==================== block 1
Block 1, signal wires on met3:
The bar under the picture is 50 um long. Cells faint in the background.
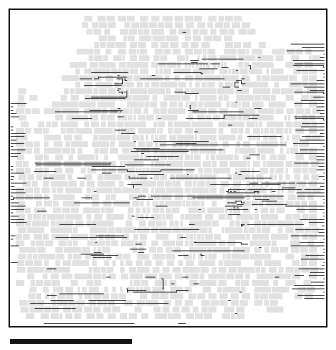

## src/rtl/bpu_ctrl.sv

```systemverilog
// Branch-prediction controller: BTB lookup and next-PC prediction in IF, prediction
// tracking through ID/EX, mispredict redirect and BTB install in EX. Optional macro: BPU_2BIT_COUNTER_EN.
module bpu_ctrl (
  input  logic        i_clk,
  input  logic        i_rst_n,
  input  logic [31:0] i_if_pc,
  input  logic        i_if_valid,
  input  logic        i_stall,
  input  logic        i_flush,
  input  logic        i_ex_is_br,
  input  logic        i_ex_taken,
  input  logic [31:0] i_ex_target,
  output logic [9:0]  o_btb_rd_addr,
  input  logic [19:0] i_btb_tag,
  input  logic [31:0] i_btb_pred_pc,
  input  logic        i_btb_valid,
  output logic [9:0]  o_btb_wr_addr,
  output logic [19:0] o_btb_tag,
  output logic [31:0] o_btb_pred_pc,
  output logic        o_btb_wren,
  output logic        o_pred_taken,
  output logic [31:0] o_next_pc,
  output logic        o_redirect,
  output logic [31:0] o_redirect_pc
);

  logic        hit;
  logic        dir;
  logic        pred_taken;

  // Stage handshake: a stage's valid bit marks a real instruction; the stage
  // captures from upstream on every edge where i_stall is low and holds otherwise.
  // Redirect or i_flush clears both valid bits at the edge, regardless of i_stall.
  logic        id_valid_q, id_valid_d;
  logic [31:0] id_pc_q, id_pc_d;
  logic        id_pred_taken_q, id_pred_taken_d;
  logic [31:0] id_pred_pc_q, id_pred_pc_d;
  logic        id_hit_q, id_hit_d;

  logic        ex_valid_q, ex_valid_d;
  logic [31:0] ex_pc_q, ex_pc_d;
  logic        ex_pred_taken_q, ex_pred_taken_d;
  logic [31:0] ex_pred_pc_q, ex_pred_pc_d;
  logic        ex_hit_q, ex_hit_d;

  logic        resolve;
  logic        actual_taken;
  logic        target_diff;
  logic        mispredict;
  logic        btb_wren;

  assign o_btb_rd_addr = i_if_pc[11:2];
  assign hit           = i_btb_valid & (i_btb_tag == i_if_pc[31:12]);

`ifdef BPU_2BIT_COUNTER_EN
  logic [1:0] ctr_q [64];
  logic [1:0] ctr_d [64];
  logic [5:0] ctr_idx;

  assign dir = ctr_q[i_if_pc[7:2]][1];
`else
  assign dir = 1'b1;
`endif

  assign pred_taken   = hit & dir;
  assign o_pred_taken = pred_taken;
  assign o_next_pc    = pred_taken ? i_btb_pred_pc : i_if_pc + 32'd4;

  // Resolution is suppressed while stalled or in reset so each EX instruction fires once.
  assign resolve      = i_rst_n & ex_valid_q & ~i_stall;
  assign actual_taken = i_ex_is_br & i_ex_taken;
  assign target_diff  = ex_pred_pc_q != i_ex_target;
  assign mispredict   = resolve & ((ex_pred_taken_q & ~actual_taken) |
                                   (actual_taken & (~ex_pred_taken_q | target_diff)));
  assign btb_wren     = resolve & actual_taken & (~ex_hit_q | target_diff);

  assign o_redirect    = mispredict;
  assign o_redirect_pc = actual_taken ? i_ex_target : ex_pc_q + 32'd4;
  assign o_btb_wren    = btb_wren;
  assign o_btb_wr_addr = ex_pc_q[11:2];
  assign o_btb_tag     = ex_pc_q[31:12];
  assign o_btb_pred_pc = i_ex_target;

  // pred_pc keeps the raw BTB target even when predicted not-taken, so an
  // unchanged target on a hit does not trigger a needless rewrite.
  always_comb begin
    id_valid_d      = id_valid_q;
    id_pc_d         = id_pc_q;
    id_pred_taken_d = id_pred_taken_q;
    id_pred_pc_d    = id_pred_pc_q;
    id_hit_d        = id_hit_q;
    ex_valid_d      = ex_valid_q;
    ex_pc_d         = ex_pc_q;
    ex_pred_taken_d = ex_pred_taken_q;
    ex_pred_pc_d    = ex_pred_pc_q;
    ex_hit_d        = ex_hit_q;
    if (!i_stall) begin
      id_valid_d      = i_if_valid;
      id_pc_d         = i_if_pc;
      id_pred_taken_d = pred_taken;
      id_pred_pc_d    = i_btb_pred_pc;
      id_hit_d        = hit;
      ex_valid_d      = id_valid_q;
      ex_pc_d         = id_pc_q;
      ex_pred_taken_d = id_pred_taken_q;
      ex_pred_pc_d    = id_pred_pc_q;
      ex_hit_d        = id_hit_q;
    end
    if (mispredict | i_flush) begin
      id_valid_d = 1'b0;
      ex_valid_d = 1'b0;
    end
  end

  always_ff @(posedge i_clk) begin
    if (!i_rst_n) begin
      id_valid_q      <= 1'b0;
      id_pc_q         <= 32'd0;
      id_pred_taken_q <= 1'b0;
      id_pred_pc_q    <= 32'd0;
      id_hit_q        <= 1'b0;
      ex_valid_q      <= 1'b0;
      ex_pc_q         <= 32'd0;
      ex_pred_taken_q <= 1'b0;
      ex_pred_pc_q    <= 32'd0;
      ex_hit_q        <= 1'b0;
    end else begin
      id_valid_q      <= id_valid_d;
      id_pc_q         <= id_pc_d;
      id_pred_taken_q <= id_pred_taken_d;
      id_pred_pc_q    <= id_pred_pc_d;
      id_hit_q        <= id_hit_d;
      ex_valid_q      <= ex_valid_d;
      ex_pc_q         <= ex_pc_d;
      ex_pred_taken_q <= ex_pred_taken_d;
      ex_pred_pc_q    <= ex_pred_pc_d;
      ex_hit_q        <= ex_hit_d;
    end
  end

`ifdef BPU_2BIT_COUNTER_EN
  // A fresh install restarts its counter at weakly-taken, overriding the increment.
  always_comb begin
    for (int i = 0; i < 64; i++) begin
      ctr_d[i] = ctr_q[i];
    end
    ctr_idx = ex_pc_q[7:2];
    if (btb_wren) begin
      ctr_d[ctr_idx] = 2'b10;
    end else if (resolve & i_ex_is_br) begin
      if (i_ex_taken) begin
        ctr_d[ctr_idx] = (ctr_q[ctr_idx] == 2'b11) ? 2'b11 : ctr_q[ctr_idx] + 2'd1;
      end else begin
        ctr_d[ctr_idx] = (ctr_q[ctr_idx] == 2'b00) ? 2'b00 : ctr_q[ctr_idx] - 2'd1;
      end
    end
  end

  always_ff @(posedge i_clk) begin
    if (!i_rst_n) begin
      for (int i = 0; i < 64; i++) begin
        ctr_q[i] <= 2'b10;
      end
    end else begin
      for (int i = 0; i < 64; i++) begin
        ctr_q[i] <= ctr_d[i];
      end
    end
  end
`endif

endmodule

```

## config.mk

```make
export PLATFORM = sky130hd
export DESIGN_NAME = bpu_ctrl
export DESIGN_NICKNAME = d
export VERILOG_FILES = /design/src/rtl/bpu_ctrl.sv
export SDC_FILE = /design/constraint.sdc
export NUM_CORES = 1
export LEC_CHECK = 0
export ABC_AREA = 0
export CORE_MARGIN = 2
export CORE_UTILIZATION = 51
export CTS_CLUSTER_SIZE = 24
export DETAILED_ROUTE_END_ITERATION = 10
export GPL_TIMING_DRIVEN = 0
export PLACE_DENSITY = 0.87
export SYNTH_ARGS = -nofsm -noshare
export SYNTH_HDL_FRONTEND = slang
export SYNTH_SLANG_ARGS = --single-unit
```

## constraint.sdc

```tcl
create_clock -name i_clk -period 3.54 [get_ports i_clk]
set_clock_uncertainty 0.05 [all_clocks]
set_input_delay 0.531 -clock i_clk [delete_from_list [all_inputs] [get_ports i_clk]]
set_output_delay 0.531 -clock i_clk [all_outputs]
set_load 0.02 [all_outputs]
```

==================== block 2
**config.mk**
```make
export PLATFORM = sky130hd
export DESIGN_NAME = usart_echo_tester
export DESIGN_NICKNAME = d
export VERILOG_FILES = /design/src/rtl/usart_echo_tester.sv
export SDC_FILE = /design/constraint.sdc
export NUM_CORES = 1
export LEC_CHECK = 0
export CORE_UTILIZATION = 55
export CTS_CLUSTER_DIAMETER = 200
export DETAILED_ROUTE_END_ITERATION = 7
export PLACE_DENSITY = 0.82
export SLEW_MARGIN = 0
export SYNTH_ARGS = -nofsm -noshare
export SYNTH_HDL_FRONTEND = slang
export SYNTH_SLANG_ARGS = --single-unit
export TNS_END_PERCENT = 50
```
**constraint.sdc**
```tcl
create_clock -name serial_clock -period 10.22 [get_ports serial_clock]
set_input_delay 2.044 -clock serial_clock [delete_from_list [all_inputs] [get_ports serial_clock]]
set_output_delay 2.044 -clock serial_clock [all_outputs]
set_load 0.03 [all_outputs]
```
**src/rtl/usart_echo_tester.sv**
```systemverilog
// usart_echo_tester: 8N1 link-test initiator. Sends seed, seed+1, ... on tx_pin one byte at a time
// and scores each echo returned on rx_pin as pass, mismatch, framing error or timeout.
module usart_echo_tester #(
    parameter int TIMEOUT_BITS = 40,
    parameter int COUNT_WIDTH  = 16
) (
    input  logic                   serial_clock,
    input  logic                   reset,
    input  logic [11:0]            clocks_per_bit,
    input  logic                   start,
    input  logic [7:0]             seed,
    input  logic [COUNT_WIDTH-1:0] byte_count,
    input  logic                   cts_pin,
    input  logic                   rx_pin,
    output logic                   tx_pin,
    output logic                   busy,
    output logic                   done,
    output logic [COUNT_WIDTH-1:0] pass_count,
    output logic [COUNT_WIDTH-1:0] error_count,
    output logic [COUNT_WIDTH-1:0] timeout_count,
    output logic [7:0]             last_bad_data
);
    localparam int TW = 12 + $clog2(TIMEOUT_BITS + 1);

    typedef enum logic [2:0] {IDLE, WAIT_CTS, TX, WAIT_ECHO, RX, CHECK, FINISH} state_t;

    state_t                 state_q;
    logic [11:0]            cpb_q, bitTimer_q;
    logic [3:0]             bitIdx_q;
    logic [7:0]             txByte_q, rxShift_q, lastBad_q;
    logic                   rxStop_q;
    logic [COUNT_WIDTH-1:0] total_q, index_q, pass_q, error_q, timeout_q;
    logic [TW-1:0]          toTimer_q;
    logic                   tx_q, busy_q, done_q;
    logic                   rxMeta_q, rxSync_q, rxPrev_q;

    logic                   rxFall_d;
    logic [COUNT_WIDTH-1:0] indexNext_d;
    logic [TW-1:0]          toLoad_d;
    logic [9:0]             txFrame_d;

    assign rxFall_d    = rxPrev_q & ~rxSync_q;
    assign indexNext_d = index_q + 1'b1;
    // Loaded one short so the byte is declared lost exactly TIMEOUT_BITS bit periods after the stop bit.
    assign toLoad_d    = TW'(TIMEOUT_BITS) * TW'(cpb_q) - TW'(1);
    assign txFrame_d   = {1'b1, txByte_q, 1'b0};

    function automatic logic [COUNT_WIDTH-1:0] satInc(input logic [COUNT_WIDTH-1:0] v);
        return (&v) ? v : v + 1'b1;
    endfunction

    always_ff @(posedge serial_clock) begin
        if (!reset) begin
            rxMeta_q <= 1'b1;
            rxSync_q <= 1'b1;
            rxPrev_q <= 1'b1;
        end else begin
            rxMeta_q <= rx_pin;
            rxSync_q <= rxMeta_q;
            rxPrev_q <= rxSync_q;
        end
    end

    always_ff @(posedge serial_clock) begin
        if (!reset) begin
            state_q    <= IDLE;
            cpb_q      <= '0;
            bitTimer_q <= '0;
            bitIdx_q   <= '0;
            txByte_q   <= '0;
            rxShift_q  <= '0;
            rxStop_q   <= 1'b0;
            total_q    <= '0;
            index_q    <= '0;
            pass_q     <= '0;
            error_q    <= '0;
            timeout_q  <= '0;
            toTimer_q  <= '0;
            lastBad_q  <= '0;
            tx_q       <= 1'b1;
            busy_q     <= 1'b0;
            done_q     <= 1'b0;
        end else begin
            done_q <= 1'b0;
            unique case (state_q)
                IDLE: begin
                    if (start) begin
                        cpb_q     <= clocks_per_bit;
                        txByte_q  <= seed;
                        total_q   <= byte_count;
                        index_q   <= '0;
                        pass_q    <= '0;
                        error_q   <= '0;
                        timeout_q <= '0;
                        if (byte_count != '0) begin
                            state_q <= WAIT_CTS;
                            busy_q  <= 1'b1;
                        end else begin
                            state_q <= FINISH;
                        end
                    end
                end
                WAIT_CTS: begin
                    if (!cts_pin) begin
                        state_q    <= TX;
                        tx_q       <= 1'b0;
                        bitTimer_q <= cpb_q - 12'd1;
                        bitIdx_q   <= '0;
                    end
                end
                TX: begin
                    if (bitTimer_q != 12'd0) begin
                        bitTimer_q <= bitTimer_q - 12'd1;
                    end else if (bitIdx_q == 4'd9) begin
                        state_q   <= WAIT_ECHO;
                        toTimer_q <= toLoad_d;
                    end else begin
                        bitTimer_q <= cpb_q - 12'd1;
                        bitIdx_q   <= bitIdx_q + 4'd1;
                        tx_q       <= txFrame_d[bitIdx_q + 4'd1];
                    end
                end
                WAIT_ECHO: begin
                    // An edge wins over a simultaneous expiry.
                    if (rxFall_d) begin
                        state_q    <= RX;
                        bitIdx_q   <= '0;
                        bitTimer_q <= (cpb_q >> 1) - 12'd1;
                    end else if (toTimer_q == '0) begin
                        timeout_q <= satInc(timeout_q);
                        index_q   <= indexNext_d;
                        txByte_q  <= txByte_q + 8'd1;
                        state_q   <= (indexNext_d == total_q) ? FINISH : WAIT_CTS;
                    end else begin
                        toTimer_q <= toTimer_q - TW'(1);
                    end
                end
                RX: begin
                    if (bitTimer_q != 12'd0) begin
                        bitTimer_q <= bitTimer_q - 12'd1;
                    end else begin
                        bitTimer_q <= cpb_q - 12'd1;
                        bitIdx_q   <= bitIdx_q + 4'd1;
                        if (bitIdx_q == 4'd0) begin
                            if (rxSync_q) begin
                                state_q <= WAIT_ECHO;
                            end
                        end else if (bitIdx_q == 4'd9) begin
                            rxStop_q <= rxSync_q;
                            state_q  <= CHECK;
                        end else begin
                            rxShift_q <= {rxSync_q, rxShift_q[7:1]};
                        end
                    end
                end
                CHECK: begin
                    if (!rxStop_q || rxShift_q != txByte_q) begin
                        error_q   <= satInc(error_q);
                        lastBad_q <= rxShift_q;
                    end else begin
                        pass_q <= satInc(pass_q);
                    end
                    index_q  <= indexNext_d;
                    txByte_q <= txByte_q + 8'd1;
                    state_q  <= (indexNext_d == total_q) ? FINISH : WAIT_CTS;
                end
                FINISH: begin
                    busy_q  <= 1'b0;
                    done_q  <= 1'b1;
                    state_q <= IDLE;
                end
                default: state_q <= IDLE;
            endcase
        end
    end

    assign tx_pin        = tx_q;
    assign busy          = busy_q;
    assign done          = done_q;
    assign pass_count    = pass_q;
    assign error_count   = error_q;
    assign timeout_count = timeout_q;
    assign last_bad_data = lastBad_q;

endmodule

```
==================== block 3
$ cat src/rtl/lsu_pkg.sv
// Shared types and constants for the byte-wide load/store unit.
package lsu_pkg;

    localparam int ADDR_W = 8;
    localparam int DATA_W = 8;
    localparam int RD_W   = 3;

    // Addresses from RO_BASE upward hold constants: readable, never writable.
    localparam logic [ADDR_W-1:0] RO_BASE = 8'd128;

    typedef enum logic [1:0] {
        IDLE,
        STORE,
        LOAD,
        RESP
    } lsu_state_t;

    typedef struct packed {
        logic              is_store;
        logic [ADDR_W-1:0] base;
        logic [ADDR_W-1:0] offset;
        logic [DATA_W-1:0] data;
        logic [RD_W-1:0]   rd;
    } lsu_req_t;

    function automatic logic is_read_only(input logic [ADDR_W-1:0] ea);
        return ea >= RO_BASE;
    endfunction

endpackage

$ cat src/rtl/lsu_ea_check.sv
// Effective-address adder (8-bit wrap) and read-only region flag.
module lsu_ea_check
    import lsu_pkg::*;
(
    input  logic [ADDR_W-1:0] base,
    input  logic [ADDR_W-1:0] offset,
    output logic [ADDR_W-1:0] ea,
    output logic              read_only
);

    assign ea        = base + offset;
    assign read_only = is_read_only(ea);

endmodule

$ cat src/rtl/load_store_unit.sv
// Single-outstanding byte load/store unit between execute stage and data memory.
module load_store_unit
    import lsu_pkg::*;
(
    input  logic              clk,
    input  logic              reset,
    input  logic              req_valid,
    output logic              req_ready,
    input  logic              req_is_store,
    input  logic [ADDR_W-1:0] req_base,
    input  logic [ADDR_W-1:0] req_offset,
    input  logic [DATA_W-1:0] req_store_data,
    input  logic [RD_W-1:0]   req_rd,
    output logic              mem_write_en,
    output logic              mem_read_en,
    output logic [ADDR_W-1:0] mem_base,
    output logic [ADDR_W-1:0] mem_offset,
    output logic [DATA_W-1:0] mem_data_in,
    input  logic [DATA_W-1:0] mem_data_out,
    output logic              wb_valid,
    output logic [RD_W-1:0]   wb_rd,
    output logic [DATA_W-1:0] wb_data,
    output logic              err_ro
);

    lsu_state_t        state, next_state;
    lsu_req_t          req_q;
    logic [DATA_W-1:0] wb_data_q;
    logic [ADDR_W-1:0] ea;
    logic              read_only;

    lsu_ea_check u_ea_check (
        .base      (req_q.base),
        .offset    (req_q.offset),
        .ea        (ea),
        .read_only (read_only)
    );

    always_ff @(posedge clk) begin
        if (reset) begin
            state <= IDLE;
        end else begin
            state <= next_state;
        end
    end

    // The request is only captured in IDLE, so anything presented while busy is dropped.
    always_ff @(posedge clk) begin
        if (reset) begin
            req_q <= '0;
        end else if (state == IDLE && req_valid) begin
            req_q <= '{is_store: req_is_store,
                       base:     req_base,
                       offset:   req_offset,
                       data:     req_store_data,
                       rd:       req_rd};
        end
    end

    always_ff @(posedge clk) begin
        if (reset) begin
            wb_data_q <= '0;
        end else if (state == LOAD) begin
            wb_data_q <= mem_data_out;
        end
    end

    always_comb begin
        next_state   = state;
        req_ready    = 1'b0;
        mem_write_en = 1'b0;
        mem_read_en  = 1'b0;
        mem_base     = '0;
        mem_offset   = '0;
        mem_data_in  = '0;
        wb_valid     = 1'b0;
        err_ro       = 1'b0;

        case (state)
            IDLE: begin
                req_ready = 1'b1;
                if (req_valid) begin
                    next_state = req_is_store ? STORE : LOAD;
                end
            end
            STORE: begin
                if (read_only) begin
                    err_ro = 1'b1;
                end else begin
                    mem_write_en = 1'b1;
                    mem_base     = req_q.base;
                    mem_offset   = req_q.offset;
                    mem_data_in  = req_q.data;
                end
                next_state = IDLE;
            end
            LOAD: begin
                mem_read_en = 1'b1;
                mem_base    = req_q.base;
                mem_offset  = req_q.offset;
                next_state  = RESP;
            end
            RESP: begin
                wb_valid   = 1'b1;
                next_state = IDLE;
            end
            default: next_state = IDLE;
        endcase

        // Reset silences every output in the same cycle, before the state register clears.
        if (reset) begin
            req_ready    = 1'b0;
            mem_write_en = 1'b0;
            mem_read_en  = 1'b0;
            mem_base     = '0;
            mem_offset   = '0;
            mem_data_in  = '0;
            wb_valid     = 1'b0;
            err_ro       = 1'b0;
        end
    end

    assign wb_data = reset ? '0 : wb_data_q;
    assign wb_rd   = reset ? '0 : req_q.rd;

    // The region check assumes the read-only area is exactly the upper half of the map.
    always_comb begin
        if (!reset) begin
            assert (!(mem_write_en && mem_read_en));
            assert (read_only == ea[ADDR_W-1]);
            if (state == STORE || state == LOAD) begin
                assert (req_q.is_store == (state == STORE));
            end
        end
    end

endmodule

$ cat config.mk
export PLATFORM = sky130hd
export DESIGN_NAME = load_store_unit
export DESIGN_NICKNAME = d
export VERILOG_FILES = /design/src/rtl/lsu_pkg.sv /design/src/rtl/lsu_ea_check.sv /design/src/rtl/load_store_unit.sv
export SDC_FILE = /design/constraint.sdc
export NUM_CORES = 1
export LEC_CHECK = 0
export ABC_AREA = 1
export CORE_MARGIN = 2
export CORE_UTILIZATION = 23
export CTS_CLUSTER_DIAMETER = 120
export CTS_CLUSTER_SIZE = 24
export DETAILED_ROUTE_END_ITERATION = 7
export PLACE_DENSITY = 0.49
export SETUP_SLACK_MARGIN = 0.4
export SLEW_MARGIN = 20
export SYNTH_ARGS = -nofsm -noshare
export SYNTH_HDL_FRONTEND = slang
export SYNTH_SLANG_ARGS = --single-unit
$ cat constraint.sdc
create_clock -name clk -period 4.85 [get_ports clk]
set_clock_uncertainty 0.15 [all_clocks]
set_input_delay 0.7275 -clock clk [delete_from_list [all_inputs] [get_ports clk]]
set_output_delay 0.7275 -clock clk [all_outputs]
set_load 0.02 [all_outputs]
==================== block 4
File: src/rtl/burst_rw_sched.sv
// CAS-to-data scheduler: queues up to DEPTH outstanding read/write CAS commands and
// launches each data burst after its latency, honouring bus occupancy and turnaround.
module burst_rw_sched #(
    parameter int unsigned DEPTH = 8,
    parameter int unsigned CNT_W = 6,
    parameter int unsigned TAG_W = 4,
    parameter int unsigned TURN  = 2
) (
    input  logic             clock_t,
    input  logic             reset,
    input  logic             cas_rdy,
    input  logic             cas_rw,
    input  logic [TAG_W-1:0] cas_tag,
    input  logic             burst_chop,
    input  logic [CNT_W-1:0] rd_delay,
    input  logic [CNT_W-1:0] wr_delay,
    output logic             cas_full,
    output logic             rw_rdy,
    output logic             rw_dir,
    output logic [TAG_W-1:0] rw_tag,
    output logic             data_valid,
    output logic             rw_done,
    output logic             data_idle,
    output logic [CNT_W-1:0] slip,
    output logic             ovf_err
);

    localparam int unsigned PTR_W   = $clog2(DEPTH);
    localparam int unsigned CW      = $clog2(DEPTH + 1);
    localparam int unsigned TAIL_W  = CNT_W + 1;
    localparam int unsigned CNT_MAX = (2 ** CNT_W) - 1;

    typedef enum logic [1:0] {StIdle, StWait, StData} state_e;

    state_e state_q, state_d;

    logic             q_dir  [DEPTH];
    logic [TAG_W-1:0] q_tag  [DEPTH];
    logic             q_chop [DEPTH];
    logic [CNT_W-1:0] q_cnt  [DEPTH];

    logic [PTR_W-1:0]  rd_ptr_q, wr_ptr_q;
    logic [CW-1:0]     count_q, count_d;
    logic [TAIL_W-1:0] tail_q, tail_d;
    logic              last_dir_q;
    logic [2:0]        beats_q, beats_d;
    logic              rw_rdy_q, rw_rdy_d;
    logic              rw_dir_q, rw_dir_d;
    logic [TAG_W-1:0]  rw_tag_q, rw_tag_d;
    logic              valid_q, valid_d;
    logic              rw_done_q, rw_done_d;
    logic [CNT_W-1:0]  slip_q, slip_d;
    logic              ovf_q, ovf_d;

    logic        full, push, pop, start;
    logic [31:0] base_w, need_w, eff_w, eff_sat, blen;
    logic        eff_clamp;

    function automatic logic [PTR_W-1:0] ptr_inc(input logic [PTR_W-1:0] p);
        return (p == PTR_W'(DEPTH - 1)) ? '0 : p + 1'b1;
    endfunction

    assign full  = (count_q == CW'(DEPTH));
    // Head launches once its countdown expires and the bus frees up this same edge.
    assign start = (count_q != '0) && (q_cnt[rd_ptr_q] <= CNT_W'(1)) &&
                   ((state_q != StData) || (beats_q == 3'd1));
    assign pop   = start;
    assign push  = cas_rdy && (!full || pop);

    always_comb begin
        base_w = 32'(cas_rw ? wr_delay : rd_delay);
        if (base_w == 32'd0) begin
            base_w = 32'd1;
        end
        need_w = 32'(tail_q);
        if ((tail_q != '0) && (cas_rw != last_dir_q)) begin
            need_w = need_w + 32'(TURN);
        end
        eff_w     = (need_w > base_w) ? need_w : base_w;
        eff_clamp = (eff_w > 32'(CNT_MAX));
        eff_sat   = eff_clamp ? 32'(CNT_MAX) : eff_w;
        blen      = burst_chop ? 32'd2 : 32'd4;
    end

    always_comb begin
        count_d = count_q + CW'(push) - CW'(pop);
        tail_d  = (tail_q != '0) ? tail_q - 1'b1 : tail_q;
        slip_d  = slip_q;
        if (push) begin
            tail_d = TAIL_W'(eff_sat + blen - 32'd1);
            slip_d = CNT_W'(eff_sat - base_w);
        end
        ovf_d = ovf_q | (cas_rdy && !push) | (push && eff_clamp);
    end

    always_comb begin
        state_d   = state_q;
        beats_d   = beats_q;
        rw_rdy_d  = 1'b0;
        rw_done_d = 1'b0;
        valid_d   = valid_q;
        rw_dir_d  = rw_dir_q;
        rw_tag_d  = rw_tag_q;
        unique case (state_q)
            StIdle: begin
                if (push) begin
                    state_d = StWait;
                end
            end
            StWait: ;
            StData: begin
                if (beats_q == 3'd1) begin
                    rw_done_d = 1'b1;
                    valid_d   = 1'b0;
                    state_d   = (count_d != '0) ? StWait : StIdle;
                end else begin
                    beats_d = beats_q - 3'd1;
                end
            end
            default: state_d = StIdle;
        endcase
        if (start) begin
            state_d  = StData;
            beats_d  = q_chop[rd_ptr_q] ? 3'd2 : 3'd4;
            rw_rdy_d = 1'b1;
            valid_d  = 1'b1;
            rw_dir_d = q_dir[rd_ptr_q];
            rw_tag_d = q_tag[rd_ptr_q];
        end
    end

    always_ff @(posedge clock_t or posedge reset) begin
        if (reset) begin
            state_q    <= StIdle;
            rd_ptr_q   <= '0;
            wr_ptr_q   <= '0;
            count_q    <= '0;
            tail_q     <= '0;
            last_dir_q <= 1'b0;
            beats_q    <= '0;
            rw_rdy_q   <= 1'b0;
            rw_dir_q   <= 1'b0;
            rw_tag_q   <= '0;
            valid_q    <= 1'b0;
            rw_done_q  <= 1'b0;
            slip_q     <= '0;
            ovf_q      <= 1'b0;
        end else begin
            state_q   <= state_d;
            count_q   <= count_d;
            tail_q    <= tail_d;
            beats_q   <= beats_d;
            rw_rdy_q  <= rw_rdy_d;
            rw_dir_q  <= rw_dir_d;
            rw_tag_q  <= rw_tag_d;
            valid_q   <= valid_d;
            rw_done_q <= rw_done_d;
            slip_q    <= slip_d;
            ovf_q     <= ovf_d;
            if (pop) begin
                rd_ptr_q <= ptr_inc(rd_ptr_q);
            end
            if (push) begin
                wr_ptr_q   <= ptr_inc(wr_ptr_q);
                last_dir_q <= cas_rw;
            end
        end
    end

    always_ff @(posedge clock_t or posedge reset) begin
        if (reset) begin
            for (int i = 0; i < DEPTH; i++) begin
                q_dir[i]  <= 1'b0;
                q_tag[i]  <= '0;
                q_chop[i] <= 1'b0;
                q_cnt[i]  <= '0;
            end
        end else begin
            for (int i = 0; i < DEPTH; i++) begin
                if (q_cnt[i] != '0) begin
                    q_cnt[i] <= q_cnt[i] - 1'b1;
                end
            end
            if (push) begin
                q_dir[wr_ptr_q]  <= cas_rw;
                q_tag[wr_ptr_q]  <= cas_tag;
                q_chop[wr_ptr_q] <= burst_chop;
                q_cnt[wr_ptr_q]  <= eff_sat[CNT_W-1:0];
            end
        end
    end

    assign cas_full   = full;
    assign rw_rdy     = rw_rdy_q;
    assign rw_dir     = rw_dir_q;
    assign rw_tag     = rw_tag_q;
    assign data_valid = valid_q;
    assign rw_done    = rw_done_q;
    assign data_idle  = (state_q == StIdle);
    assign slip       = slip_q;
    assign ovf_err    = ovf_q;

endmodule

File: config.mk
export PLATFORM = sky130hd
export DESIGN_NAME = burst_rw_sched
export DESIGN_NICKNAME = d
export VERILOG_FILES = /design/src/rtl/burst_rw_sched.sv
export SDC_FILE = /design/constraint.sdc
export NUM_CORES = 1
export LEC_CHECK = 0
export ABC_AREA = 1
export CAP_MARGIN = 20
export CORE_UTILIZATION = 61
export DETAILED_ROUTE_END_ITERATION = 12
export PLACE_DENSITY = 0.9
export SYNTH_ARGS = -nofsm -noshare
export SYNTH_HDL_FRONTEND = slang
export SYNTH_SLANG_ARGS = --single-unit
File: constraint.sdc
create_clock -name clock_t -period 5.7 [get_ports clock_t]
set_input_delay 1.425 -clock clock_t [delete_from_list [all_inputs] [get_ports clock_t]]
set_output_delay 1.425 -clock clock_t [all_outputs]
set_load 0.03 [all_outputs]
Block 1, the metal 4 layer:
Supply wires on this layer in grey. Cells faint in the background.
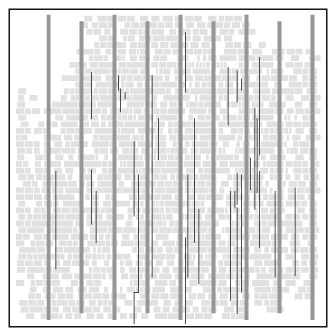
The layer carries 924 um of wire. The layer holds 3.4% of the routed length.
Post-Route WL: 27400 um
via count: 7430

About 'signal wires on met3' of block 1:
The layer holds 7.8% of the routed length. The wires run mostly horizontal. 220 nets have wire on it. The longest straight run is 56.6 um.
grt met3 use: 5.41%

==> impl_metrics.toml, block 1 <==
# yosys + openroad results
[placed_design]
dpl.hpwl_um = 21100
gp_congestion = 0.944
dpl.cell_count = 1341

[run]
warnings = 27

[clocking]
cts_resized = 48

[synthesis]
syn_nets = 993
ys_types = 38
top_cell_area_share_pct = 32.6

[routing]
firstDrtPassIters = 5

[setup_path]
required_ns = 2.96

[layout]
n_antenna_cell = 0

[pwr]
seqPwrFrac_pct = 37.4
intPower_mw = 3.15
pwr-share-clk_pct = 41.5
p_sw_mw = 1.18

[min_path]
hold_start = "id_hit_q"

[global_route]
grt_usage_pct = 31.7
grt_pass1_vias = 7068

[status]
status = "completed"
## block 1: cell usage in the layout (no fill, tap or decap), types with 9 or more instances in the layout
master	Yosys	final
o21ai_0	25	25
nand2_1	53	53
clkbuf_16	0	18
buf_4	72	78
dlygate4sd2_1	0	40
nand3_1	26	25
dlymetal6s2s_1	0	12
nor2b_1	129	129
clkbuf_1	28	25
xnor2_1	73	69
clkdlybuf4s50_1	0	206
mux2_4	28	28
dfxtp_1	132	131
nand4_1	23	23
buf_2	9	9
nor2_1	18	18
mux2i_1	133	133
xor2_1	35	34
## block 1: kinds of logic after synthesis
| logic type | after synthesis | share of synthesized area, % |
|---|---|---|
| AOI/OAI and AO/OA | 36 | 2.41 |
| xor gates and xnor gates | 108 | 11.7 |
| adders and majority gates | 2 | 0.309 |
| buffers and inverters | 125 | 9.55 |
| DFF | 132 | 32.6 |
| muxes | 163 | 21.9 |
| and+or+nand+nor | 301 | 21.5 |
## block 1: through the flow
step	setup WS [ns]	hold WS, ns
2_1_floorplan	0.925	0.389
3_3_place_gp	-0.386	0.404
3_5_place_dp	-0.430	0.405
4_1_cts	-0.202	0.453
5_1_grt	-0.0306	0.459
6_report	0.0126	0.453
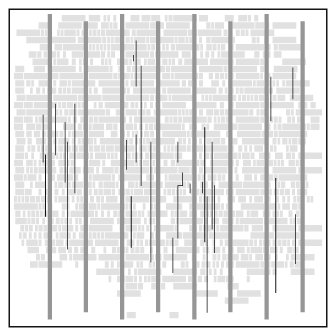
Block 4: the metal 4 layer
Supply wires on this layer in grey. Cells faint in the background.
The layer carries 592 um of wire. The layer holds 3.0% of the routed length. The longest straight run is 44.9 um.
Post-Route WL: 19500 um
via count: 7113

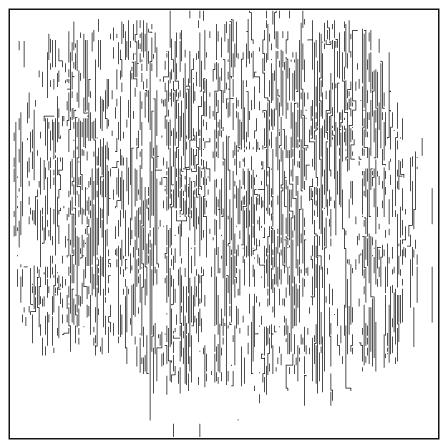
Block 4: metal 2
The longest straight run is 47.3 um. The layer holds 49% of the routed length. The wires run mostly vertical.
global routing usage on met2: 48.7%

==> impl_metrics.toml, block 4 <==
# yosys + openroad results
[routing]
wl_met2_um = 9480
viasPerCell = 5.67
routedWlPerCell_um = 15.5
topRoutingLayerUsed = "met4"
route.met3.wl_um = 1110
firstDrtPassIters = 6
drc_errors = 0

[setup_path]
start_kind = "input pin"
critPathCaptureType = "flip-flop"
reg2reg_depth = 30
critPathTopFamily = "AND-OR/OR-AND gates"
path_buffers = 7

[global_route]
met3_usage_pct = 5.74
grt_pass1_vias = 6839
use_met1_pct = 37.3
antenna_found_initial = 0

[final_timing]
slew_violations = 0
finalCritPeriodShare_pct = 89.7
holdWs_ns = 0.487
hold_viol_final = 0
setup_slack_ns = 0.587
clock-skew-final_ns = 0.00720
setup_violations = 0

[clocking]
clock_latency_ns = 0.43
cts_tree = "done"
cts_resized = 0
numCtsBuffers = 17
cts_setup_buffers = 0
clockBufferDepth = 2

[layout]
lay_top_cells = "230 x nand2_1, 134 x dfrtp_1, 112 x inv_1"
largestRegisters = "q_cnt (48), q_tag (32)"
largest_register_ffs = 48

[placed_design]
dpl.cell_count = 1222
dpl.hpwl_um = 12700
dp_slack_ns = 0.171
postPlaceCellArea_um2 = 8710

[run]
drv_cap = 0
warnings = 39

[synthesis]
yosysChipArea_um2 = 8310
syn_inst = 1030
synthMuxAreaShare_pct = 0.482
avgSynthCellArea_um2 = 8.06

[min_path]
min_path_cells = 2
hold_start = "q_dir[6]"

[pwr]
cellLeakagePower_nw = 4.59
p_total_mw = 6.19

[floorplanning]
fp.dieW_um = 119
floorplan.core_util_pct = 62.7

[status]
status = "completed"
## block 4: cell usage after synthesis, types with 13 or more instances
library cell,instances,area share [%]
o21ai_2,13,1.4
inv_1,113,5.1
dfrtp_1,134,40
o21ai_0,72,4.3
xor2_1,31,3.3
o21ai_1,105,6.3
nand3_1,32,1.9
nor2_1,91,4.1
nand2_1,230,10
a21oi_1,30,1.8
buf_6,18,2.4
ha_1,51,7.7
## block 4: layout make-up
class | count | area, um2
clock buffers | 17 | 425
well taps | 176 | 220
inverters | 118 | 445
flip-flops and latches | 134 | 3350
fillers | 992 | 3910
clock inverters | 15 | 169
multi-input cells | 743 | 4220
repair buffers | 52 | 503
## block 4: how the worst max path moves through the flow
stage / from / end / slack, ns / cells after the start
6_report: cas_rw / tail_q[6] / 0.59 / 27
5_1_grt: cas_rw / tail_q[6] / 0.27 / 30
4_1_cts: cas_rw / tail_q[5] / 0.61 / 24
3_5_place_dp: cas_rw / tail_q[6] / 0.17 / 27
3_3_place_gp: cas_rw / tail_q[5] / 0.34 / 24
2_1_floorplan: cas_rw / tail_q[5] / 0.64 / 27
## block 4: where the power goes
part           switching, mW  internal, mW
sequential             0.338          1.42
clock                  0.459         0.653
combinational           2.07          1.24
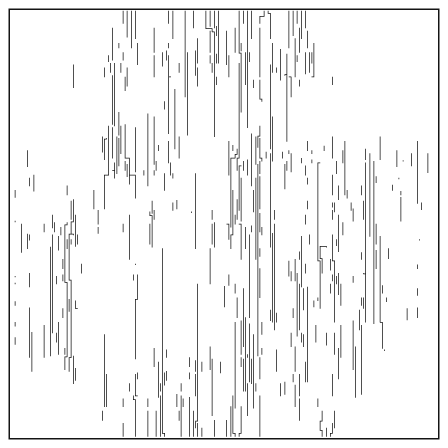
Block 3: metal 2
The layer holds 45% of the routed length. The wires run mostly vertical. The layer carries 2280 um of wire.
global routing usage on met2: 18.1%
via count: 1827

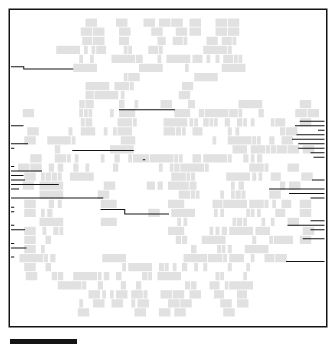
Block 3: signal wires on met3
The bar under the picture is 20 um long. Cells faint in the background.
The layer carries 284 um of wire. 37 nets have wire on it. The longest straight run is 27.4 um. The layer holds 5.6% of the routed length.
Post-Route WL: 5060 um
grt met3 use: 3.27%

==> impl_metrics.toml, block 3 <==
# yosys + openroad results
[status]
status = "completed"

[final_timing]
setup_violations = 0
finalSetupTns_ns = 0

[layout]
largest_register_ffs = 27
top_area_cell_class = "combinational gates"
logic_area_um2 = 968
n_antenna_cell = 0
stdcell_area_um2 = 2880
fillCellCount = 870

[setup_path]
path_buffers = 5

[placed_design]
portBuffers = 78

[synthesis]
simple_gate_share_pct = 19.9
xor_area_share_pct = 0.461
synthMuxAreaShare_pct = 0

[clocking]
clock-root-buffer = "clkbuf_8"
cts_resized = 0
cts_setup_buffers = 0

[pwr]
power_frac_comb_pct = 32.1
p_total_uw = 905
seqPwrFrac_pct = 41.4

[routing]
firstDrtPassIters = 4
routedWlPerCell_um = 11.6

[min_path]
holdPathEnd = "req_q[9]"

[floorplanning]
floorplan.core_util_pct = 23.4

[global_route]
grt_usage_pct = 11.8
[block 3: worst register-to-register path, cell delays in order, from the launching register on]
cell and delay (ns):
dfxtp_1 0.37, inv_1 0.11, ha_1 0.23, nand2_1 0.25, inv_1 0.33, nor2_1 0.18
nor2_1 0.06
[block 3: synth_stat cells]
library cell | count | area share [%]
buf_2 | 4 | 1.1
o21ai_0 | 27 | 7.1
a21oi_4 | 1 | 0.86
nand2_2 | 1 | 0.33
clkbuf_1 | 7 | 1.4
inv_1 | 32 | 6.3
nand2_1 | 27 | 5.3
clkinv_1 | 1 | 0.20
nand3_1 | 1 | 0.26
xnor2_1 | 1 | 0.46
o22a_1 | 8 | 3.7
a21oi_1 | 20 | 5.3
a21oi_2 | 10 | 4.6
a211oi_1 | 2 | 0.79
ha_1 | 12 | 7.9
nand3_2 | 1 | 0.53
nand4_2 | 1 | 0.66
buf_4 | 1 | 0.39
nor2_2 | 2 | 0.66
o22ai_1 | 1 | 0.33
buf_1 | 1 | 0.20
nand3_4 | 1 | 0.92
dfxtp_1 | 37 | 39
nor2_1 | 57 | 11
buf_6 | 1 | 0.59
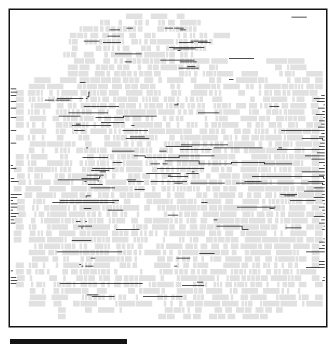
Block 2: signal wires on met3
The bar under the picture is 50 um long. Cells faint in the background.
The layer holds 5.3% of the routed length. The wires run mostly horizontal. The longest straight run is 36.8 um.
via count: 9237
Post-Route WL: 23500 um
grt met3 use: 3.90%

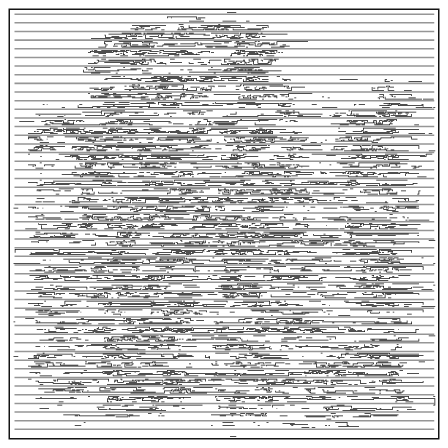
Block 2: the metal 1 layer
Supply wires on this layer in grey.
The longest straight run is 28.1 um. The layer holds 47% of the routed length. 1268 nets have wire on it.

==> impl_metrics.toml, block 2 <==
# yosys + openroad results
[setup_path]
required_ns = 10.52
worstSetupStartpoint = "start"
reg2reg_to = "toTimer_q[17]"
critPathTopFamily = "simple AND/OR/NAND/NOR gates"
crit_chain = "clkdlybuf4s50_1 > nor4b_2 > buf_4 > o21ai_1 > nor3_1 > nand4_1 > xor2_1 > nor2_1"
crit_path_top_delay_cell = "nor3_1"
reg2reg_depth = 11
path_depth = 8
path_class = "in2reg"
path_buffers = 2

[synthesis]
ys_warn_count = 0
syn_area_um2 = 9670
simple_gate_share_pct = 28.4
yosysTopAreaCell = "dfxtp_1"
yosysChipArea_um2 = 9670
syn_nets = 1331
synth-main-ff-cell = "dfxtp_1"
fa_ha_area_share_pct = 4.48
xor_area_share_pct = 9.69
avgSynthCellArea_um2 = 7.70
ys_ff = 160
ys_seq_share_pct = 33.1
synthTopCellsByCount = "160 x dfxtp_1, 155 x nand2_1, 137 x nor2_1, 77 x o21ai_0, 66 x a21oi_1"

[routing]
viasPerCell = 5.94
antenna_left = 0

[status]
status = "completed"

[layout]
nets = 1392
n_antenna_cell = 0

[run]
drv_cap = 0
warnings = 29

[pwr]
max-vdd-ir-drop_mv = 0.178
seqPwrFrac_pct = 33.9
cellLeakagePower_nw = 4.33
cellPowerDensity_nw_per_um2 = 201
p_seq_uw = 772

[global_route]
grt_usage_pct = 26.0
grt_start_max_net_pins = 82
antenna_found_initial = 0

[final_timing]
worst_pin_slew_ns = 0.897
period_minus_slack_ns = 4.02
holdWs_ns = 0.436

[placed_design]
dp_slack_ns = 5.80
portBuffers = 99
## block 2: routing by layer
| metal | GRT usage [%] | vias up | part of all wire (%) |
|---|---|---|---|
| met1 | 34.8 | 4323 | 47 |
| met5 | 0 | - | 0 |
| met3 | 3.90 | 36 | 5.3 |
| met4 | 8.86 | 0 | 1.6 |
| met2 | 42.6 | 305 | 46 |
| li1 | - | 4573 | - |
## block 2: layout by cell type (no fill, tap or decap), drive strengths merged, types with 5 or more instances in the layout
master,n
nand2b,10
nand2,155
o31ai,7
a31oi,8
a21oi,66
a21boi,29
o211ai,6
nand4,15
and2,13
or2,5
clkdlybuf4s50,98
and4,9
nor4,27
inv,37
and3,13
or3,16
a21o,11
o22ai,16
nor4b,5
nand3b,7
o21ai,82
xnor2,57
nor3b,6
xor2,50
nor2b,30
mux2i,21
clkbuf,19
nor2,137
or4,6
a211oi,7
nand3,62
nor3,42
ha,33
buf,12
dfxtp,160
## block 2: layout make-up
type / count / area (um2)
repair buffers: 110 / 1070
inverters: 28 / 105
flip-flops and latches: 160 / 3200
multi-input cells: 1000 / 6090
fillers: 1465 / 5880
well taps: 225 / 282
clock inverters: 13 / 161
clock buffers: 19 / 443

==================== block 5
Block 5, metal 2:
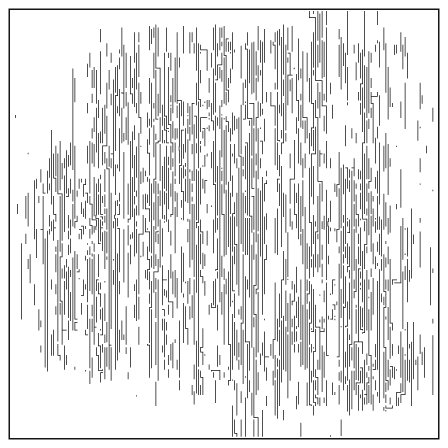

$ cat src/rtl/rice_residual_decoder.sv
// rice_residual_decoder: serial Rice decoder for one FLAC residual partition,
// emitting zigzag-unfolded signed residuals with a one-cycle valid strobe.
module rice_residual_decoder #(
   parameter int DATA_W = 16,
   parameter int CNT_W  = 16
) (
   input  logic              iClock,
   input  logic              iReset,
   input  logic              iStart,
   input  logic [3:0]        iRiceParam,
   input  logic [CNT_W-1:0]  iCount,
   input  logic              iBit,
   input  logic              iBitValid,
   output logic [DATA_W-1:0] oData,
   output logic              oValid,
   output logic              oBusy,
   output logic              oDone,
   output logic              oError
);
   localparam int UW = DATA_W + 15;
   typedef enum logic [1:0] {IDLE, UNARY, REM} state_t;
   state_t             state;
   logic [3:0]         k;
   logic [3:0]         bits;
   logic [CNT_W-1:0]   cnt;
   logic [DATA_W:0]    q;
   logic [13:0]        r;
   logic [UW-1:0]      u;
   logic [DATA_W-1:0]  half;
   logic               fin;
   logic               ovf;
   // r holds only k-1 bits when the final remainder bit arrives, so {r, iBit} is the full remainder
   assign fin   = iBitValid && ((state == UNARY && iBit && k == 4'd0) ||
                                (state == REM && bits == k - 4'd1));
   assign u     = (UW'(q) << k) | (state == REM ? UW'({r, iBit}) : '0);
   assign ovf   = |u[UW-1:DATA_W];
   assign half  = u[DATA_W:1];
   assign oBusy = state != IDLE;
   always_ff @(posedge iClock) begin
      if (iReset) begin
         state  <= IDLE;
         k      <= '0;
         bits   <= '0;
         cnt    <= '0;
         q      <= '0;
         r      <= '0;
         oData  <= '0;
         oValid <= 1'b0;
         oDone  <= 1'b0;
         oError <= 1'b0;
      end else begin
         oValid <= 1'b0;
         oDone  <= 1'b0;
         case (state)
            IDLE: if (iStart) begin
               oError <= iRiceParam == 4'd15;
               if (iRiceParam != 4'd15) begin
                  if (iCount == '0) oDone <= 1'b1;
                  else begin
                     state <= UNARY;
                     k     <= iRiceParam;
                     cnt   <= iCount;
                     q     <= '0;
                  end
               end
            end
            UNARY: if (iBitValid) begin
               if (!iBit) q <= q[DATA_W] ? q : q + 1'b1;
               else if (k != 4'd0) begin
                  state <= REM;
                  r     <= '0;
                  bits  <= '0;
               end
            end
            REM: if (iBitValid) begin
               r    <= {r[12:0], iBit};
               bits <= bits + 4'd1;
            end
            default: state <= IDLE;
         endcase
         // Residual completion overrides the per-state updates above
         if (fin) begin
            if (ovf) begin
               oError <= 1'b1;
               state  <= IDLE;
            end else begin
               oValid <= 1'b1;
               oData  <= u[0] ? ~half : half;
               cnt    <= cnt - 1'b1;
               q      <= '0;
               if (cnt == CNT_W'(1)) begin
                  oDone <= 1'b1;
                  state <= IDLE;
               end else state <= UNARY;
            end
         end
      end
   end
endmodule

$ cat config.mk
export PLATFORM = sky130hd
export DESIGN_NAME = rice_residual_decoder
export DESIGN_NICKNAME = d
export VERILOG_FILES = /design/src/rtl/rice_residual_decoder.sv
export SDC_FILE = /design/constraint.sdc
export NUM_CORES = 1
export LEC_CHECK = 0
export CORE_MARGIN = 1.5
export CORE_UTILIZATION = 63
export CTS_CLUSTER_SIZE = 20
export DETAILED_ROUTE_END_ITERATION = 6
export PLACE_DENSITY = 0.9
export SYNTH_ARGS = -nofsm -noshare
export SYNTH_HDL_FRONTEND = slang
export SYNTH_SLANG_ARGS = --single-unit
$ cat constraint.sdc
create_clock -name iClock -period 5.7 [get_ports iClock]
set_clock_uncertainty 0.1 [all_clocks]
set_input_delay 1.14 -clock iClock [delete_from_list [all_inputs] [get_ports iClock]]
set_output_delay 1.14 -clock iClock [all_outputs]
set_load 0.03 [all_outputs]
==================== block 6
[src/rtl/alu_writeback_pkg.sv]
// Shared types for the ALU writeback stage.
//   dest_t     : result destination, encodings shared with the decoder
//   wb_state_t : writeback FSM state
package alu_writeback_pkg;

    localparam int DEST_W = 2;

    typedef enum logic [DEST_W-1:0] {
        DEST_NONE = 2'd0,
        DEST_ACC  = 2'd1,
        DEST_REG  = 2'd2,
        DEST_MEM  = 2'd3
    } dest_t;

    typedef enum logic {
        WB_IDLE     = 1'b0,
        WB_MEM_WAIT = 1'b1
    } wb_state_t;

    // Stores are the only destination that stalls the stage.
    function automatic logic is_store(dest_t d);
        return d == DEST_MEM;
    endfunction

endpackage

[src/rtl/alu_writeback_reg_file.sv]
// General register file for the writeback stage.
//   clk, rst_n        : clock, synchronous active-low reset (clears all registers)
//   wr_en/wr_idx/wr_data : synchronous write port
//   rd_idx/rd_data    : combinational read port, no write bypass
// Indices at or beyond NUM_REGS drop writes and read as zero.
module reg_file #(
    parameter int DW       = 8,
    parameter int NUM_REGS = 8,
    parameter int RIW      = $clog2(NUM_REGS)
) (
    input  logic           clk,
    input  logic           rst_n,
    input  logic           wr_en,
    input  logic [RIW-1:0] wr_idx,
    input  logic [DW-1:0]  wr_data,
    input  logic [RIW-1:0] rd_idx,
    output logic [DW-1:0]  rd_data
);

    localparam logic [RIW:0] LIMIT = (RIW + 1)'(NUM_REGS);

    logic [DW-1:0] regs [NUM_REGS];
    logic          wr_in_range;
    logic          rd_in_range;

    assign wr_in_range = {1'b0, wr_idx} < LIMIT;
    assign rd_in_range = {1'b0, rd_idx} < LIMIT;

    always_ff @(posedge clk) begin
        if (!rst_n) begin
            for (int i = 0; i < NUM_REGS; i++) begin
                regs[i] <= '0;
            end
        end else if (wr_en && wr_in_range) begin
            regs[wr_idx] <= wr_data;
        end
    end

    always_comb begin
        rd_data = '0;
        if (rd_in_range) begin
            rd_data = regs[rd_idx];
        end
    end

endmodule

[src/rtl/alu_writeback.sv]
// ALU writeback stage: commits one ALU result per handshake to the
// accumulator, the register file or data memory, and holds the
// condition-code flag fed back to the ALU.
//   clk, rst_n                    : clock, synchronous active-low reset
//   in_valid/in_ready             : upstream handshake
//   in_result, in_cc, in_cc_we    : ALU result and flag with flag write enable
//   in_dest, in_reg_idx, in_addr  : destination select, register index, store address
//   acc_o, cc_q                   : accumulator and flag back to the ALU
//   rd_idx/rd_data                : combinational register read
//   mem_wr_en/mem_addr/mem_wdata/mem_ack : store request to data memory
//   retire                        : one-cycle pulse per committed result
//
// state       | meaning
// ------------+-----------------------------------------------------
// WB_IDLE     | accepting results; non-store results commit on transfer
// WB_MEM_WAIT | store presented to memory, upstream stalled until ack
module alu_writeback
    import alu_writeback_pkg::*;
#(
    parameter int DW       = 8,
    parameter int NUM_REGS = 8,
    parameter int RIW      = $clog2(NUM_REGS)
) (
    input  logic           clk,
    input  logic           rst_n,
    input  logic           in_valid,
    output logic           in_ready,
    input  logic [DW-1:0]  in_result,
    input  logic           in_cc,
    input  logic           in_cc_we,
    input  logic [1:0]     in_dest,
    input  logic [RIW-1:0] in_reg_idx,
    input  logic [DW-1:0]  in_addr,
    output logic [DW-1:0]  acc_o,
    output logic           cc_q,
    input  logic [RIW-1:0] rd_idx,
    output logic [DW-1:0]  rd_data,
    output logic           mem_wr_en,
    output logic [DW-1:0]  mem_addr,
    output logic [DW-1:0]  mem_wdata,
    input  logic           mem_ack,
    output logic           retire
);

    wb_state_t state_q;
    wb_state_t state_d;
    dest_t     dest;
    logic      xfer;
    logic      store_done;

    assign dest       = dest_t'(in_dest);
    assign xfer       = in_valid && in_ready;
    assign store_done = (state_q == WB_MEM_WAIT) && mem_ack;

    always_ff @(posedge clk) begin
        if (!rst_n) begin
            state_q <= WB_IDLE;
        end else begin
            state_q <= state_d;
        end
    end

    always_comb begin
        state_d = state_q;
        case (state_q)
            WB_IDLE: begin
                if (xfer && is_store(dest)) begin
                    state_d = WB_MEM_WAIT;
                end
            end
            WB_MEM_WAIT: begin
                if (mem_ack) begin
                    state_d = WB_IDLE;
                end
            end
            default: state_d = WB_IDLE;
        endcase
    end

    // in_ready is a function of state only, so no path from in_valid.
    always_comb begin
        in_ready  = 1'b0;
        mem_wr_en = 1'b0;
        case (state_q)
            WB_IDLE:     in_ready  = 1'b1;
            WB_MEM_WAIT: mem_wr_en = 1'b1;
            default: begin
                in_ready  = 1'b0;
                mem_wr_en = 1'b0;
            end
        endcase
    end

    // Unknown values from the ALU pass through unmasked.
    always_ff @(posedge clk) begin
        if (!rst_n) begin
            acc_o     <= '0;
            cc_q      <= 1'b0;
            mem_addr  <= '0;
            mem_wdata <= '0;
            retire    <= 1'b0;
        end else begin
            if (xfer && dest == DEST_ACC) begin
                acc_o <= in_result;
            end
            if (xfer && in_cc_we) begin
                cc_q <= in_cc;
            end
            if (xfer && is_store(dest)) begin
                mem_addr  <= in_addr;
                mem_wdata <= in_result;
            end
            retire <= (xfer && !is_store(dest)) || store_done;
        end
    end

    reg_file #(
        .DW       (DW),
        .NUM_REGS (NUM_REGS),
        .RIW      (RIW)
    ) u_reg_file (
        .clk     (clk),
        .rst_n   (rst_n),
        .wr_en   (xfer && dest == DEST_REG),
        .wr_idx  (in_reg_idx),
        .wr_data (in_result),
        .rd_idx  (rd_idx),
        .rd_data (rd_data)
    );

endmodule

[config.mk]
export PLATFORM = sky130hd
export DESIGN_NAME = alu_writeback
export DESIGN_NICKNAME = d
export VERILOG_FILES = /design/src/rtl/alu_writeback_pkg.sv /design/src/rtl/alu_writeback_reg_file.sv /design/src/rtl/alu_writeback.sv
export SDC_FILE = /design/constraint.sdc
export NUM_CORES = 1
export LEC_CHECK = 0
export CAP_MARGIN = 30
export CELL_PAD_IN_SITES_DETAIL_PLACEMENT = 0
export CELL_PAD_IN_SITES_GLOBAL_PLACEMENT = 1
export CORE_MARGIN = 1.5
export CORE_UTILIZATION = 44
export DETAILED_ROUTE_END_ITERATION = 10
export MAX_ROUTING_LAYER = met4
export PLACE_DENSITY = 0.85
export SYNTH_ARGS = -nofsm -noshare
export SYNTH_HDL_FRONTEND = slang
export SYNTH_SLANG_ARGS = --single-unit
[constraint.sdc]
create_clock -name clk -period 1.9 [get_ports clk]
set_input_delay 0.38 -clock clk [delete_from_list [all_inputs] [get_ports clk]]
set_output_delay 0.38 -clock clk [all_outputs]
set_load 0.01 [all_outputs]
==================== block 7
## src/rtl/alu_pkg.sv

```systemverilog
// Opcode type and constants shared by the alu datapath and its register stage.
package alu_pkg;

   typedef logic [0:2] opcode_t;

   localparam opcode_t OP_HLT = 3'b000;
   localparam opcode_t OP_SKZ = 3'b001;
   localparam opcode_t OP_ADD = 3'b010;
   localparam opcode_t OP_AND = 3'b011;
   localparam opcode_t OP_XOR = 3'b100;
   localparam opcode_t OP_LDA = 3'b101;
   localparam opcode_t OP_STO = 3'b110;
   localparam opcode_t OP_JMP = 3'b111;

endpackage

```

## src/rtl/alu_comb.sv

```systemverilog
// Combinational result select, accumulator zero detect and optional ADD carry.
// Carry output exists only when ALU_CARRY_EN is defined.
module alu_comb
   import alu_pkg::*;
#(
   parameter int unsigned WIDTH = 8
) (
   input  logic [0:WIDTH-1] a_i,
   input  logic [0:WIDTH-1] b_i,
   input  opcode_t          op_i,
`ifdef ALU_CARRY_EN
   output logic             carry_o,
`endif
   output logic [0:WIDTH-1] result_o,
   output logic             a_zero_o
);

`ifdef ALU_CARRY_EN
   // Extra leading bit holds the carry out of the MSB.
   logic [0:WIDTH] sum_ext;
   logic [0:WIDTH-1] sum;
   assign sum_ext = {1'b0, a_i} + {1'b0, b_i};
   assign sum     = sum_ext[1:WIDTH];
   assign carry_o = (op_i == OP_ADD) ? sum_ext[0] : 1'b0;
`else
   logic [0:WIDTH-1] sum;
   assign sum = a_i + b_i;
`endif

   assign a_zero_o = (a_i == '0);

   always_comb begin
      result_o = a_i;
      unique case (op_i)
         OP_HLT:  result_o = a_i;
         OP_SKZ:  result_o = a_i;
         OP_ADD:  result_o = sum;
         OP_AND:  result_o = a_i & b_i;
         OP_XOR:  result_o = a_i ^ b_i;
         OP_LDA:  result_o = b_i;
         OP_STO:  result_o = a_i;
         OP_JMP:  result_o = a_i;
      endcase
   end

endmodule

```

## src/rtl/alu.sv

```systemverilog
// Accumulator-machine ALU: registers the alu_comb result and zero flag each clock.
// Define ALU_CARRY_EN to add the registered carry_out port.
module alu
   import alu_pkg::*;
#(
   parameter int unsigned WIDTH = 8
) (
   input  logic             clk,
   input  logic             rst,
   input  logic [0:WIDTH-1] in_a,
   input  logic [0:WIDTH-1] in_b,
   input  opcode_t          opcode,
`ifdef ALU_CARRY_EN
   output logic             carry_out,
`endif
   output logic [0:WIDTH-1] alu_out,
   output logic             a_is_zero
);

   logic [0:WIDTH-1] alu_out_d, alu_out_q;
   logic             a_is_zero_d, a_is_zero_q;

`ifdef ALU_CARRY_EN
   logic carry_d, carry_q;
`endif

   alu_comb #(
      .WIDTH (WIDTH)
   ) u_alu_comb (
      .a_i      (in_a),
      .b_i      (in_b),
      .op_i     (opcode),
`ifdef ALU_CARRY_EN
      .carry_o  (carry_d),
`endif
      .result_o (alu_out_d),
      .a_zero_o (a_is_zero_d)
   );

   always_ff @(posedge clk) begin
      if (rst) begin
         alu_out_q   <= '0;
         a_is_zero_q <= 1'b0;
`ifdef ALU_CARRY_EN
         carry_q     <= 1'b0;
`endif
      end else begin
         alu_out_q   <= alu_out_d;
         a_is_zero_q <= a_is_zero_d;
`ifdef ALU_CARRY_EN
         carry_q     <= carry_d;
`endif
      end
   end

   assign alu_out   = alu_out_q;
   assign a_is_zero = a_is_zero_q;
`ifdef ALU_CARRY_EN
   assign carry_out = carry_q;
`endif

endmodule

```

## config.mk

```make
export PLATFORM = sky130hd
export DESIGN_NAME = alu
export DESIGN_NICKNAME = d
export VERILOG_FILES = /design/src/rtl/alu_pkg.sv /design/src/rtl/alu_comb.sv /design/src/rtl/alu.sv
export SDC_FILE = /design/constraint.sdc
export NUM_CORES = 1
export LEC_CHECK = 0
export ABC_CLOCK_PERIOD_IN_PS = 5030
export CAP_MARGIN = 20
export CORE_AREA = 2 2 56 58
export CTS_BUF_LIST = sky130_fd_sc_hd__clkbuf_4
export DETAILED_ROUTE_END_ITERATION = 10
export DIE_AREA = 0 0 58 60
export GPL_ROUTABILITY_DRIVEN = 0
export GPL_TIMING_DRIVEN = 0
export HOLD_SLACK_MARGIN = 0.02
export PLACE_DENSITY = 0.7
export SLEW_MARGIN = 15
export SYNTH_ARGS = -nofsm -noshare
export SYNTH_HDL_FRONTEND = slang
export SYNTH_SLANG_ARGS = --single-unit
```

## constraint.sdc

```tcl
create_clock -name clk -period 5.03 [get_ports clk]
set_input_delay 1.006 -clock clk [delete_from_list [all_inputs] [get_ports clk]]
set_output_delay 1.006 -clock clk [all_outputs]
set_load 0.005 [all_outputs]
```

==================== block 8
<file path="src/rtl/avalon_pkg.sv">
// Shared types and constants for the Avalon-MM command initiator.
package avalon_pkg;

  typedef enum logic [1:0] {
    OP_READ        = 2'b00,
    OP_WRITE       = 2'b01,
    OP_BURST_WRITE = 2'b10,
    OP_RSVD        = 2'b11
  } op_t;

  localparam logic [1:0] RESP_OKAY        = 2'b00;
  localparam logic [1:0] RESP_RSVD        = 2'b01;
  localparam logic [1:0] RESP_SLVERR      = 2'b10;
  localparam logic [1:0] RESP_DECODEERROR = 2'b11;

  localparam logic [10:0] MAX_ADDR_DEFAULT = 11'h62C;

  typedef enum logic [3:0] {
    ST_IDLE,
    ST_CHECK,
    ST_RD_REQ,
    ST_RD_RESP,
    ST_WR_REQ,
    ST_WR_RESP,
    ST_BW_FETCH,
    ST_BW_BEAT,
    ST_BW_RESP,
    ST_DONE
  } state_t;

  function automatic logic is_wait_state(input state_t s);
    return s inside {ST_RD_REQ, ST_RD_RESP, ST_WR_REQ, ST_WR_RESP, ST_BW_BEAT, ST_BW_RESP};
  endfunction

endpackage

</file>
<file path="src/rtl/avalon_timeout_cnt.sv">
// Slave-wait watchdog: down-counter reloaded on clear, flags when TIMEOUT enabled cycles have elapsed.
module avalon_timeout_cnt #(
  parameter int unsigned TIMEOUT = 255
) (
  input  logic clk,
  input  logic n_rst,
  input  logic clr_i,
  input  logic en_i,
  output logic rollover_o
);

  localparam logic [7:0] LOAD = 8'(TIMEOUT - 1);

  logic [7:0] cnt_q, cnt_d;

  always_comb begin
    cnt_d = cnt_q;
    if (clr_i) begin
      cnt_d = LOAD;
    end else if (en_i && (cnt_q != 8'd0)) begin
      cnt_d = cnt_q - 8'd1;
    end
  end

  always_ff @(posedge clk or negedge n_rst) begin
    if (!n_rst) cnt_q <= LOAD;
    else        cnt_q <= cnt_d;
  end

  assign rollover_o = en_i && (cnt_q == 8'd0);

endmodule

</file>
<file path="src/rtl/avalon_master.sv">
// Avalon-MM initiator: one local READ / WRITE / BURST_WRITE command becomes one bus transaction.
// state | meaning: IDLE accept cmd | CHECK range check | RD_REQ/RD_RESP read addr/data phase |
// WR_REQ/WR_RESP write + response | BW_FETCH get beat data | BW_BEAT drive beat | BW_RESP burst resp | DONE pulse
module avalon_master
  import avalon_pkg::*;
#(
  parameter logic [10:0] MAX_ADDR = MAX_ADDR_DEFAULT,
  parameter int unsigned TIMEOUT  = 255
) (
  input  logic        clk,
  input  logic        n_rst,
  input  logic        cmd_valid,
  output logic        cmd_ready,
  input  op_t         cmd_op,
  input  logic [10:0] cmd_addr,
  input  logic [9:0]  cmd_len,
  input  logic [31:0] cmd_wdata,
  input  logic        wdata_valid,
  output logic        wdata_ready,
  input  logic [31:0] wdata,
  output logic        done,
  output logic [1:0]  status,
  output logic [31:0] rd_data,
  output logic [10:0] address,
  output logic        read,
  output logic        write,
  output logic        beginbursttransfer,
  output logic [9:0]  burstcount,
  output logic [31:0] writedata,
  input  logic        waitrequest,
  input  logic [31:0] readdata,
  input  logic        readdatavalid,
  input  logic        writeresponsevalid,
  input  logic [1:0]  response
);

  state_t      state_q, state_d;
  op_t         op_q, op_d;
  logic [10:0] addr_q, addr_d;
  logic [9:0]  len_q, len_d, beat_q, beat_d;
  logic [31:0] cwdata_q, cwdata_d, rd_data_q, rd_data_d, writedata_q, writedata_d;
  logic [1:0]  status_q, status_d;
  logic [10:0] address_q;
  logic [9:0]  burstcount_q;
  logic        read_q, write_q, bbt_q, cmd_ready_q, wdata_ready_q, done_q;
  logic        tmo;
  logic        single_ok, burst_ok;
  logic [11:0] burst_end;

  avalon_timeout_cnt #(.TIMEOUT(TIMEOUT)) u_tmo (
    .clk        (clk),
    .n_rst      (n_rst),
    .clr_i      (state_d != state_q),
    .en_i       (is_wait_state(state_q)),
    .rollover_o (tmo)
  );

  assign burst_end = {1'b0, addr_q} + {2'b00, len_q};
  assign single_ok = (addr_q != 11'd0) && (addr_q < MAX_ADDR);
  assign burst_ok  = (len_q != 10'd0) && (burst_end < {1'b0, MAX_ADDR});

  always_comb begin
    state_d     = state_q;
    op_d        = op_q;
    addr_d      = addr_q;
    len_d       = len_q;
    cwdata_d    = cwdata_q;
    beat_d      = beat_q;
    status_d    = status_q;
    rd_data_d   = rd_data_q;
    writedata_d = writedata_q;
    case (state_q)
      ST_IDLE: begin
        if (cmd_valid && cmd_ready_q) begin
          op_d     = cmd_op;
          addr_d   = cmd_addr;
          len_d    = cmd_len;
          cwdata_d = cmd_wdata;
          state_d  = ST_CHECK;
        end
      end
      ST_CHECK: begin
        beat_d   = 10'd0;
        status_d = RESP_SLVERR;
        state_d  = ST_DONE;
        if ((op_q == OP_READ) && single_ok) begin
          state_d = ST_RD_REQ;
        end else if ((op_q == OP_WRITE) && single_ok) begin
          state_d     = ST_WR_REQ;
          writedata_d = cwdata_q;
        end else if ((op_q == OP_BURST_WRITE) && burst_ok) begin
          state_d = ST_BW_FETCH;
        end
      end
      ST_RD_REQ: begin
        if (!waitrequest) state_d = ST_RD_RESP;
        else if (tmo) begin
          status_d = RESP_DECODEERROR;
          state_d  = ST_DONE;
        end
      end
      ST_RD_RESP: begin
        if (readdatavalid) begin
          rd_data_d = readdata;
          status_d  = response;
          state_d   = ST_DONE;
        end else if (tmo) begin
          status_d = RESP_DECODEERROR;
          state_d  = ST_DONE;
        end
      end
      ST_WR_REQ: begin
        if (!waitrequest) state_d = ST_WR_RESP;
        else if (tmo) begin
          status_d = RESP_DECODEERROR;
          state_d  = ST_DONE;
        end
      end
      ST_BW_FETCH: begin
        if (wdata_valid && wdata_ready_q) begin
          writedata_d = wdata;
          state_d     = ST_BW_BEAT;
        end
      end
      ST_BW_BEAT: begin
        if (!waitrequest) begin
          beat_d  = beat_q + 10'd1;
          state_d = (beat_q == len_q - 10'd1) ? ST_BW_RESP : ST_BW_FETCH;
        end else if (tmo) begin
          status_d = RESP_DECODEERROR;
          state_d  = ST_DONE;
        end
      end
      ST_WR_RESP, ST_BW_RESP: begin
        // A response landing on the timeout cycle still counts.
        if (writeresponsevalid) begin
          status_d = response;
          state_d  = ST_DONE;
        end else if (tmo) begin
          status_d = RESP_DECODEERROR;
          state_d  = ST_DONE;
        end
      end
      ST_DONE: state_d = ST_IDLE;
      default: state_d = ST_IDLE;
    endcase
  end

  always_ff @(posedge clk or negedge n_rst) begin
    if (!n_rst) begin
      state_q       <= ST_IDLE;
      op_q          <= OP_READ;
      addr_q        <= '0;
      len_q         <= '0;
      cwdata_q      <= '0;
      beat_q        <= '0;
      status_q      <= '0;
      rd_data_q     <= '0;
      writedata_q   <= '0;
      address_q     <= '0;
      burstcount_q  <= '0;
      read_q        <= 1'b0;
      write_q       <= 1'b0;
      bbt_q         <= 1'b0;
      cmd_ready_q   <= 1'b0;
      wdata_ready_q <= 1'b0;
      done_q        <= 1'b0;
    end else begin
      state_q       <= state_d;
      op_q          <= op_d;
      addr_q        <= addr_d;
      len_q         <= len_d;
      cwdata_q      <= cwdata_d;
      beat_q        <= beat_d;
      status_q      <= status_d;
      rd_data_q     <= rd_data_d;
      writedata_q   <= writedata_d;
      read_q        <= (state_d == ST_RD_REQ);
      write_q       <= (state_d == ST_WR_REQ) || (state_d == ST_BW_BEAT);
      bbt_q         <= (state_d == ST_BW_BEAT) && (beat_d == 10'd0);
      cmd_ready_q   <= (state_d == ST_IDLE);
      wdata_ready_q <= (state_d == ST_BW_FETCH);
      done_q        <= (state_d == ST_DONE);
      if (state_d == ST_BW_BEAT) begin
        address_q    <= addr_q;
        burstcount_q <= len_q;
      end else if ((state_d == ST_RD_REQ) || (state_d == ST_WR_REQ)) begin
        address_q    <= addr_q;
        burstcount_q <= 10'd1;
      end
    end
  end

  assign cmd_ready          = cmd_ready_q;
  assign wdata_ready        = wdata_ready_q;
  assign done               = done_q;
  assign status             = status_q;
  assign rd_data            = rd_data_q;
  assign address            = address_q;
  assign read               = read_q;
  assign write              = write_q;
  assign beginbursttransfer = bbt_q;
  assign burstcount         = burstcount_q;
  assign writedata          = writedata_q;

endmodule

</file>
<file path="config.mk">
export PLATFORM = sky130hd
export DESIGN_NAME = avalon_master
export DESIGN_NICKNAME = d
export VERILOG_FILES = /design/src/rtl/avalon_pkg.sv /design/src/rtl/avalon_timeout_cnt.sv /design/src/rtl/avalon_master.sv
export SDC_FILE = /design/constraint.sdc
export NUM_CORES = 1
export LEC_CHECK = 0
export CORE_UTILIZATION = 49
export CTS_CLUSTER_SIZE = 12
export DETAILED_ROUTE_END_ITERATION = 16
export PLACE_DENSITY_LB_ADDON = 0.12
export SYNTH_ARGS = -nofsm -noshare
export SYNTH_HDL_FRONTEND = slang
export SYNTH_SLANG_ARGS = --single-unit
</file>
<file path="constraint.sdc">
create_clock -name clk -period 4.2 [get_ports clk]
set_clock_uncertainty 0.15 [all_clocks]
set_input_delay 0.84 -clock clk [delete_from_list [all_inputs] [get_ports clk]]
set_output_delay 0.84 -clock clk [all_outputs]
set_load 0.01 [all_outputs]
</file>
==================== block 9
===== src/rtl/fifo_defs.sv =====
// rtl/fifo_defs.sv - shared FIFO sizing defaults and count-width helper
package fifo_defs;
  localparam int LENGTH_DEF = 8;
  localparam int PTR_W_DEF  = 3;
  localparam int AF_THR_DEF = 2;
  localparam int AE_THR_DEF = 2;
  localparam int CNT_W_DEF  = PTR_W_DEF + 1;

  // count needs one extra bit so a full FIFO (LENGTH) is distinguishable from empty
  function automatic int cnt_width(input int ptr_w);
    return ptr_w + 1;
  endfunction
endpackage


===== src/rtl/fifo_ptr.sv =====
// rtl/fifo_ptr.sv - wrapping pointer counter with increment enable
module fifo_ptr #(
  parameter int PTR_W = 3
) (
  input  logic             clk,
  input  logic             reset,
  input  logic             inc,
  output logic [PTR_W-1:0] ptr
);

  always_ff @(posedge clk or posedge reset) begin
    if (reset) ptr <= '0;
    else if (inc) ptr <= ptr + PTR_W'(1);
  end

endmodule


===== src/rtl/fifo_ctrl.sv =====
// rtl/fifo_ctrl.sv - FIFO pointer/count/flag control; FIFO_CTRL_ERR_EN adds sticky err
module fifo_ctrl
  import fifo_defs::*;
#(
  parameter int LENGTH = LENGTH_DEF,
  parameter int PTR_W  = PTR_W_DEF,
  parameter int AF_THR = AF_THR_DEF,
  parameter int AE_THR = AE_THR_DEF
) (
  input  logic                 clk,
  input  logic                 reset,
  input  logic                 push,
  input  logic                 pop,
  output logic                 write,
  output logic                 read,
  output logic [PTR_W-1:0]     ptr_write,
  output logic [PTR_W-1:0]     ptr_read,
  output logic [PTR_W:0]       count,
  output logic                 full,
  output logic                 empty,
  output logic                 almost_full,
`ifdef FIFO_CTRL_ERR_EN
  output logic                 almost_empty,
  output logic                 err
`else
  output logic                 almost_empty
`endif
);

  localparam int CNT_W = cnt_width(PTR_W);
  localparam logic [CNT_W-1:0] LEN_C = CNT_W'(LENGTH);
  localparam logic [CNT_W-1:0] AF_C  = CNT_W'(LENGTH - AF_THR);
  localparam logic [CNT_W-1:0] AE_C  = CNT_W'(AE_THR);

  logic             rd_ok;
  logic             wr_ok;
  logic [CNT_W-1:0] count_next;

  // reset gating keeps strobes quiet even though full is low during reset
  assign rd_ok = pop & ~empty & ~reset;
  assign wr_ok = push & (~full | rd_ok) & ~reset;
  assign read  = rd_ok;
  assign write = wr_ok;

  fifo_ptr #(.PTR_W(PTR_W)) u_wr_ptr (
    .clk   (clk),
    .reset (reset),
    .inc   (wr_ok),
    .ptr   (ptr_write)
  );

  fifo_ptr #(.PTR_W(PTR_W)) u_rd_ptr (
    .clk   (clk),
    .reset (reset),
    .inc   (rd_ok),
    .ptr   (ptr_read)
  );

  always_comb begin
    count_next = count;
    if (wr_ok && !rd_ok)      count_next = count + CNT_W'(1);
    else if (rd_ok && !wr_ok) count_next = count - CNT_W'(1);
  end

  // flags derive from count_next so they land on the same edge as count
  always_ff @(posedge clk or posedge reset) begin
    if (reset) begin
      count        <= '0;
      full         <= 1'b0;
      empty        <= 1'b1;
      almost_full  <= 1'b0;
      almost_empty <= 1'b1;
    end else begin
      count        <= count_next;
      full         <= (count_next == LEN_C);
      empty        <= (count_next == '0);
      almost_full  <= (count_next >= AF_C);
      almost_empty <= (count_next <= AE_C);
    end
  end

`ifdef FIFO_CTRL_ERR_EN
  always_ff @(posedge clk or posedge reset) begin
    if (reset) err <= 1'b0;
    else if ((push && !wr_ok) || (pop && empty)) err <= 1'b1;
  end
`endif

endmodule


===== config.mk =====
export PLATFORM = sky130hd
export DESIGN_NAME = fifo_ctrl
export DESIGN_NICKNAME = d
export VERILOG_FILES = /design/src/rtl/fifo_defs.sv /design/src/rtl/fifo_ptr.sv /design/src/rtl/fifo_ctrl.sv
export SDC_FILE = /design/constraint.sdc
export NUM_CORES = 1
export LEC_CHECK = 0
export CORE_MARGIN = 10
export CORE_UTILIZATION = 25
export CTS_BUF_LIST = sky130_fd_sc_hd__clkbuf_16
export CTS_CLUSTER_SIZE = 10
export DETAILED_ROUTE_END_ITERATION = 12
export GPL_ROUTABILITY_DRIVEN = 0
export PLACE_DENSITY = 0.47
export SLEW_MARGIN = 20
export SYNTH_ARGS = -nofsm -noshare
export SYNTH_HDL_FRONTEND = slang
export SYNTH_SLANG_ARGS = --single-unit

===== constraint.sdc =====
create_clock -name clk -period 1.7 [get_ports clk]
set_input_delay 0.255 -clock clk [delete_from_list [all_inputs] [get_ports clk]]
set_output_delay 0.255 -clock clk [all_outputs]
set_load 0.005 [all_outputs]

Block 7, the metal 1 layer:
Supply wires on this layer in grey.
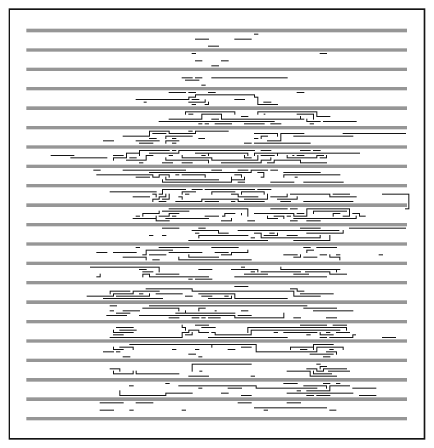
The layer holds 45% of the routed length. 177 nets have wire on it. The longest straight run is 22.1 um.

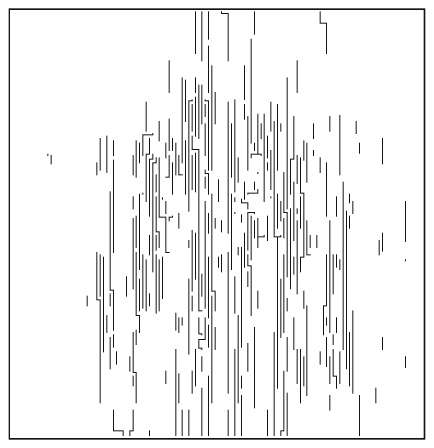
Block 7: metal 2
The layer holds 49% of the routed length. The layer carries 1400 um of wire.

==> impl_metrics.toml, block 7 <==
# yosys + openroad results
[setup_path]
path_class = "in2reg"
start_kind = "input pin"
crit_arrival_ns = 3.09
critPathMaxStageDelay_ns = 0.48
crit_chain = "clkdlybuf4s50_1 > ha_1 > fa_1 > a211oi_2 > o21ai_1 > and3_1 > o32ai_1"
cp_max_fo = 4
worstSetupStartpoint = "in_a[7]"

[clocking]
cts_setup_buffers = 0
htreeDepth = 1
hold_buffers = 0
clk_pin_slew_ns = 0.07
clockBufferDepth = 2

[floorplanning]
tap_cells = 33
fp.coreArea_um2 = 2900
num_rows = 20

[layout]
nMultiInputCombCells = 109
drive_gt1_share_pct = 9.26
syn_to_final_growth_pct = 36.1
clkbuf_count = 4
clock_area_share_pct = 2.27
logic_area_um2 = 738

[synthesis]
avgSynthCellArea_um2 = 7.49
syn_area_um2 = 973
top_cell_area_share_pct = 18.5
ys_ff = 9
xor_area_share_pct = 1.80
syn_nets = 160
aoi_share_pct = 33.2
area_leaders = "dfxtp_1 19%, ha_1 10%, a21oi_1 7.7%"
fa_ha_area_share_pct = 12.3

[status]
status = "completed"

[routing]
routedWlPerCell_um = 14.7
viasPerCell = 5.73
antenna_left = 0

[placed_design]
dpl.hpwl_um = 2210
portBuffers = 28
dp_slack_ns = 1.88

[global_route]
grt_pass1_vias = 1047
grt_usage_pct = 18.2

[final_timing]
grt_setup_unrepaired = "no"
slew_headroom_pct = 67.7
finalCritPeriodShare_pct = 57.7
period_minus_slack_ns = 2.90
slew_violations = 0

[pwr]
cellPowerDensity_nw_per_um2 = 192
max-vdd-ir-drop_mv = 0.0929
seqPwrFrac_pct = 30.8
power_frac_comb_pct = 42.5

[run]
warnings = 26
## block 7: layer usage
| metal | part of all wire [%] | GRT usage [%] |
|---|---|---|
| met1 | 45 | 22.8 |
| met2 | 49 | 29.5 |
| met3 | 4.7 | 2.16 |
| met4 | 1.8 | 11.3 |
| met5 | 0 | 0 |
## block 7: cells in the mapped netlist, types with 2 or more instances
cell and instances:
o32ai_1 2, nor3_1 3, a211oi_1 2, and3_1 2
nand2_1 11, buf_2 5, nand3b_1 2, o21ai_0 10
nand2b_1 3, nor4_1 2, nand3_1 7, o21ai_1 2
ha_1 8, or2_2 2, inv_1 4, a211oi_2 2
dfxtp_1 9, nor2_1 8, a21oi_1 15, o31a_1 2
mux2i_1 7, o211ai_1 5, a21o_1 2
## block 7: flip-flops by register name, indices dropped and copies added, names as in the netlist
name       cells
a_is_zero      1
alu_out        8
## block 7: worst max-delay path, delay by kind of cell
family / cells / cell delay [ns]
AND/OR/NAND/NOR: 1 / 0.19
adder cells (fa/ha/maj): 2 / 0.77
AND-OR/OR-AND: 3 / 0.63
buffers and inverters: 1 / 0.48
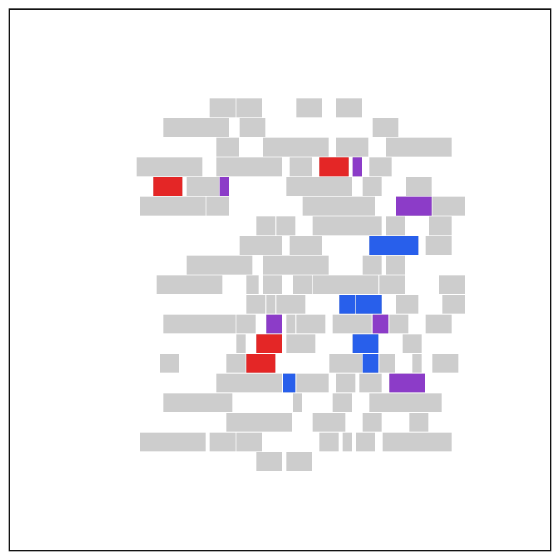
Block 9: gate-type map
NOR gates: in blue, cells 6. NAND gates: in purple, cells 6. multiplexers: in red, cells 4, where centre.
Non-Filler Instances: 131
most numerous logic cell after layout: buf_4
combinational share of cell area: 35.2%

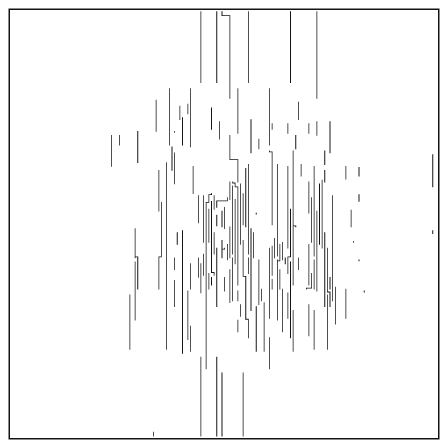
Block 9: metal 2
The wires run mostly vertical. The layer holds 49% of the routed length.

==> impl_metrics.toml, block 9 <==
# yosys + openroad results
[status]
status = "finished with violations"
failed_checks = "setup timing"

[synthesis]
ys_ff = 14
ys_types = 29
area_leaders = "dfrtp_1 40%, dfstp_2 7.0%, ha_1 6.7%"
synth-main-ff-cell = "dfrtp_1"
synthArstFlopShare_pct = 100
avgSynthCellArea_um2 = 12.7
syn_area_um2 = 749
top_cell_area_share_pct = 40.1
yosysChipArea_um2 = 749

[setup_path]
required_ns = 1.85
path_depth = 6
critPathMaxStageDelay_ns = 0.52
cp_max_fo = 5

[clocking]
hold_buffers = 0
clock-root-buffer = "clkbuf_16"
htreeDepth = 1
cts_tree = "done"

[final_timing]
holdWs_ns = 0.361
slew_headroom_pct = 73.5
period_minus_slack_ns = 1.76
setup_violations = 4
hold_viol_final = 0
setup_slack_ns = -0.0645
finalCritPeriodShare_pct = 104

[floorplanning]
floorplan.core_util_pct = 26.7
num_rows = 19

[min_path]
hold_class = "in2async"

[global_route]
met3_usage_pct = 2.50
gr-total-overflow = 0
grt_start_max_net_pins = 14
grt_busiest_layer = "met2"

[layout]
largestRegisters = "count (4), u_rd_ptr.ptr (3), u_wr_ptr.ptr (3)"
buffer_area_share_pct = 26.0
seq_cell_count = 14
stdcell_area_um2 = 1260
largest_register = "count"
signal_buffers = 37
syn_to_final_growth_pct = 68.8
largest_register_ffs = 4

[routing]
via_count = 627
drt_iter0_drc = 42
drc_errors = 0

[placed_design]
portBuffers = 19
[block 9: cells in the final DEF (no fill, tap or decap), drive strengths merged, types with 2 or more instances in the layout]
cell type | Yosys | layout
mux2 | 3 | 3
clkbuf | 0 | 3
inv | 5 | 5
dfrtp | 12 | 12
nor3 | 3 | 3
dlygate4sd2 | 0 | 2
clkdlybuf4s50 | 0 | 15
xor2 | 2 | 2
or3 | 2 | 2
nand2b | 4 | 4
xnor2 | 4 | 4
buf | 0 | 18
a211oi | 2 | 2
ha | 4 | 4
dfstp | 2 | 2
nand2 | 2 | 2
[block 9: worst min-delay path: stages]
cell and delay [ns]:
clkdlybuf4s50_1 0.44, buf_4 0.17, inv_1 0.07
[block 9: kinds of logic (layout without fill, tap and decap cells)]
group | after synthesis | in the layout | synth area share (%)
AOI/OAI and AO/OA | 11 | 11 | 14.5
xor gates and xnor gates | 6 | 6 | 8.02
adders and majority gates | 4 | 4 | 6.68
buffers and inverters | 5 | 46 | 2.50
DFF | 14 | 14 | 47.1
muxes | 4 | 4 | 5.84
and+or+nand+nor | 15 | 15 | 15.4
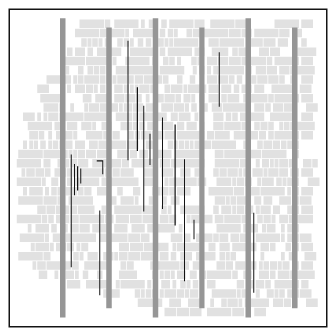
Block 5: the metal 4 layer
Supply wires on this layer in grey. Cells faint in the background.
The layer carries 310 um of wire. The layer holds 2.3% of the routed length. 14 nets have wire on it.
via count: 5045
Post-Route WL: 13300 um

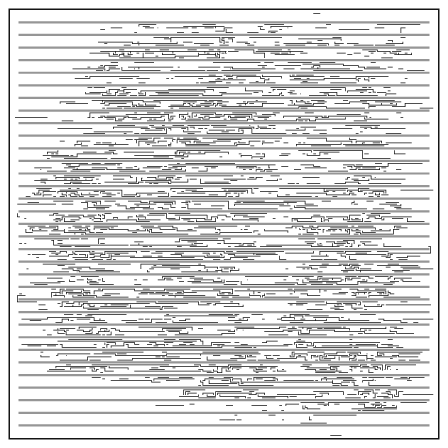
Block 5: the metal 1 layer
Supply wires on this layer in grey.
The wires run mostly horizontal. The longest straight run is 29.9 um.
GR Util met1: 41.4%

Notes on 'metal 2' of block 5 above:
The layer holds 48% of the routed length. The wires run mostly vertical.

==> impl_metrics.toml, block 5 <==
# yosys + openroad results
[routing]
routedWlPerCell_um = 17.9
antenna_left = 0
drt_iter0_drc = 568
firstDrtPassIters = 6
viasPerCell = 6.78

[synthesis]
synthTopLogicFamily = "AND-OR/OR-AND gates"
aoi_share_pct = 23.2
xor_area_share_pct = 4.35
synthMuxAreaShare_pct = 11.0
ys_types = 64
synthTopCellsByCount = "76 x dfxtp_1, 69 x nand2_1, 61 x a21oi_1, 53 x nor2_1, 35 x nand3_1"
yosysTopAreaCell = "dfxtp_1"
ys_seq_share_pct = 30.2
synthArstFlopShare_pct = 0
simple_gate_share_pct = 23.1

[layout]
stdcell_area_um2 = 5620
largest_register_ffs = 17
seq_cell_count = 76
clock_area_share_pct = 4.06
drive_gt1_share_pct = 9.97
logic_area_um2 = 3180
seq_share_pct = 27.1
syn_to_final_growth_pct = 11.4
signal_buffers = 54
largestRegisters = "q (17), cnt (16), oData (16)"
buffer_area_share_pct = 9.09

[clocking]
htreeDepth = 3
clockBufferDepth = 2
clock_sinks = 76
cts_setup_buffers = 0
clk_pin_slew_ns = 0.09
numCtsBuffers = 9

[floorplanning]
fp.coreArea_um2 = 7730
design.die.area_um2 = 8540
ioPinCount = 45
die_h_um = 92.4

[placed_design]
postPlaceCellArea_um2 = 5390
dpl.hpwl_um = 9120
gp_congestion = 0.967

[pwr]
cellPowerDensity_nw_per_um2 = 236

[setup_path]
cp_max_fo = 45
rrSetupSlack_ns = 1.82
path_class = "in2reg"
path_depth = 8

[status]
status = "completed"

[global_route]
grt_pass1_wl_um = 21300
grt_start_max_net_pins = 63
grt_pass1_vias = 4320

[run]
warnings = 27
drv_cap = 0

[min_path]
min_path_cells = 2

[final_timing]
period_minus_slack_ns = 4.09
worst_pin_slew_ns = 1.04
finalCritPeriodShare_pct = 71.7
slew_violations = 0
fmax_mhz = 245
slew_headroom_pct = 30.2
## block 5: cell usage in the layout, fill, tap and decap left out, types with 7 or more instances in the layout
cell	instances
mux2_2	14
nand2_1	69
nor2_1	53
dfxtp_1	76
nor4_1	12
nor3_1	13
buf_4	10
clkbuf_8	9
a21oi_1	61
and3_1	14
a31oi_1	8
o211ai_1	7
a311oi_1	18
clkdlybuf4s50_1	43
nand2b_1	7
xor2_1	10
inv_1	11
o21ai_0	19
nand3_1	35
mux4_2	8
xnor2_1	15
mux2i_1	20
a22oi_1	11
## block 5: through the flow
stage | std cells | hold slack [ns]
floorplan | 633 | 0.337
global placement | 728 | 0.350
detailed placement | 728 | 0.358
CTS | 744 | 0.370
global route | 744 | 0.393
finish | 744 | 0.371
## block 5: report_power, final
part           internal (mW)  switching (mW)
Clock                  0.254           0.228
Combinational          0.103           0.167
Sequential             0.551          0.0220
## block 5: layer usage
layer / wire, um / vias up / GRT usage (%)
li1: - / 2358 / -
met1: 5510 / 2382 / 41.4
met2: 6430 / 272 / 50.9
met3: 1080 / 33 / 5.58
met4: 310 / 0 / 11.3
met5: 0 / - / 0
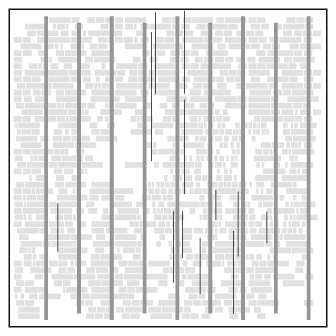
Block 8: the metal 4 layer
Supply wires on this layer in grey. Cells faint in the background.
The wires run mostly vertical. The longest straight run is 53.0 um.
Post-Route WL: 20800 um
via count: 6322

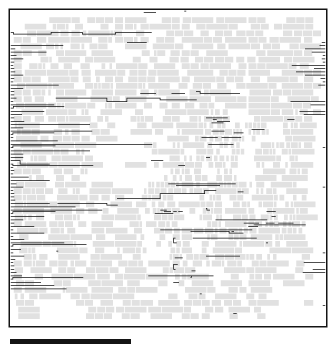
Block 8: signal wires on met3
The bar under the picture is 50 um long. Cells faint in the background.
The wires run mostly horizontal. The layer holds 7.1% of the routed length. The longest straight run is 58.2 um. 136 nets have wire on it.
grt met3 use: 8.18%

==> impl_metrics.toml, block 8 <==
# yosys + openroad results
[setup_path]
path_buffers = 0
path_class = "reg2reg"
critPathMaxStageDelay_ns = 0.49
required_ns = 4.37
cp_max_fo = 7
critPathCaptureType = "flip-flop"

[routing]
drt_iter0_drc = 358
route.met3.wl_um = 1480

[layout]
seq_share_pct = 38.2
ff_latch_area_um2 = 4260
buffer_area_share_pct = 20.6
top_area_cell_class = "registers"
logic_area_um2 = 3630
n_antenna_cell = 0
clkbuf_count = 21
syn_to_final_growth_pct = 37.5
nets = 1060
instances_no_fill = 1148
seq_cell_count = 170
lay_top_cells = "219 x clkdlybuf4s50_1, 163 x dfrtp_1, 90 x mux2_2"

[floorplanning]
ioPinCount = 221
num_rows = 46

[final_timing]
hold_viol_final = 0
setup_violations = 0
holdWs_ns = 0.312
worst_pin_slew_ns = 0.829

[synthesis]
syn_area_um2 = 8110
top_cell_area_share_pct = 50.3
synth-edff-count = 0
aoi_share_pct = 10.1
syn_nets = 843
ys_ff = 170
ys_seq_share_pct = 52.5
ys_types = 66
fa_ha_area_share_pct = 1.85

[pwr]
pwr-share-clk_pct = 18.9
power_frac_comb_pct = 46.3
seqPwrFrac_pct = 34.8
max-vdd-ir-drop_mv = 0.415
cellLeakagePower_nw = 4.67
p_sw_mw = 3.05
intPower_mw = 5.55
p_total_mw = 8.60

[status]
status = "completed"

[global_route]
grt_pass1_vias = 6515
grt_start_max_net_pins = 90
grt_busiest_layer = "met2"

[clocking]
clock_sinks = 170
clock-root-buffer = "clkbuf_16"
htreeDepth = 4
clock_latency_ns = 0.42
clk_pin_slew_ns = 0.07

[placed_design]
portBuffers = 220

[min_path]
hold_class = "in2async"

[run]
warnings = 26
-- block 8: power groups by stage --
stage          sequential, mW  combinational (mW)  clock, mW
2_1_floorplan            3.00                2.32          0
3_3_place_gp             2.96                3.81          0
3_5_place_dp             3.00                3.97          0
4_1_cts                  2.99                4.00       1.66
5_1_grt                  3.09                4.32       1.73
6_report                 2.99                3.98       1.63
-- block 8: worst register-to-register path: stages (launching register included) --
cell and delay (ns):
dfrtp_1 0.44, ha_1 0.33, a311oi_1 0.28, o22ai_1 0.22, a221oi_1 0.39, mux2_2 0.40
a211oi_1 0.38, nor3b_2 0.18, a2111o_1 0.49, nor2_1 0.38, o211ai_1 0.16
-- block 8: final timing paths --
kind                              startpoint              to  slack, ns  depth (start not counted)
worst min register to register  cwdata_q[17]    cwdata_q[17]       0.35                          1
worst max-delay path                len_q[1]  u_tmo.cnt_q[1]       0.30                         10
worst max register to register      len_q[1]  u_tmo.cnt_q[1]       0.30                         10
min in group clk                cwdata_q[17]    cwdata_q[17]       0.35                          1
worst min-delay path                   n_rst   burstcount[8]       0.31                          1
max in group asynchronous              n_rst           write       2.67                          2
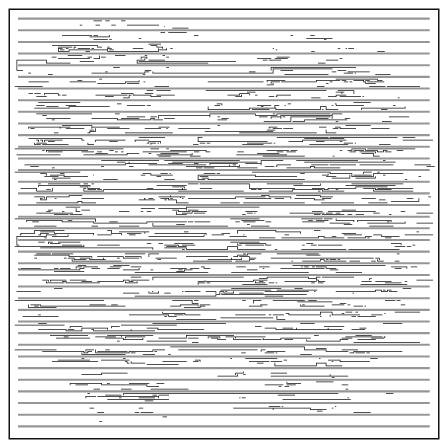
Block 6: the metal 1 layer
Supply wires on this layer in grey.
389 nets have wire on it. The layer carries 4330 um of wire. The wires run mostly horizontal. The layer holds 44% of the routed length. The longest straight run is 50.1 um.

==> impl_metrics.toml, block 6 <==
# yosys + openroad results
[layout]
mostFrequentLayoutCell = "and2_1"
fillCellCount = 736

[clocking]
numCtsBuffers = 9

[setup_path]
r2r_start = "state_q"
crit_chain = "mux4_2 > mux2_4 > buf_6"
required_ns = 1.52

[synthesis]
ys_warn_count = 0
simple_gate_share_pct = 20.3
fa_ha_area_share_pct = 0
aoi_share_pct = 3.21
top_cell_area_share_pct = 46.5
syn_inst = 295

[final_timing]
setup_violations = 8
setup_slack_ns = -0.188

[status]
failed_checks = "setup timing"
status = "finished with violations"

[min_path]
hold_class = "reg2reg"
-- block 6: area by class of cell --
cell class / instances / area share [%]
Sequential cell: 91 / 45.3
Multi-Input combinational cell: 186 / 28.5
Tap cell: 111 / 2.55
Inverter: 2 / 0.138
Timing Repair Buffer: 101 / 20.0
Clock buffer: 10 / 2.35
Clock inverter: 6 / 1.17
-- block 6: power groups by stage --
stage / registers, mW / clock network, mW / logic (mW)
after floorplan: 2.26 / 0 / 0.192
after global placement: 2.27 / 0 / 0.451
after detailed placement: 2.27 / 0 / 0.461
after CTS: 2.23 / 1.31 / 0.517
after global routing: 2.24 / 1.42 / 0.549
final: 2.23 / 1.29 / 0.515
-- block 6: sequential cells by signal, summed over array words and instances, names as in the netlist --
| signal | count |
|---|---|
| acc_o | 8 |
| cc_q | 1 |
| mem_addr | 8 |
| mem_wdata | 8 |
| retire | 1 |
| state_q | 1 |
| u_reg_file.regs | 64 |
-- block 6: worst max-delay path: cells and delay by family (launching register included) --
family | cells | cell delay, ns
buffers and inverters | 1 | 0.12
flip-flops | 1 | 0.44
multiplexers | 2 | 0.79

==================== block 10
Block 10, the metal 1 layer:
Supply wires on this layer in grey.
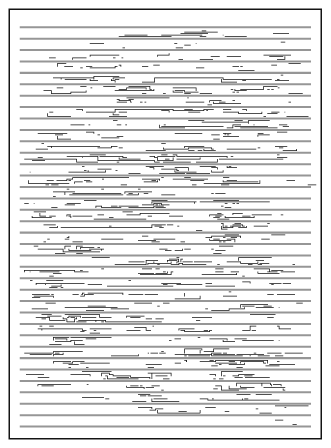

File: src/rtl/ps2_pkg.sv
// PS/2 receiver shared types and constants.
// Bit-FSM states, Set-2 prefix bytes, bytes to ignore, Pause tail length.
package ps2_pkg;

  typedef enum logic [1:0] {
    ST_IDLE,
    ST_DATA,
    ST_PARITY,
    ST_STOP
  } bit_st_e;

  localparam logic [7:0] PS2_EXT   = 8'hE0;
  localparam logic [7:0] PS2_REL   = 8'hF0;
  localparam logic [7:0] PS2_PAUSE = 8'hE1;

  localparam logic [7:0] PS2_BAT   = 8'hAA;
  localparam logic [7:0] PS2_ACK   = 8'hFA;
  localparam logic [7:0] PS2_RSND  = 8'hFE;
  localparam logic [7:0] PS2_ECHO  = 8'hEE;
  localparam logic [7:0] PS2_OVF0  = 8'h00;
  localparam logic [7:0] PS2_OVF1  = 8'hFF;

  localparam logic [2:0] PAUSE_TAIL = 3'd7;

  function automatic logic is_discard(
    input logic [7:0] b
  );
    return (b == PS2_BAT)  || (b == PS2_ACK)  ||
           (b == PS2_RSND) || (b == PS2_ECHO) ||
           (b == PS2_OVF0) || (b == PS2_OVF1);
  endfunction

endpackage

File: src/rtl/ps2_sync_filter.sv
// 2-FF synchronizer plus FILTER_LEN-sample stability filter.
// Ports: clk_i, reset_i, raw_i -> level_o (filtered), fall_o (1-cycle 1->0).
module ps2_sync_filter #(
  parameter int FILTER_LEN = 8
) (
  input  logic clk_i,
  input  logic reset_i,
  input  logic raw_i,
  output logic level_o,
  output logic fall_o
);

  localparam int CW = $clog2(FILTER_LEN + 1);

  logic          s1_q, s2_q;
  logic          lvl_q, lvl_d;
  logic          fall_q, fall_d;
  logic [CW-1:0] cnt_q, cnt_d;

  // cnt_q counts consecutive samples that disagree with the level;
  // the FILTER_LEN-th disagreeing sample flips the level.
  always_comb begin
    lvl_d  = lvl_q;
    fall_d = 1'b0;
    cnt_d  = '0;
    if (s2_q != lvl_q) begin
      if (cnt_q == CW'(FILTER_LEN - 1)) begin
        lvl_d  = s2_q;
        fall_d = ~s2_q;
      end else begin
        cnt_d = cnt_q + 1'b1;
      end
    end
  end

  always_ff @(posedge clk_i) begin
    if (reset_i) begin
      s1_q   <= 1'b1;
      s2_q   <= 1'b1;
      lvl_q  <= 1'b1;
      fall_q <= 1'b0;
      cnt_q  <= '0;
    end else begin
      s1_q   <= raw_i;
      s2_q   <= s1_q;
      lvl_q  <= lvl_d;
      fall_q <= fall_d;
      cnt_q  <= cnt_d;
    end
  end

  assign level_o = lvl_q;
  assign fall_o  = fall_q;

endmodule

File: src/rtl/ps2_scancode_rx.sv
// PS/2 Set-2 receiver: bit framing, E0/F0/E1 prefix resolution.
// Ports: clk_sys, reset, ps2_clk, ps2_data -> ps2_key[10:0], frame_err.
module ps2_scancode_rx
  import ps2_pkg::*;
#(
  parameter int FILTER_LEN = 8,
  parameter int TIMEOUT    = 12000
) (
  input  logic        clk_sys,
  input  logic        reset,
  input  logic        ps2_clk,
  input  logic        ps2_data,
  output logic [10:0] ps2_key,
  output logic        frame_err
);

  localparam int TW = $clog2(TIMEOUT + 1);

  logic          clk_lvl, fall;
  logic          d1_q, d2_q;
  bit_st_e       st_q, st_d;
  logic [2:0]    bcnt_q, bcnt_d;
  logic [7:0]    sh_q, sh_d;
  logic          par_q, par_d;
  logic [TW-1:0] tmo_q, tmo_d;
  logic          ext_q, ext_d;
  logic          rel_q, rel_d;
  logic [2:0]    skip_q, skip_d;
  logic [10:0]   key_q, key_d;
  logic          err, byte_done;

  ps2_sync_filter #(
    .FILTER_LEN(FILTER_LEN)
  ) u_clk_filt (
    .clk_i  (clk_sys),
    .reset_i(reset),
    .raw_i  (ps2_clk),
    .level_o(clk_lvl),
    .fall_o (fall)
  );

  always_comb begin
    st_d      = st_q;
    bcnt_d    = bcnt_q;
    sh_d      = sh_q;
    par_d     = par_q;
    err       = 1'b0;
    byte_done = 1'b0;

    // tmo_q = cycles since the last fall while a frame is open
    if (fall)                tmo_d = TW'(1);
    else if (st_q == ST_IDLE) tmo_d = '0;
    else                     tmo_d = tmo_q + 1'b1;

    if (st_q != ST_IDLE && tmo_q == TW'(TIMEOUT)) begin
      err    = 1'b1;
      st_d   = ST_IDLE;
      bcnt_d = '0;
    end else if (fall) begin
      unique case (st_q)
        ST_IDLE: begin
          if (d2_q) begin
            err = 1'b1;
          end else begin
            st_d   = ST_DATA;
            bcnt_d = '0;
          end
        end
        ST_DATA: begin
          sh_d   = {d2_q, sh_q[7:1]};
          bcnt_d = bcnt_q + 1'b1;
          if (bcnt_q == 3'd7) st_d = ST_PARITY;
        end
        ST_PARITY: begin
          par_d = d2_q;
          st_d  = ST_STOP;
        end
        ST_STOP: begin
          st_d = ST_IDLE;
          if (d2_q && (^{sh_q, par_q})) byte_done = 1'b1;
          else                           err       = 1'b1;
        end
      endcase
    end
  end

  always_comb begin
    ext_d  = ext_q;
    rel_d  = rel_q;
    skip_d = skip_q;
    key_d  = key_q;
    if (err) begin
      ext_d  = 1'b0;
      rel_d  = 1'b0;
      skip_d = '0;
    end else if (byte_done) begin
      if (skip_q != 3'd0) begin
        skip_d = skip_q - 1'b1;
      end else begin
        unique case (1'b1)
          (sh_q == PS2_EXT):   ext_d  = 1'b1;
          (sh_q == PS2_REL):   rel_d  = 1'b1;
          (sh_q == PS2_PAUSE): skip_d = PAUSE_TAIL;
          is_discard(sh_q):    ;
          default: begin
            key_d = {~key_q[10], ~rel_q, ext_q, sh_q};
            ext_d = 1'b0;
            rel_d = 1'b0;
          end
        endcase
      end
    end
  end

  always_ff @(posedge clk_sys) begin
    if (reset) begin
      d1_q   <= 1'b1;
      d2_q   <= 1'b1;
      st_q   <= ST_IDLE;
      bcnt_q <= '0;
      sh_q   <= '0;
      par_q  <= 1'b0;
      tmo_q  <= '0;
      ext_q  <= 1'b0;
      rel_q  <= 1'b0;
      skip_q <= '0;
      key_q  <= '0;
    end else begin
      d1_q   <= ps2_data;
      d2_q   <= d1_q;
      st_q   <= st_d;
      bcnt_q <= bcnt_d;
      sh_q   <= sh_d;
      par_q  <= par_d;
      tmo_q  <= tmo_d;
      ext_q  <= ext_d;
      rel_q  <= rel_d;
      skip_q <= skip_d;
      key_q  <= key_d;
    end
  end

  // The filtered level itself is not needed beyond its fall strobe.
  logic unused_lvl;
  assign unused_lvl = clk_lvl;

  assign ps2_key   = key_q;
  assign frame_err = err & ~reset;

endmodule

File: config.mk
export PLATFORM = sky130hd
export DESIGN_NAME = ps2_scancode_rx
export DESIGN_NICKNAME = d
export VERILOG_FILES = /design/src/rtl/ps2_pkg.sv /design/src/rtl/ps2_sync_filter.sv /design/src/rtl/ps2_scancode_rx.sv
export SDC_FILE = /design/constraint.sdc
export NUM_CORES = 1
export LEC_CHECK = 0
export ABC_AREA = 0
export CAP_MARGIN = 30
export CELL_PAD_IN_SITES_DETAIL_PLACEMENT = 1
export CELL_PAD_IN_SITES_GLOBAL_PLACEMENT = 2
export CORE_ASPECT_RATIO = 1.4
export CORE_MARGIN = 2
export CORE_UTILIZATION = 37
export DETAILED_ROUTE_END_ITERATION = 8
export PLACE_DENSITY_LB_ADDON = 0.08
export RECOVER_POWER = 50
export SKIP_LAST_GASP = 1
export SLEW_MARGIN = 20
export SYNTH_ARGS = -nofsm -noshare
export SYNTH_HDL_FRONTEND = slang
export SYNTH_HIERARCHICAL = 1
export SYNTH_SLANG_ARGS = --single-unit
File: constraint.sdc
create_clock -name clk_sys -period 3.4 [get_ports clk_sys]
set_input_delay 0.68 -clock clk_sys [delete_from_list [all_inputs] [get_ports clk_sys]]
set_output_delay 0.68 -clock clk_sys [all_outputs]
set_load 0.05 [all_outputs]
==================== block 11
$ cat src/rtl/serial_sub_pkg.sv
// Shared types and defaults for the bit-serial subtractor.
// Holds the FSM state encoding and the default operand width.
package serial_sub_pkg;

    localparam int SERIAL_SUB_WIDTH = 8;

    typedef enum logic {
        ST_IDLE  = 1'b0,
        ST_SHIFT = 1'b1
    } state_t;

endpackage

$ cat src/rtl/full_subtractor.sv
// 1-bit full-subtractor cell: d = a - b - bin, bout is the borrow out.
module full_subtractor (
    input  logic a,
    input  logic b,
    input  logic bin,
    output logic d,
    output logic bout
);

    assign d    = a ^ b ^ bin;
    assign bout = (~a & b) | (~(a ^ b) & bin);

endmodule

$ cat src/rtl/serial_subtractor.sv
// Bit-serial WIDTH-bit subtractor (diff = a - b - bin), LSB first, one bit per clock.
// Optional signed overflow flag on port ovf when SERIAL_SUB_OVF_EN is defined.
//
// state    | meaning
// ST_IDLE  | waiting for start, result registers hold last operation
// ST_SHIFT | one operand bit pair consumed per clock through the cell
module serial_subtractor
    import serial_sub_pkg::*;
#(
    parameter int WIDTH = SERIAL_SUB_WIDTH
) (
    input  logic             clk,
    input  logic             rst_n,
    input  logic             start,
    input  logic [WIDTH-1:0] a,
    input  logic [WIDTH-1:0] b,
    input  logic             bin,
    output logic             busy,
    output logic             done,
    output logic [WIDTH-1:0] diff,
    output logic             bout
`ifdef SERIAL_SUB_OVF_EN
    ,
    output logic             ovf
`endif
);

    localparam int              CNT_W = $clog2(WIDTH);
    localparam logic [CNT_W-1:0] LAST = CNT_W'(WIDTH - 1);

    state_t             state;
    logic [WIDTH-1:0]   a_sr;
    logic [WIDTH-1:0]   b_sr;
    logic               brw;
    logic [CNT_W-1:0]   cnt;
    logic               cell_d;
    logic               cell_bout;

    full_subtractor u_cell (
        .a    (a_sr[0]),
        .b    (b_sr[0]),
        .bin  (brw),
        .d    (cell_d),
        .bout (cell_bout)
    );

    always_ff @(posedge clk or negedge rst_n) begin
        if (!rst_n) begin
            state <= ST_IDLE;
            busy  <= 1'b0;
            done  <= 1'b0;
            diff  <= '0;
            bout  <= 1'b0;
            a_sr  <= '0;
            b_sr  <= '0;
            brw   <= 1'b0;
            cnt   <= '0;
`ifdef SERIAL_SUB_OVF_EN
            ovf   <= 1'b0;
`endif
        end else begin
            done <= 1'b0;
            case (state)
                ST_IDLE: begin
                    if (start) begin
                        state <= ST_SHIFT;
                        busy  <= 1'b1;
                        a_sr  <= a;
                        b_sr  <= b;
                        brw   <= bin;
                        cnt   <= '0;
                        diff  <= '0;
                    end
                end
                ST_SHIFT: begin
                    a_sr <= a_sr >> 1;
                    b_sr <= b_sr >> 1;
                    brw  <= cell_bout;
                    diff <= {cell_d, diff[WIDTH-1:1]};
                    if (cnt == LAST) begin
                        state <= ST_IDLE;
                        busy  <= 1'b0;
                        done  <= 1'b1;
                        bout  <= cell_bout;
`ifdef SERIAL_SUB_OVF_EN
                        // brw here is the borrow into the MSB stage
                        ovf   <= brw ^ cell_bout;
`endif
                    end else begin
                        cnt <= cnt + 1'b1;
                    end
                end
                default: state <= ST_IDLE;
            endcase
        end
    end

endmodule

$ cat config.mk
export PLATFORM = sky130hd
export DESIGN_NAME = serial_subtractor
export DESIGN_NICKNAME = d
export VERILOG_FILES = /design/src/rtl/serial_sub_pkg.sv /design/src/rtl/full_subtractor.sv /design/src/rtl/serial_subtractor.sv
export SDC_FILE = /design/constraint.sdc
export NUM_CORES = 1
export LEC_CHECK = 0
export ABC_AREA = 1
export CORE_MARGIN = 1.5
export CORE_UTILIZATION = 53
export DETAILED_ROUTE_END_ITERATION = 7
export GPL_TIMING_DRIVEN = 0
export PLACE_DENSITY = 0.82
export SLEW_MARGIN = 0
export SYNTH_ARGS = -nofsm -noshare
export SYNTH_HDL_FRONTEND = slang
export SYNTH_SLANG_ARGS = --single-unit
$ cat constraint.sdc
create_clock -name clk -period 2 [get_ports clk]
set_clock_uncertainty 0.2 [all_clocks]
set_input_delay 0.3 -clock clk [delete_from_list [all_inputs] [get_ports clk]]
set_output_delay 0.3 -clock clk [all_outputs]
set_load 0.01 [all_outputs]
==================== block 12
### src/rtl/ram_arbiter.sv
// rtl/ram_arbiter.sv - IFU/LSU arbiter for the data RAM with read-modify-write for partial stores
module ram_arbiter #(
    parameter int STARVE_LIMIT = 4,
    parameter int CNT_W        = 3
) (
    input  logic        clk,
    input  logic        rst,
    input  logic        ifu_req_i,
    input  logic [31:0] ifu_addr_i,
    output logic        ifu_gnt_o,
    output logic        ifu_rvalid_o,
    output logic [31:0] ifu_rdata_o,
    input  logic        lsu_req_i,
    input  logic        lsu_we_i,
    input  logic [3:0]  lsu_be_i,
    input  logic [31:0] lsu_addr_i,
    input  logic [31:0] lsu_wdata_i,
    output logic        lsu_gnt_o,
    output logic        lsu_rvalid_o,
    output logic [31:0] lsu_rdata_o,
    output logic        ram_we_o,
    output logic [31:0] ram_waddr_o,
    output logic [31:0] ram_wdata_o,
    output logic [31:0] ram_raddr_o,
    input  logic [31:0] ram_rdata_i
);

    localparam logic [0:0] S_IDLE      = 1'b0;
    localparam logic [0:0] S_RMW_MERGE = 1'b1;

    logic [0:0]       state_q, state_d;
    logic [CNT_W-1:0] cnt_q, cnt_d;
    logic             ifu_own_q, ifu_own_d;
    logic             lsu_own_q, lsu_own_d;
    logic [31:0]      raddr_q, raddr_d;
    logic [31:0]      waddr_q, waddr_d;
    logic [31:0]      wdata_q, wdata_d;
    logic             ifu_gnt, lsu_gnt, ram_we;
    logic             ifu_win, lsu_win;
    logic [31:0]      ifu_map, lsu_map, merged;
    logic             unused_addr_bits;

    // Bit 31 and the byte offset never reach the RAM.
    assign ifu_map = {1'b0, ifu_addr_i[30:2], 2'b00};
    assign lsu_map = {1'b0, lsu_addr_i[30:2], 2'b00};
    assign unused_addr_bits = ^{ifu_addr_i[31], ifu_addr_i[1:0], lsu_addr_i[31], lsu_addr_i[1:0]};

    assign ifu_win = ifu_req_i && (!lsu_req_i || (cnt_q >= CNT_W'(STARVE_LIMIT)));
    assign lsu_win = lsu_req_i && !ifu_win;

    always_comb begin
        merged = '0;
        for (int i = 0; i < 4; i++) begin
            merged[8*i +: 8] = lsu_be_i[i] ? lsu_wdata_i[8*i +: 8] : ram_rdata_i[8*i +: 8];
        end
    end

    always_comb begin
        state_d   = state_q;
        cnt_d     = cnt_q;
        ifu_own_d = 1'b0;
        lsu_own_d = 1'b0;
        raddr_d   = raddr_q;
        waddr_d   = waddr_q;
        wdata_d   = wdata_q;
        ifu_gnt   = 1'b0;
        lsu_gnt   = 1'b0;
        ram_we    = 1'b0;
        case (state_q)
            S_IDLE: begin
                if (ifu_win) begin
                    raddr_d   = ifu_map;
                    ifu_gnt   = 1'b1;
                    ifu_own_d = 1'b1;
                    cnt_d     = '0;
                end else if (lsu_win) begin
                    if (ifu_req_i && (cnt_q != {CNT_W{1'b1}})) begin
                        cnt_d = cnt_q + CNT_W'(1);
                    end
                    if (!lsu_we_i) begin
                        raddr_d   = lsu_map;
                        lsu_gnt   = 1'b1;
                        lsu_own_d = 1'b1;
                    end else if (lsu_be_i == 4'hF) begin
                        ram_we  = 1'b1;
                        waddr_d = lsu_map;
                        wdata_d = lsu_wdata_i;
                        lsu_gnt = 1'b1;
                    end else if (lsu_be_i == 4'h0) begin
                        lsu_gnt = 1'b1;
                    end else begin
                        raddr_d = lsu_map;
                        state_d = S_RMW_MERGE;
                    end
                end
            end
            default: begin
                // Requester holds addr/be/wdata, so the merge uses the live inputs.
                ram_we  = 1'b1;
                waddr_d = lsu_map;
                wdata_d = merged;
                lsu_gnt = 1'b1;
                state_d = S_IDLE;
            end
        endcase
        if (rst) begin
            ifu_gnt = 1'b0;
            lsu_gnt = 1'b0;
            ram_we  = 1'b0;
            raddr_d = '0;
            waddr_d = '0;
            wdata_d = '0;
        end
    end

    always_ff @(posedge clk) begin
        if (rst) begin
            state_q   <= S_IDLE;
            cnt_q     <= '0;
            ifu_own_q <= 1'b0;
            lsu_own_q <= 1'b0;
            raddr_q   <= '0;
            waddr_q   <= '0;
            wdata_q   <= '0;
        end else begin
            state_q   <= state_d;
            cnt_q     <= cnt_d;
            ifu_own_q <= ifu_own_d;
            lsu_own_q <= lsu_own_d;
            raddr_q   <= raddr_d;
            waddr_q   <= waddr_d;
            wdata_q   <= wdata_d;
        end
    end

    assign ifu_gnt_o    = ifu_gnt;
    assign lsu_gnt_o    = lsu_gnt;
    assign ram_we_o     = ram_we;
    assign ram_raddr_o  = raddr_d;
    assign ram_waddr_o  = waddr_d;
    assign ram_wdata_o  = wdata_d;
    assign ifu_rvalid_o = ifu_own_q && !rst;
    assign lsu_rvalid_o = lsu_own_q && !rst;
    assign ifu_rdata_o  = ifu_rvalid_o ? ram_rdata_i : '0;
    assign lsu_rdata_o  = lsu_rvalid_o ? ram_rdata_i : '0;

endmodule

### config.mk
export PLATFORM = sky130hd
export DESIGN_NAME = ram_arbiter
export DESIGN_NICKNAME = d
export VERILOG_FILES = /design/src/rtl/ram_arbiter.sv
export SDC_FILE = /design/constraint.sdc
export NUM_CORES = 1
export LEC_CHECK = 0
export CAP_MARGIN = 20
export CORE_ASPECT_RATIO = 0.9
export CORE_MARGIN = 4
export CORE_UTILIZATION = 40
export DETAILED_ROUTE_END_ITERATION = 12
export PLACE_DENSITY = 0.92
export SYNTH_ARGS = -nofsm -noshare
export SYNTH_HDL_FRONTEND = slang
export SYNTH_SLANG_ARGS = --single-unit
### constraint.sdc
create_clock -name clk -period 2.54 [get_ports clk]
set_input_delay 0.508 -clock clk [delete_from_list [all_inputs] [get_ports clk]]
set_output_delay 0.508 -clock clk [all_outputs]
set_load 0.01 [all_outputs]

==> layout pictures side by side <==
Signal wires on met3.
panel A
The bar under the picture is 50 um long. Cells faint in the background.
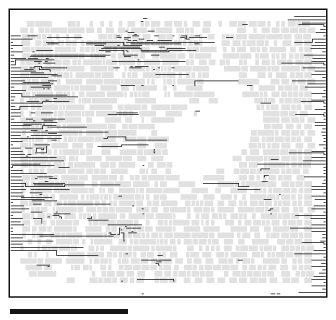
panel B
The bar under the picture is 20 um long. Cells faint in the background.
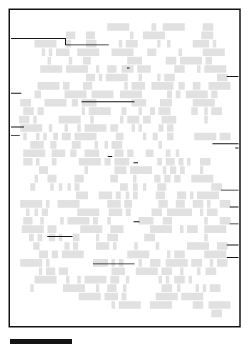
panel C
The bar under the picture is 20 um long. Cells faint in the background.
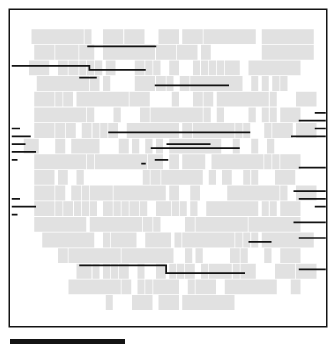
- largest die: panel A
block 11: panel C
block 12: panel A
block 10: panel B

Key to panel B:
14 nets have wire on it. The layer holds 2.2% of the routed length. The layer carries 114 um of wire.

Block 11, metal 2:
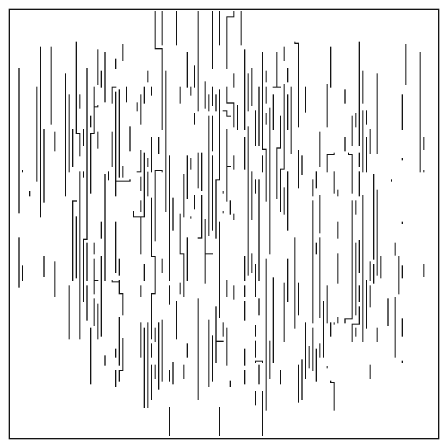
188 nets have wire on it. The longest straight run is 21.9 um. The wires run mostly vertical. The layer holds 50% of the routed length.

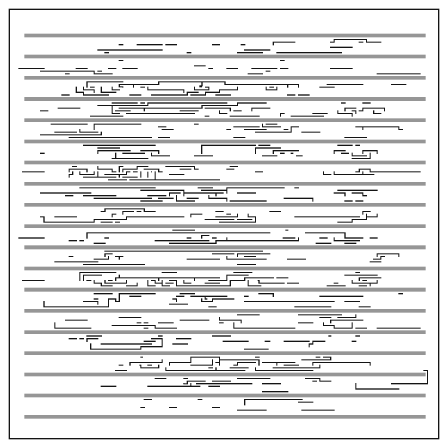
Block 11: the metal 1 layer
Supply wires on this layer in grey.
The layer holds 41% of the routed length. The layer carries 1200 um of wire. 190 nets have wire on it.
GR Util met1: 26.0%
Post-Route WL: 2920 um
via count: 1212

==> impl_metrics.toml, block 11 <==
# yosys + openroad results
[layout]
top_area_cell_class = "registers"
syn_to_final_growth_pct = 27.4
mostFrequentLayoutCell = "nand2_1"
nMultiInputCombCells = 113
seq_cell_count = 32
sh_comb_area_pct = 29.1
buffer_area_share_pct = 20.1
signal_buffers = 38
n_antenna_cell = 0

[routing]
routedWlPerCell_um = 12.8
firstDrtPassIters = 4

[synthesis]
synth-edff-count = 0
yosysTopAreaCell = "dfrtp_1"
ys_warn_count = 0
ys_seq_share_pct = 56.0
syn_area_um2 = 1430
syn_inst = 161
yosys_cells = 161
synth-main-ff-cell = "dfrtp_1"
ys_types = 12
area_leaders = "dfrtp_1 56%, nand2_1 19%, nand3_1 13%"

[placed_design]
dp_slack_ns = -0.170

[pwr]
cellLeakagePower_nw = 0.933
intPower_mw = 1.57
power_frac_comb_pct = 40.7
cellPowerDensity_nw_per_um2 = 1360

[global_route]
grt_start_max_net_pins = 33
grt_busiest_layer = "met2"
grt_pass1_wl_um = 4690

[final_timing]
holdWs_ns = 0.117
finalSetupTns_ns = 0
fmax_mhz = 564
setup_violations = 0

[setup_path]
path_buffers = 1
reg2reg_depth = 7
critPathMaxStageDelay_ns = 0.55
crit_arrival_ns = 1.27
required_ns = 1.50
start_kind = "flip-flop"
path_class = "reg2out"

[clocking]
cts_resized = 0
clock-root-buffer = "clkbuf_4"
hold_buffers = 0
htreeDepth = 2
clk_pin_slew_ns = 0.10
cts_setup_buffers = 0
numCtsBuffers = 5

[min_path]
holdPathEnd = "b_sr[3]"
hold_start = "start"

[status]
status = "completed"

[floorplanning]
design.die.area_um2 = 3020
ioPinCount = 31
## block 11: through the flow
stage               cells  total power, mW  utilization, %  instance area, um2
finish                229             2.47            72.2                1820
global route          229             2.67            72.2                1820
CTS                   228             2.49            72.0                1820
detailed placement    220             2.11            69.7                1760
global placement      220             2.04            69.7                1760
floorplan             161             1.70               -                1430
## block 11: flip-flops by register name (all words and copies together), names as in the netlist
signal,cells
a_sr,8
b_sr,8
bout,1
brw,1
busy,1
cnt,3
diff,8
done,1
state,1
## block 11: power groups by stage
stage	Sequential, mW	Combinational [mW]	Clock, mW
after floorplan	1.11	0.593	0
after global placement	1.07	0.969	0
after detailed placement	1.09	1.02	0
after CTS	1.08	1.02	0.397
after global routing	1.11	1.14	0.422
final	1.07	1.01	0.390
## block 11: metal layers
layer	vias to the layer above	share of wire, %	wire [um]
met5	-	0	0
met4	0	1.9	56
met3	6	6.6	193
met2	35	50	1470
met1	586	41	1200
li1	585	-	-
## block 11: logic make-up after synthesis
logic type,Yosys count,synth area share [%]
adder cells (fa/ha/maj),4,4.02
AND/OR/NAND/NOR,108,32.6
AND-OR/OR-AND,1,0.350
buffers and inverters,16,7.00
flip-flops,32,56.0
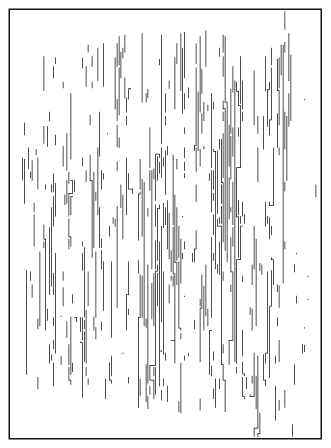
Block 10: metal 2
The layer carries 2830 um of wire. 263 nets have wire on it.

Notes on 'the metal 1 layer' of block 10 above:
The layer carries 2130 um of wire. The layer holds 41% of the routed length. The wires run mostly horizontal. 278 nets have wire on it.

==> impl_metrics.toml, block 10 <==
# yosys + openroad results
[layout]
drive_gt1_share_pct = 8.90
ff_latch_area_um2 = 1080

[pwr]
p_total_mw = 1.03
cellPowerDensity_nw_per_um2 = 357

[floorplanning]
tap_cells = 92

[setup_path]
crit_arrival_ns = 2.58
path_depth = 6
critPathTopFamily = "simple AND/OR/NAND/NOR gates"
critPathMaxStageDelay_ns = 0.57

[synthesis]
top_cell_area_share_pct = 42.6
synthArstFlopShare_pct = 0

[final_timing]
holdWs_ns = 0.415

[placed_design]
portBuffers = 15
dpl.hpwl_um = 4000

[status]
status = "completed"
[block 10: metal layers]
layer	part of all wire (%)	vias up	track usage (%)
met3	2.2	8	2.66
met2	55	21	29.5
met1	41	916	16.1
met5	0	-	0
li1	-	958	-
met4	1.9	0	6.71
[block 10: flip-flops by register name, summed over array words and instances, names as in the netlist]
| register | count |
|---|---|
| st_q | 2 |
| tmo_q | 14 |
| ext_q | 1 |
| u_clk_filt/fall_o | 1 |
| u_clk_filt/level_o | 1 |
| rel_q | 1 |
| d2_q | 1 |
| u_clk_filt/s2_q | 1 |
| u_clk_filt/cnt_q | 4 |
| ps2_key | 11 |
| par_q | 1 |
| sh_q | 8 |
| u_clk_filt/s1_q | 1 |
| skip_q | 3 |
| bcnt_q | 3 |
| d1_q | 1 |
[block 10: report_power, final]
part / switching, mW / internal [mW] / leakage (nW)
combinational: 0.0125 / 0.00824 / 0.647
sequential: 0.00163 / 0.634 / 0.436
clock: 0.204 / 0.165 / 0.0482
[block 10: cell families after synthesis]
group | synth area share [%]
DFF | 42.6
muxes | 9.41
and+or+nand+nor | 23.8
adders and majority gates | 5.91
AOI/OAI and AO/OA | 6.90
xor gates and xnor gates | 7.44
buffers and inverters | 3.99
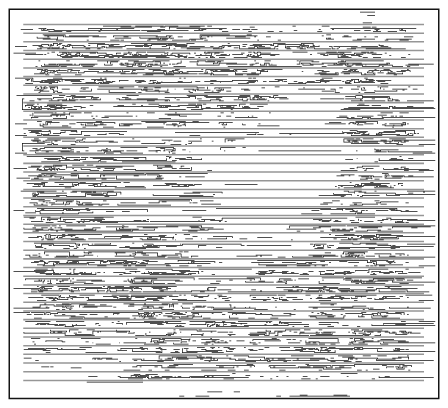
Block 12: the metal 1 layer
Supply wires on this layer in grey.
The wires run mostly horizontal. The longest straight run is 43.2 um. 1057 nets have wire on it. The layer holds 37% of the routed length.

==> impl_metrics.toml, block 12 <==
# yosys + openroad results
[status]
status = "finished with violations"
failed_checks = "setup timing"

[final_timing]
setup_slack_ns = -0.0493
slew_violations = 0
setup_violations = 2

[global_route]
grt_pass1_wl_um = 36400
met3_usage_pct = 6.76
gr-total-overflow = 0
met2_usage_pct = 50.9

[routing]
drc_errors = 0
drt_iter0_drc = 509
topRoutingLayerUsed = "met4"
firstDrtPassIters = 7
wirelength_met1_um = 9260

[min_path]
hold_start = "raddr_q[0]"
min_path_cells = 2
hold_class = "reg2reg"

[layout]
lay_top_cells = "188 x clkdlybuf4s50_1, 102 x dfxtp_1, 95 x buf_4"
syn_to_final_growth_pct = 84.2
final_util_pct = 75.3

[pwr]
p_total_mw = 4.45
cellPowerDensity_nw_per_um2 = 421

[synthesis]
avgSynthCellArea_um2 = 8.42
area_leaders = "dfxtp_1 36%, mux2i_1 11%, and2_1 7.0%"
top_cell = "dfxtp_1"
synthTopCellsByCount = "102 x dfxtp_1, 75 x a21oi_1, 64 x and2_1, 61 x mux2i_1, 61 x nor2_1"
synthArstFlopShare_pct = 0
synthTopLogicFamily = "AND-OR/OR-AND gates"

[clocking]
htreeDepth = 3
clock-root-buffer = "clkbuf_16"
hold_buffers = 0

[setup_path]
reg2reg_depth = 9
start_kind = "input pin"
r2r_start = "cnt_q[2]"
cp_max_fo = 5
path_class = "in2out"

[run]
warnings = 34
drv_cap = 0

[floorplanning]
die_h_um = 122

[placed_design]
gp_congestion = 0.882
## block 12: registers in the layout, summed over array words and instances (netlist names)
signal / count
waddr_q: 32
lsu_own_q: 1
wdata_q: 32
cnt_q: 3
raddr_q: 32
state_q: 1
ifu_own_q: 1
## block 12: report_power, final
part | switching (mW) | internal, mW | total (mW)
Combinational | 0.603 | 0.705 | 1.31
Sequential | 0.0503 | 1.69 | 1.74
Clock | 0.629 | 0.766 | 1.40
Total | 1.28 | 3.16 | 4.45
## block 12: cell type report
cell class,count,area (um2),share of cell area (%)
Timing Repair Buffer,435,4130,39.1
Inverter,3,12.5,0.119
Clock buffer,9,225,2.13
Clock inverter,6,68.8,0.652
Antenna cell,2,5.00,0.0474
Sequential cell,102,2040,19.4
Multi-Input combinational cell,509,3830,36.3
Tap cell,193,241,2.29
## block 12: worst max-delay path, stage by stage
cell	delay, ns
buf_4	0.13
and4_4	0.18
buf_6	0.13
o21ai_4	0.30
buf_6	0.19
nand3_1	0.11
a31oi_1	0.25
clkdlybuf4s15_2	0.28
## block 12: repair_timing
item,4_1_cts,5_1_grt
gates cloned,6,6
hold endpoints to repair,0,0
gates resized,358,109
setup endpoints to repair,99,86
pin swaps,16,17
buffers inserted,21,20


==> layout pictures side by side <==
The metal 4 layer.
Supply wires on this layer in grey. Cells faint in the background.
shot_01.png
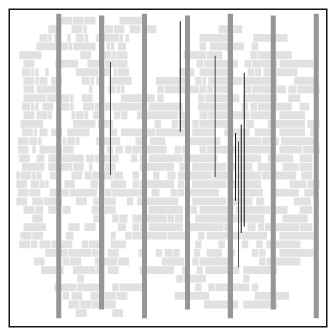
shot_02.png
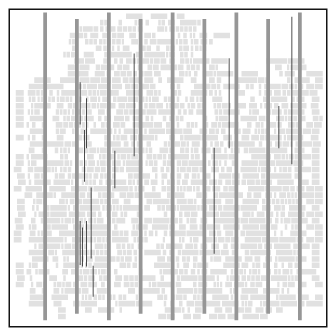
shot_03.png
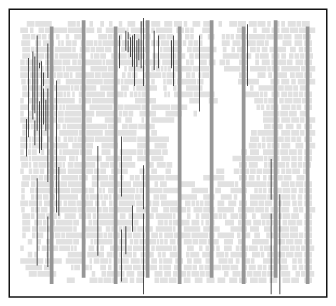
For block 6, see shot_01.png.
For block 12, see shot_03.png.
For block 2, see shot_02.png.


## Gallery

The metal 1 layer.
Supply wires on this layer in grey.
Plate I
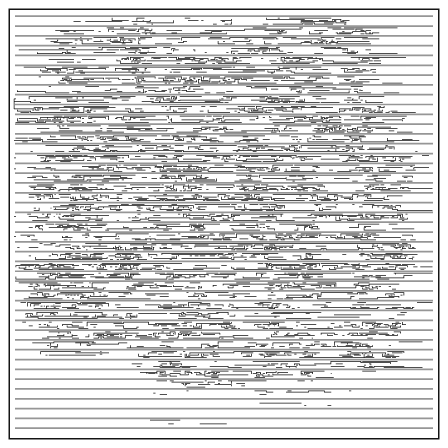
Plate II
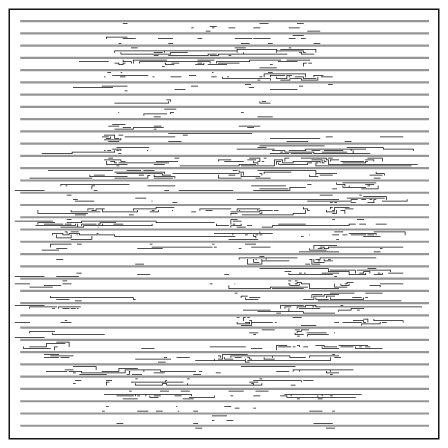
Plate III
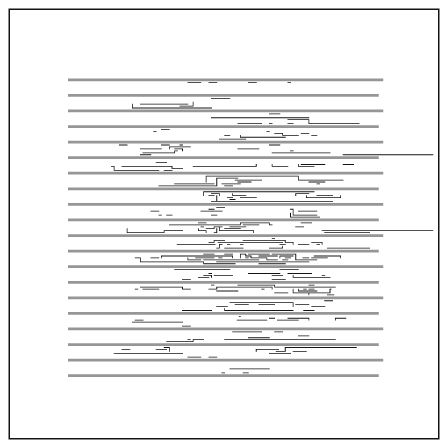
Plate IV
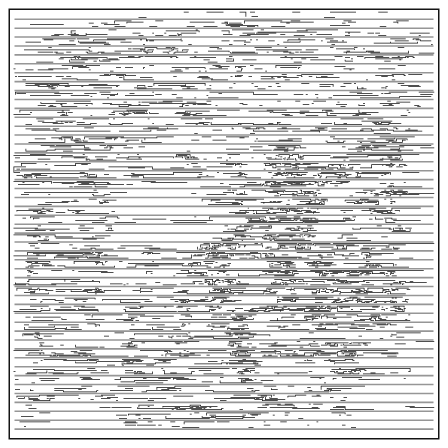
Plate V
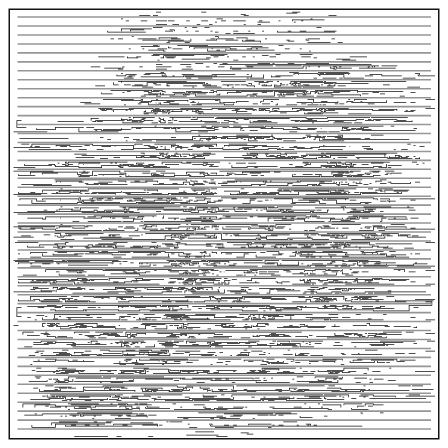
- Plate I = block 4
- Plate V = block 1
- Plate II = block 3
- Plate III = block 9
- Plate IV = block 8

Power figures rest on the tool's default switching activity, not on a simulated workload.
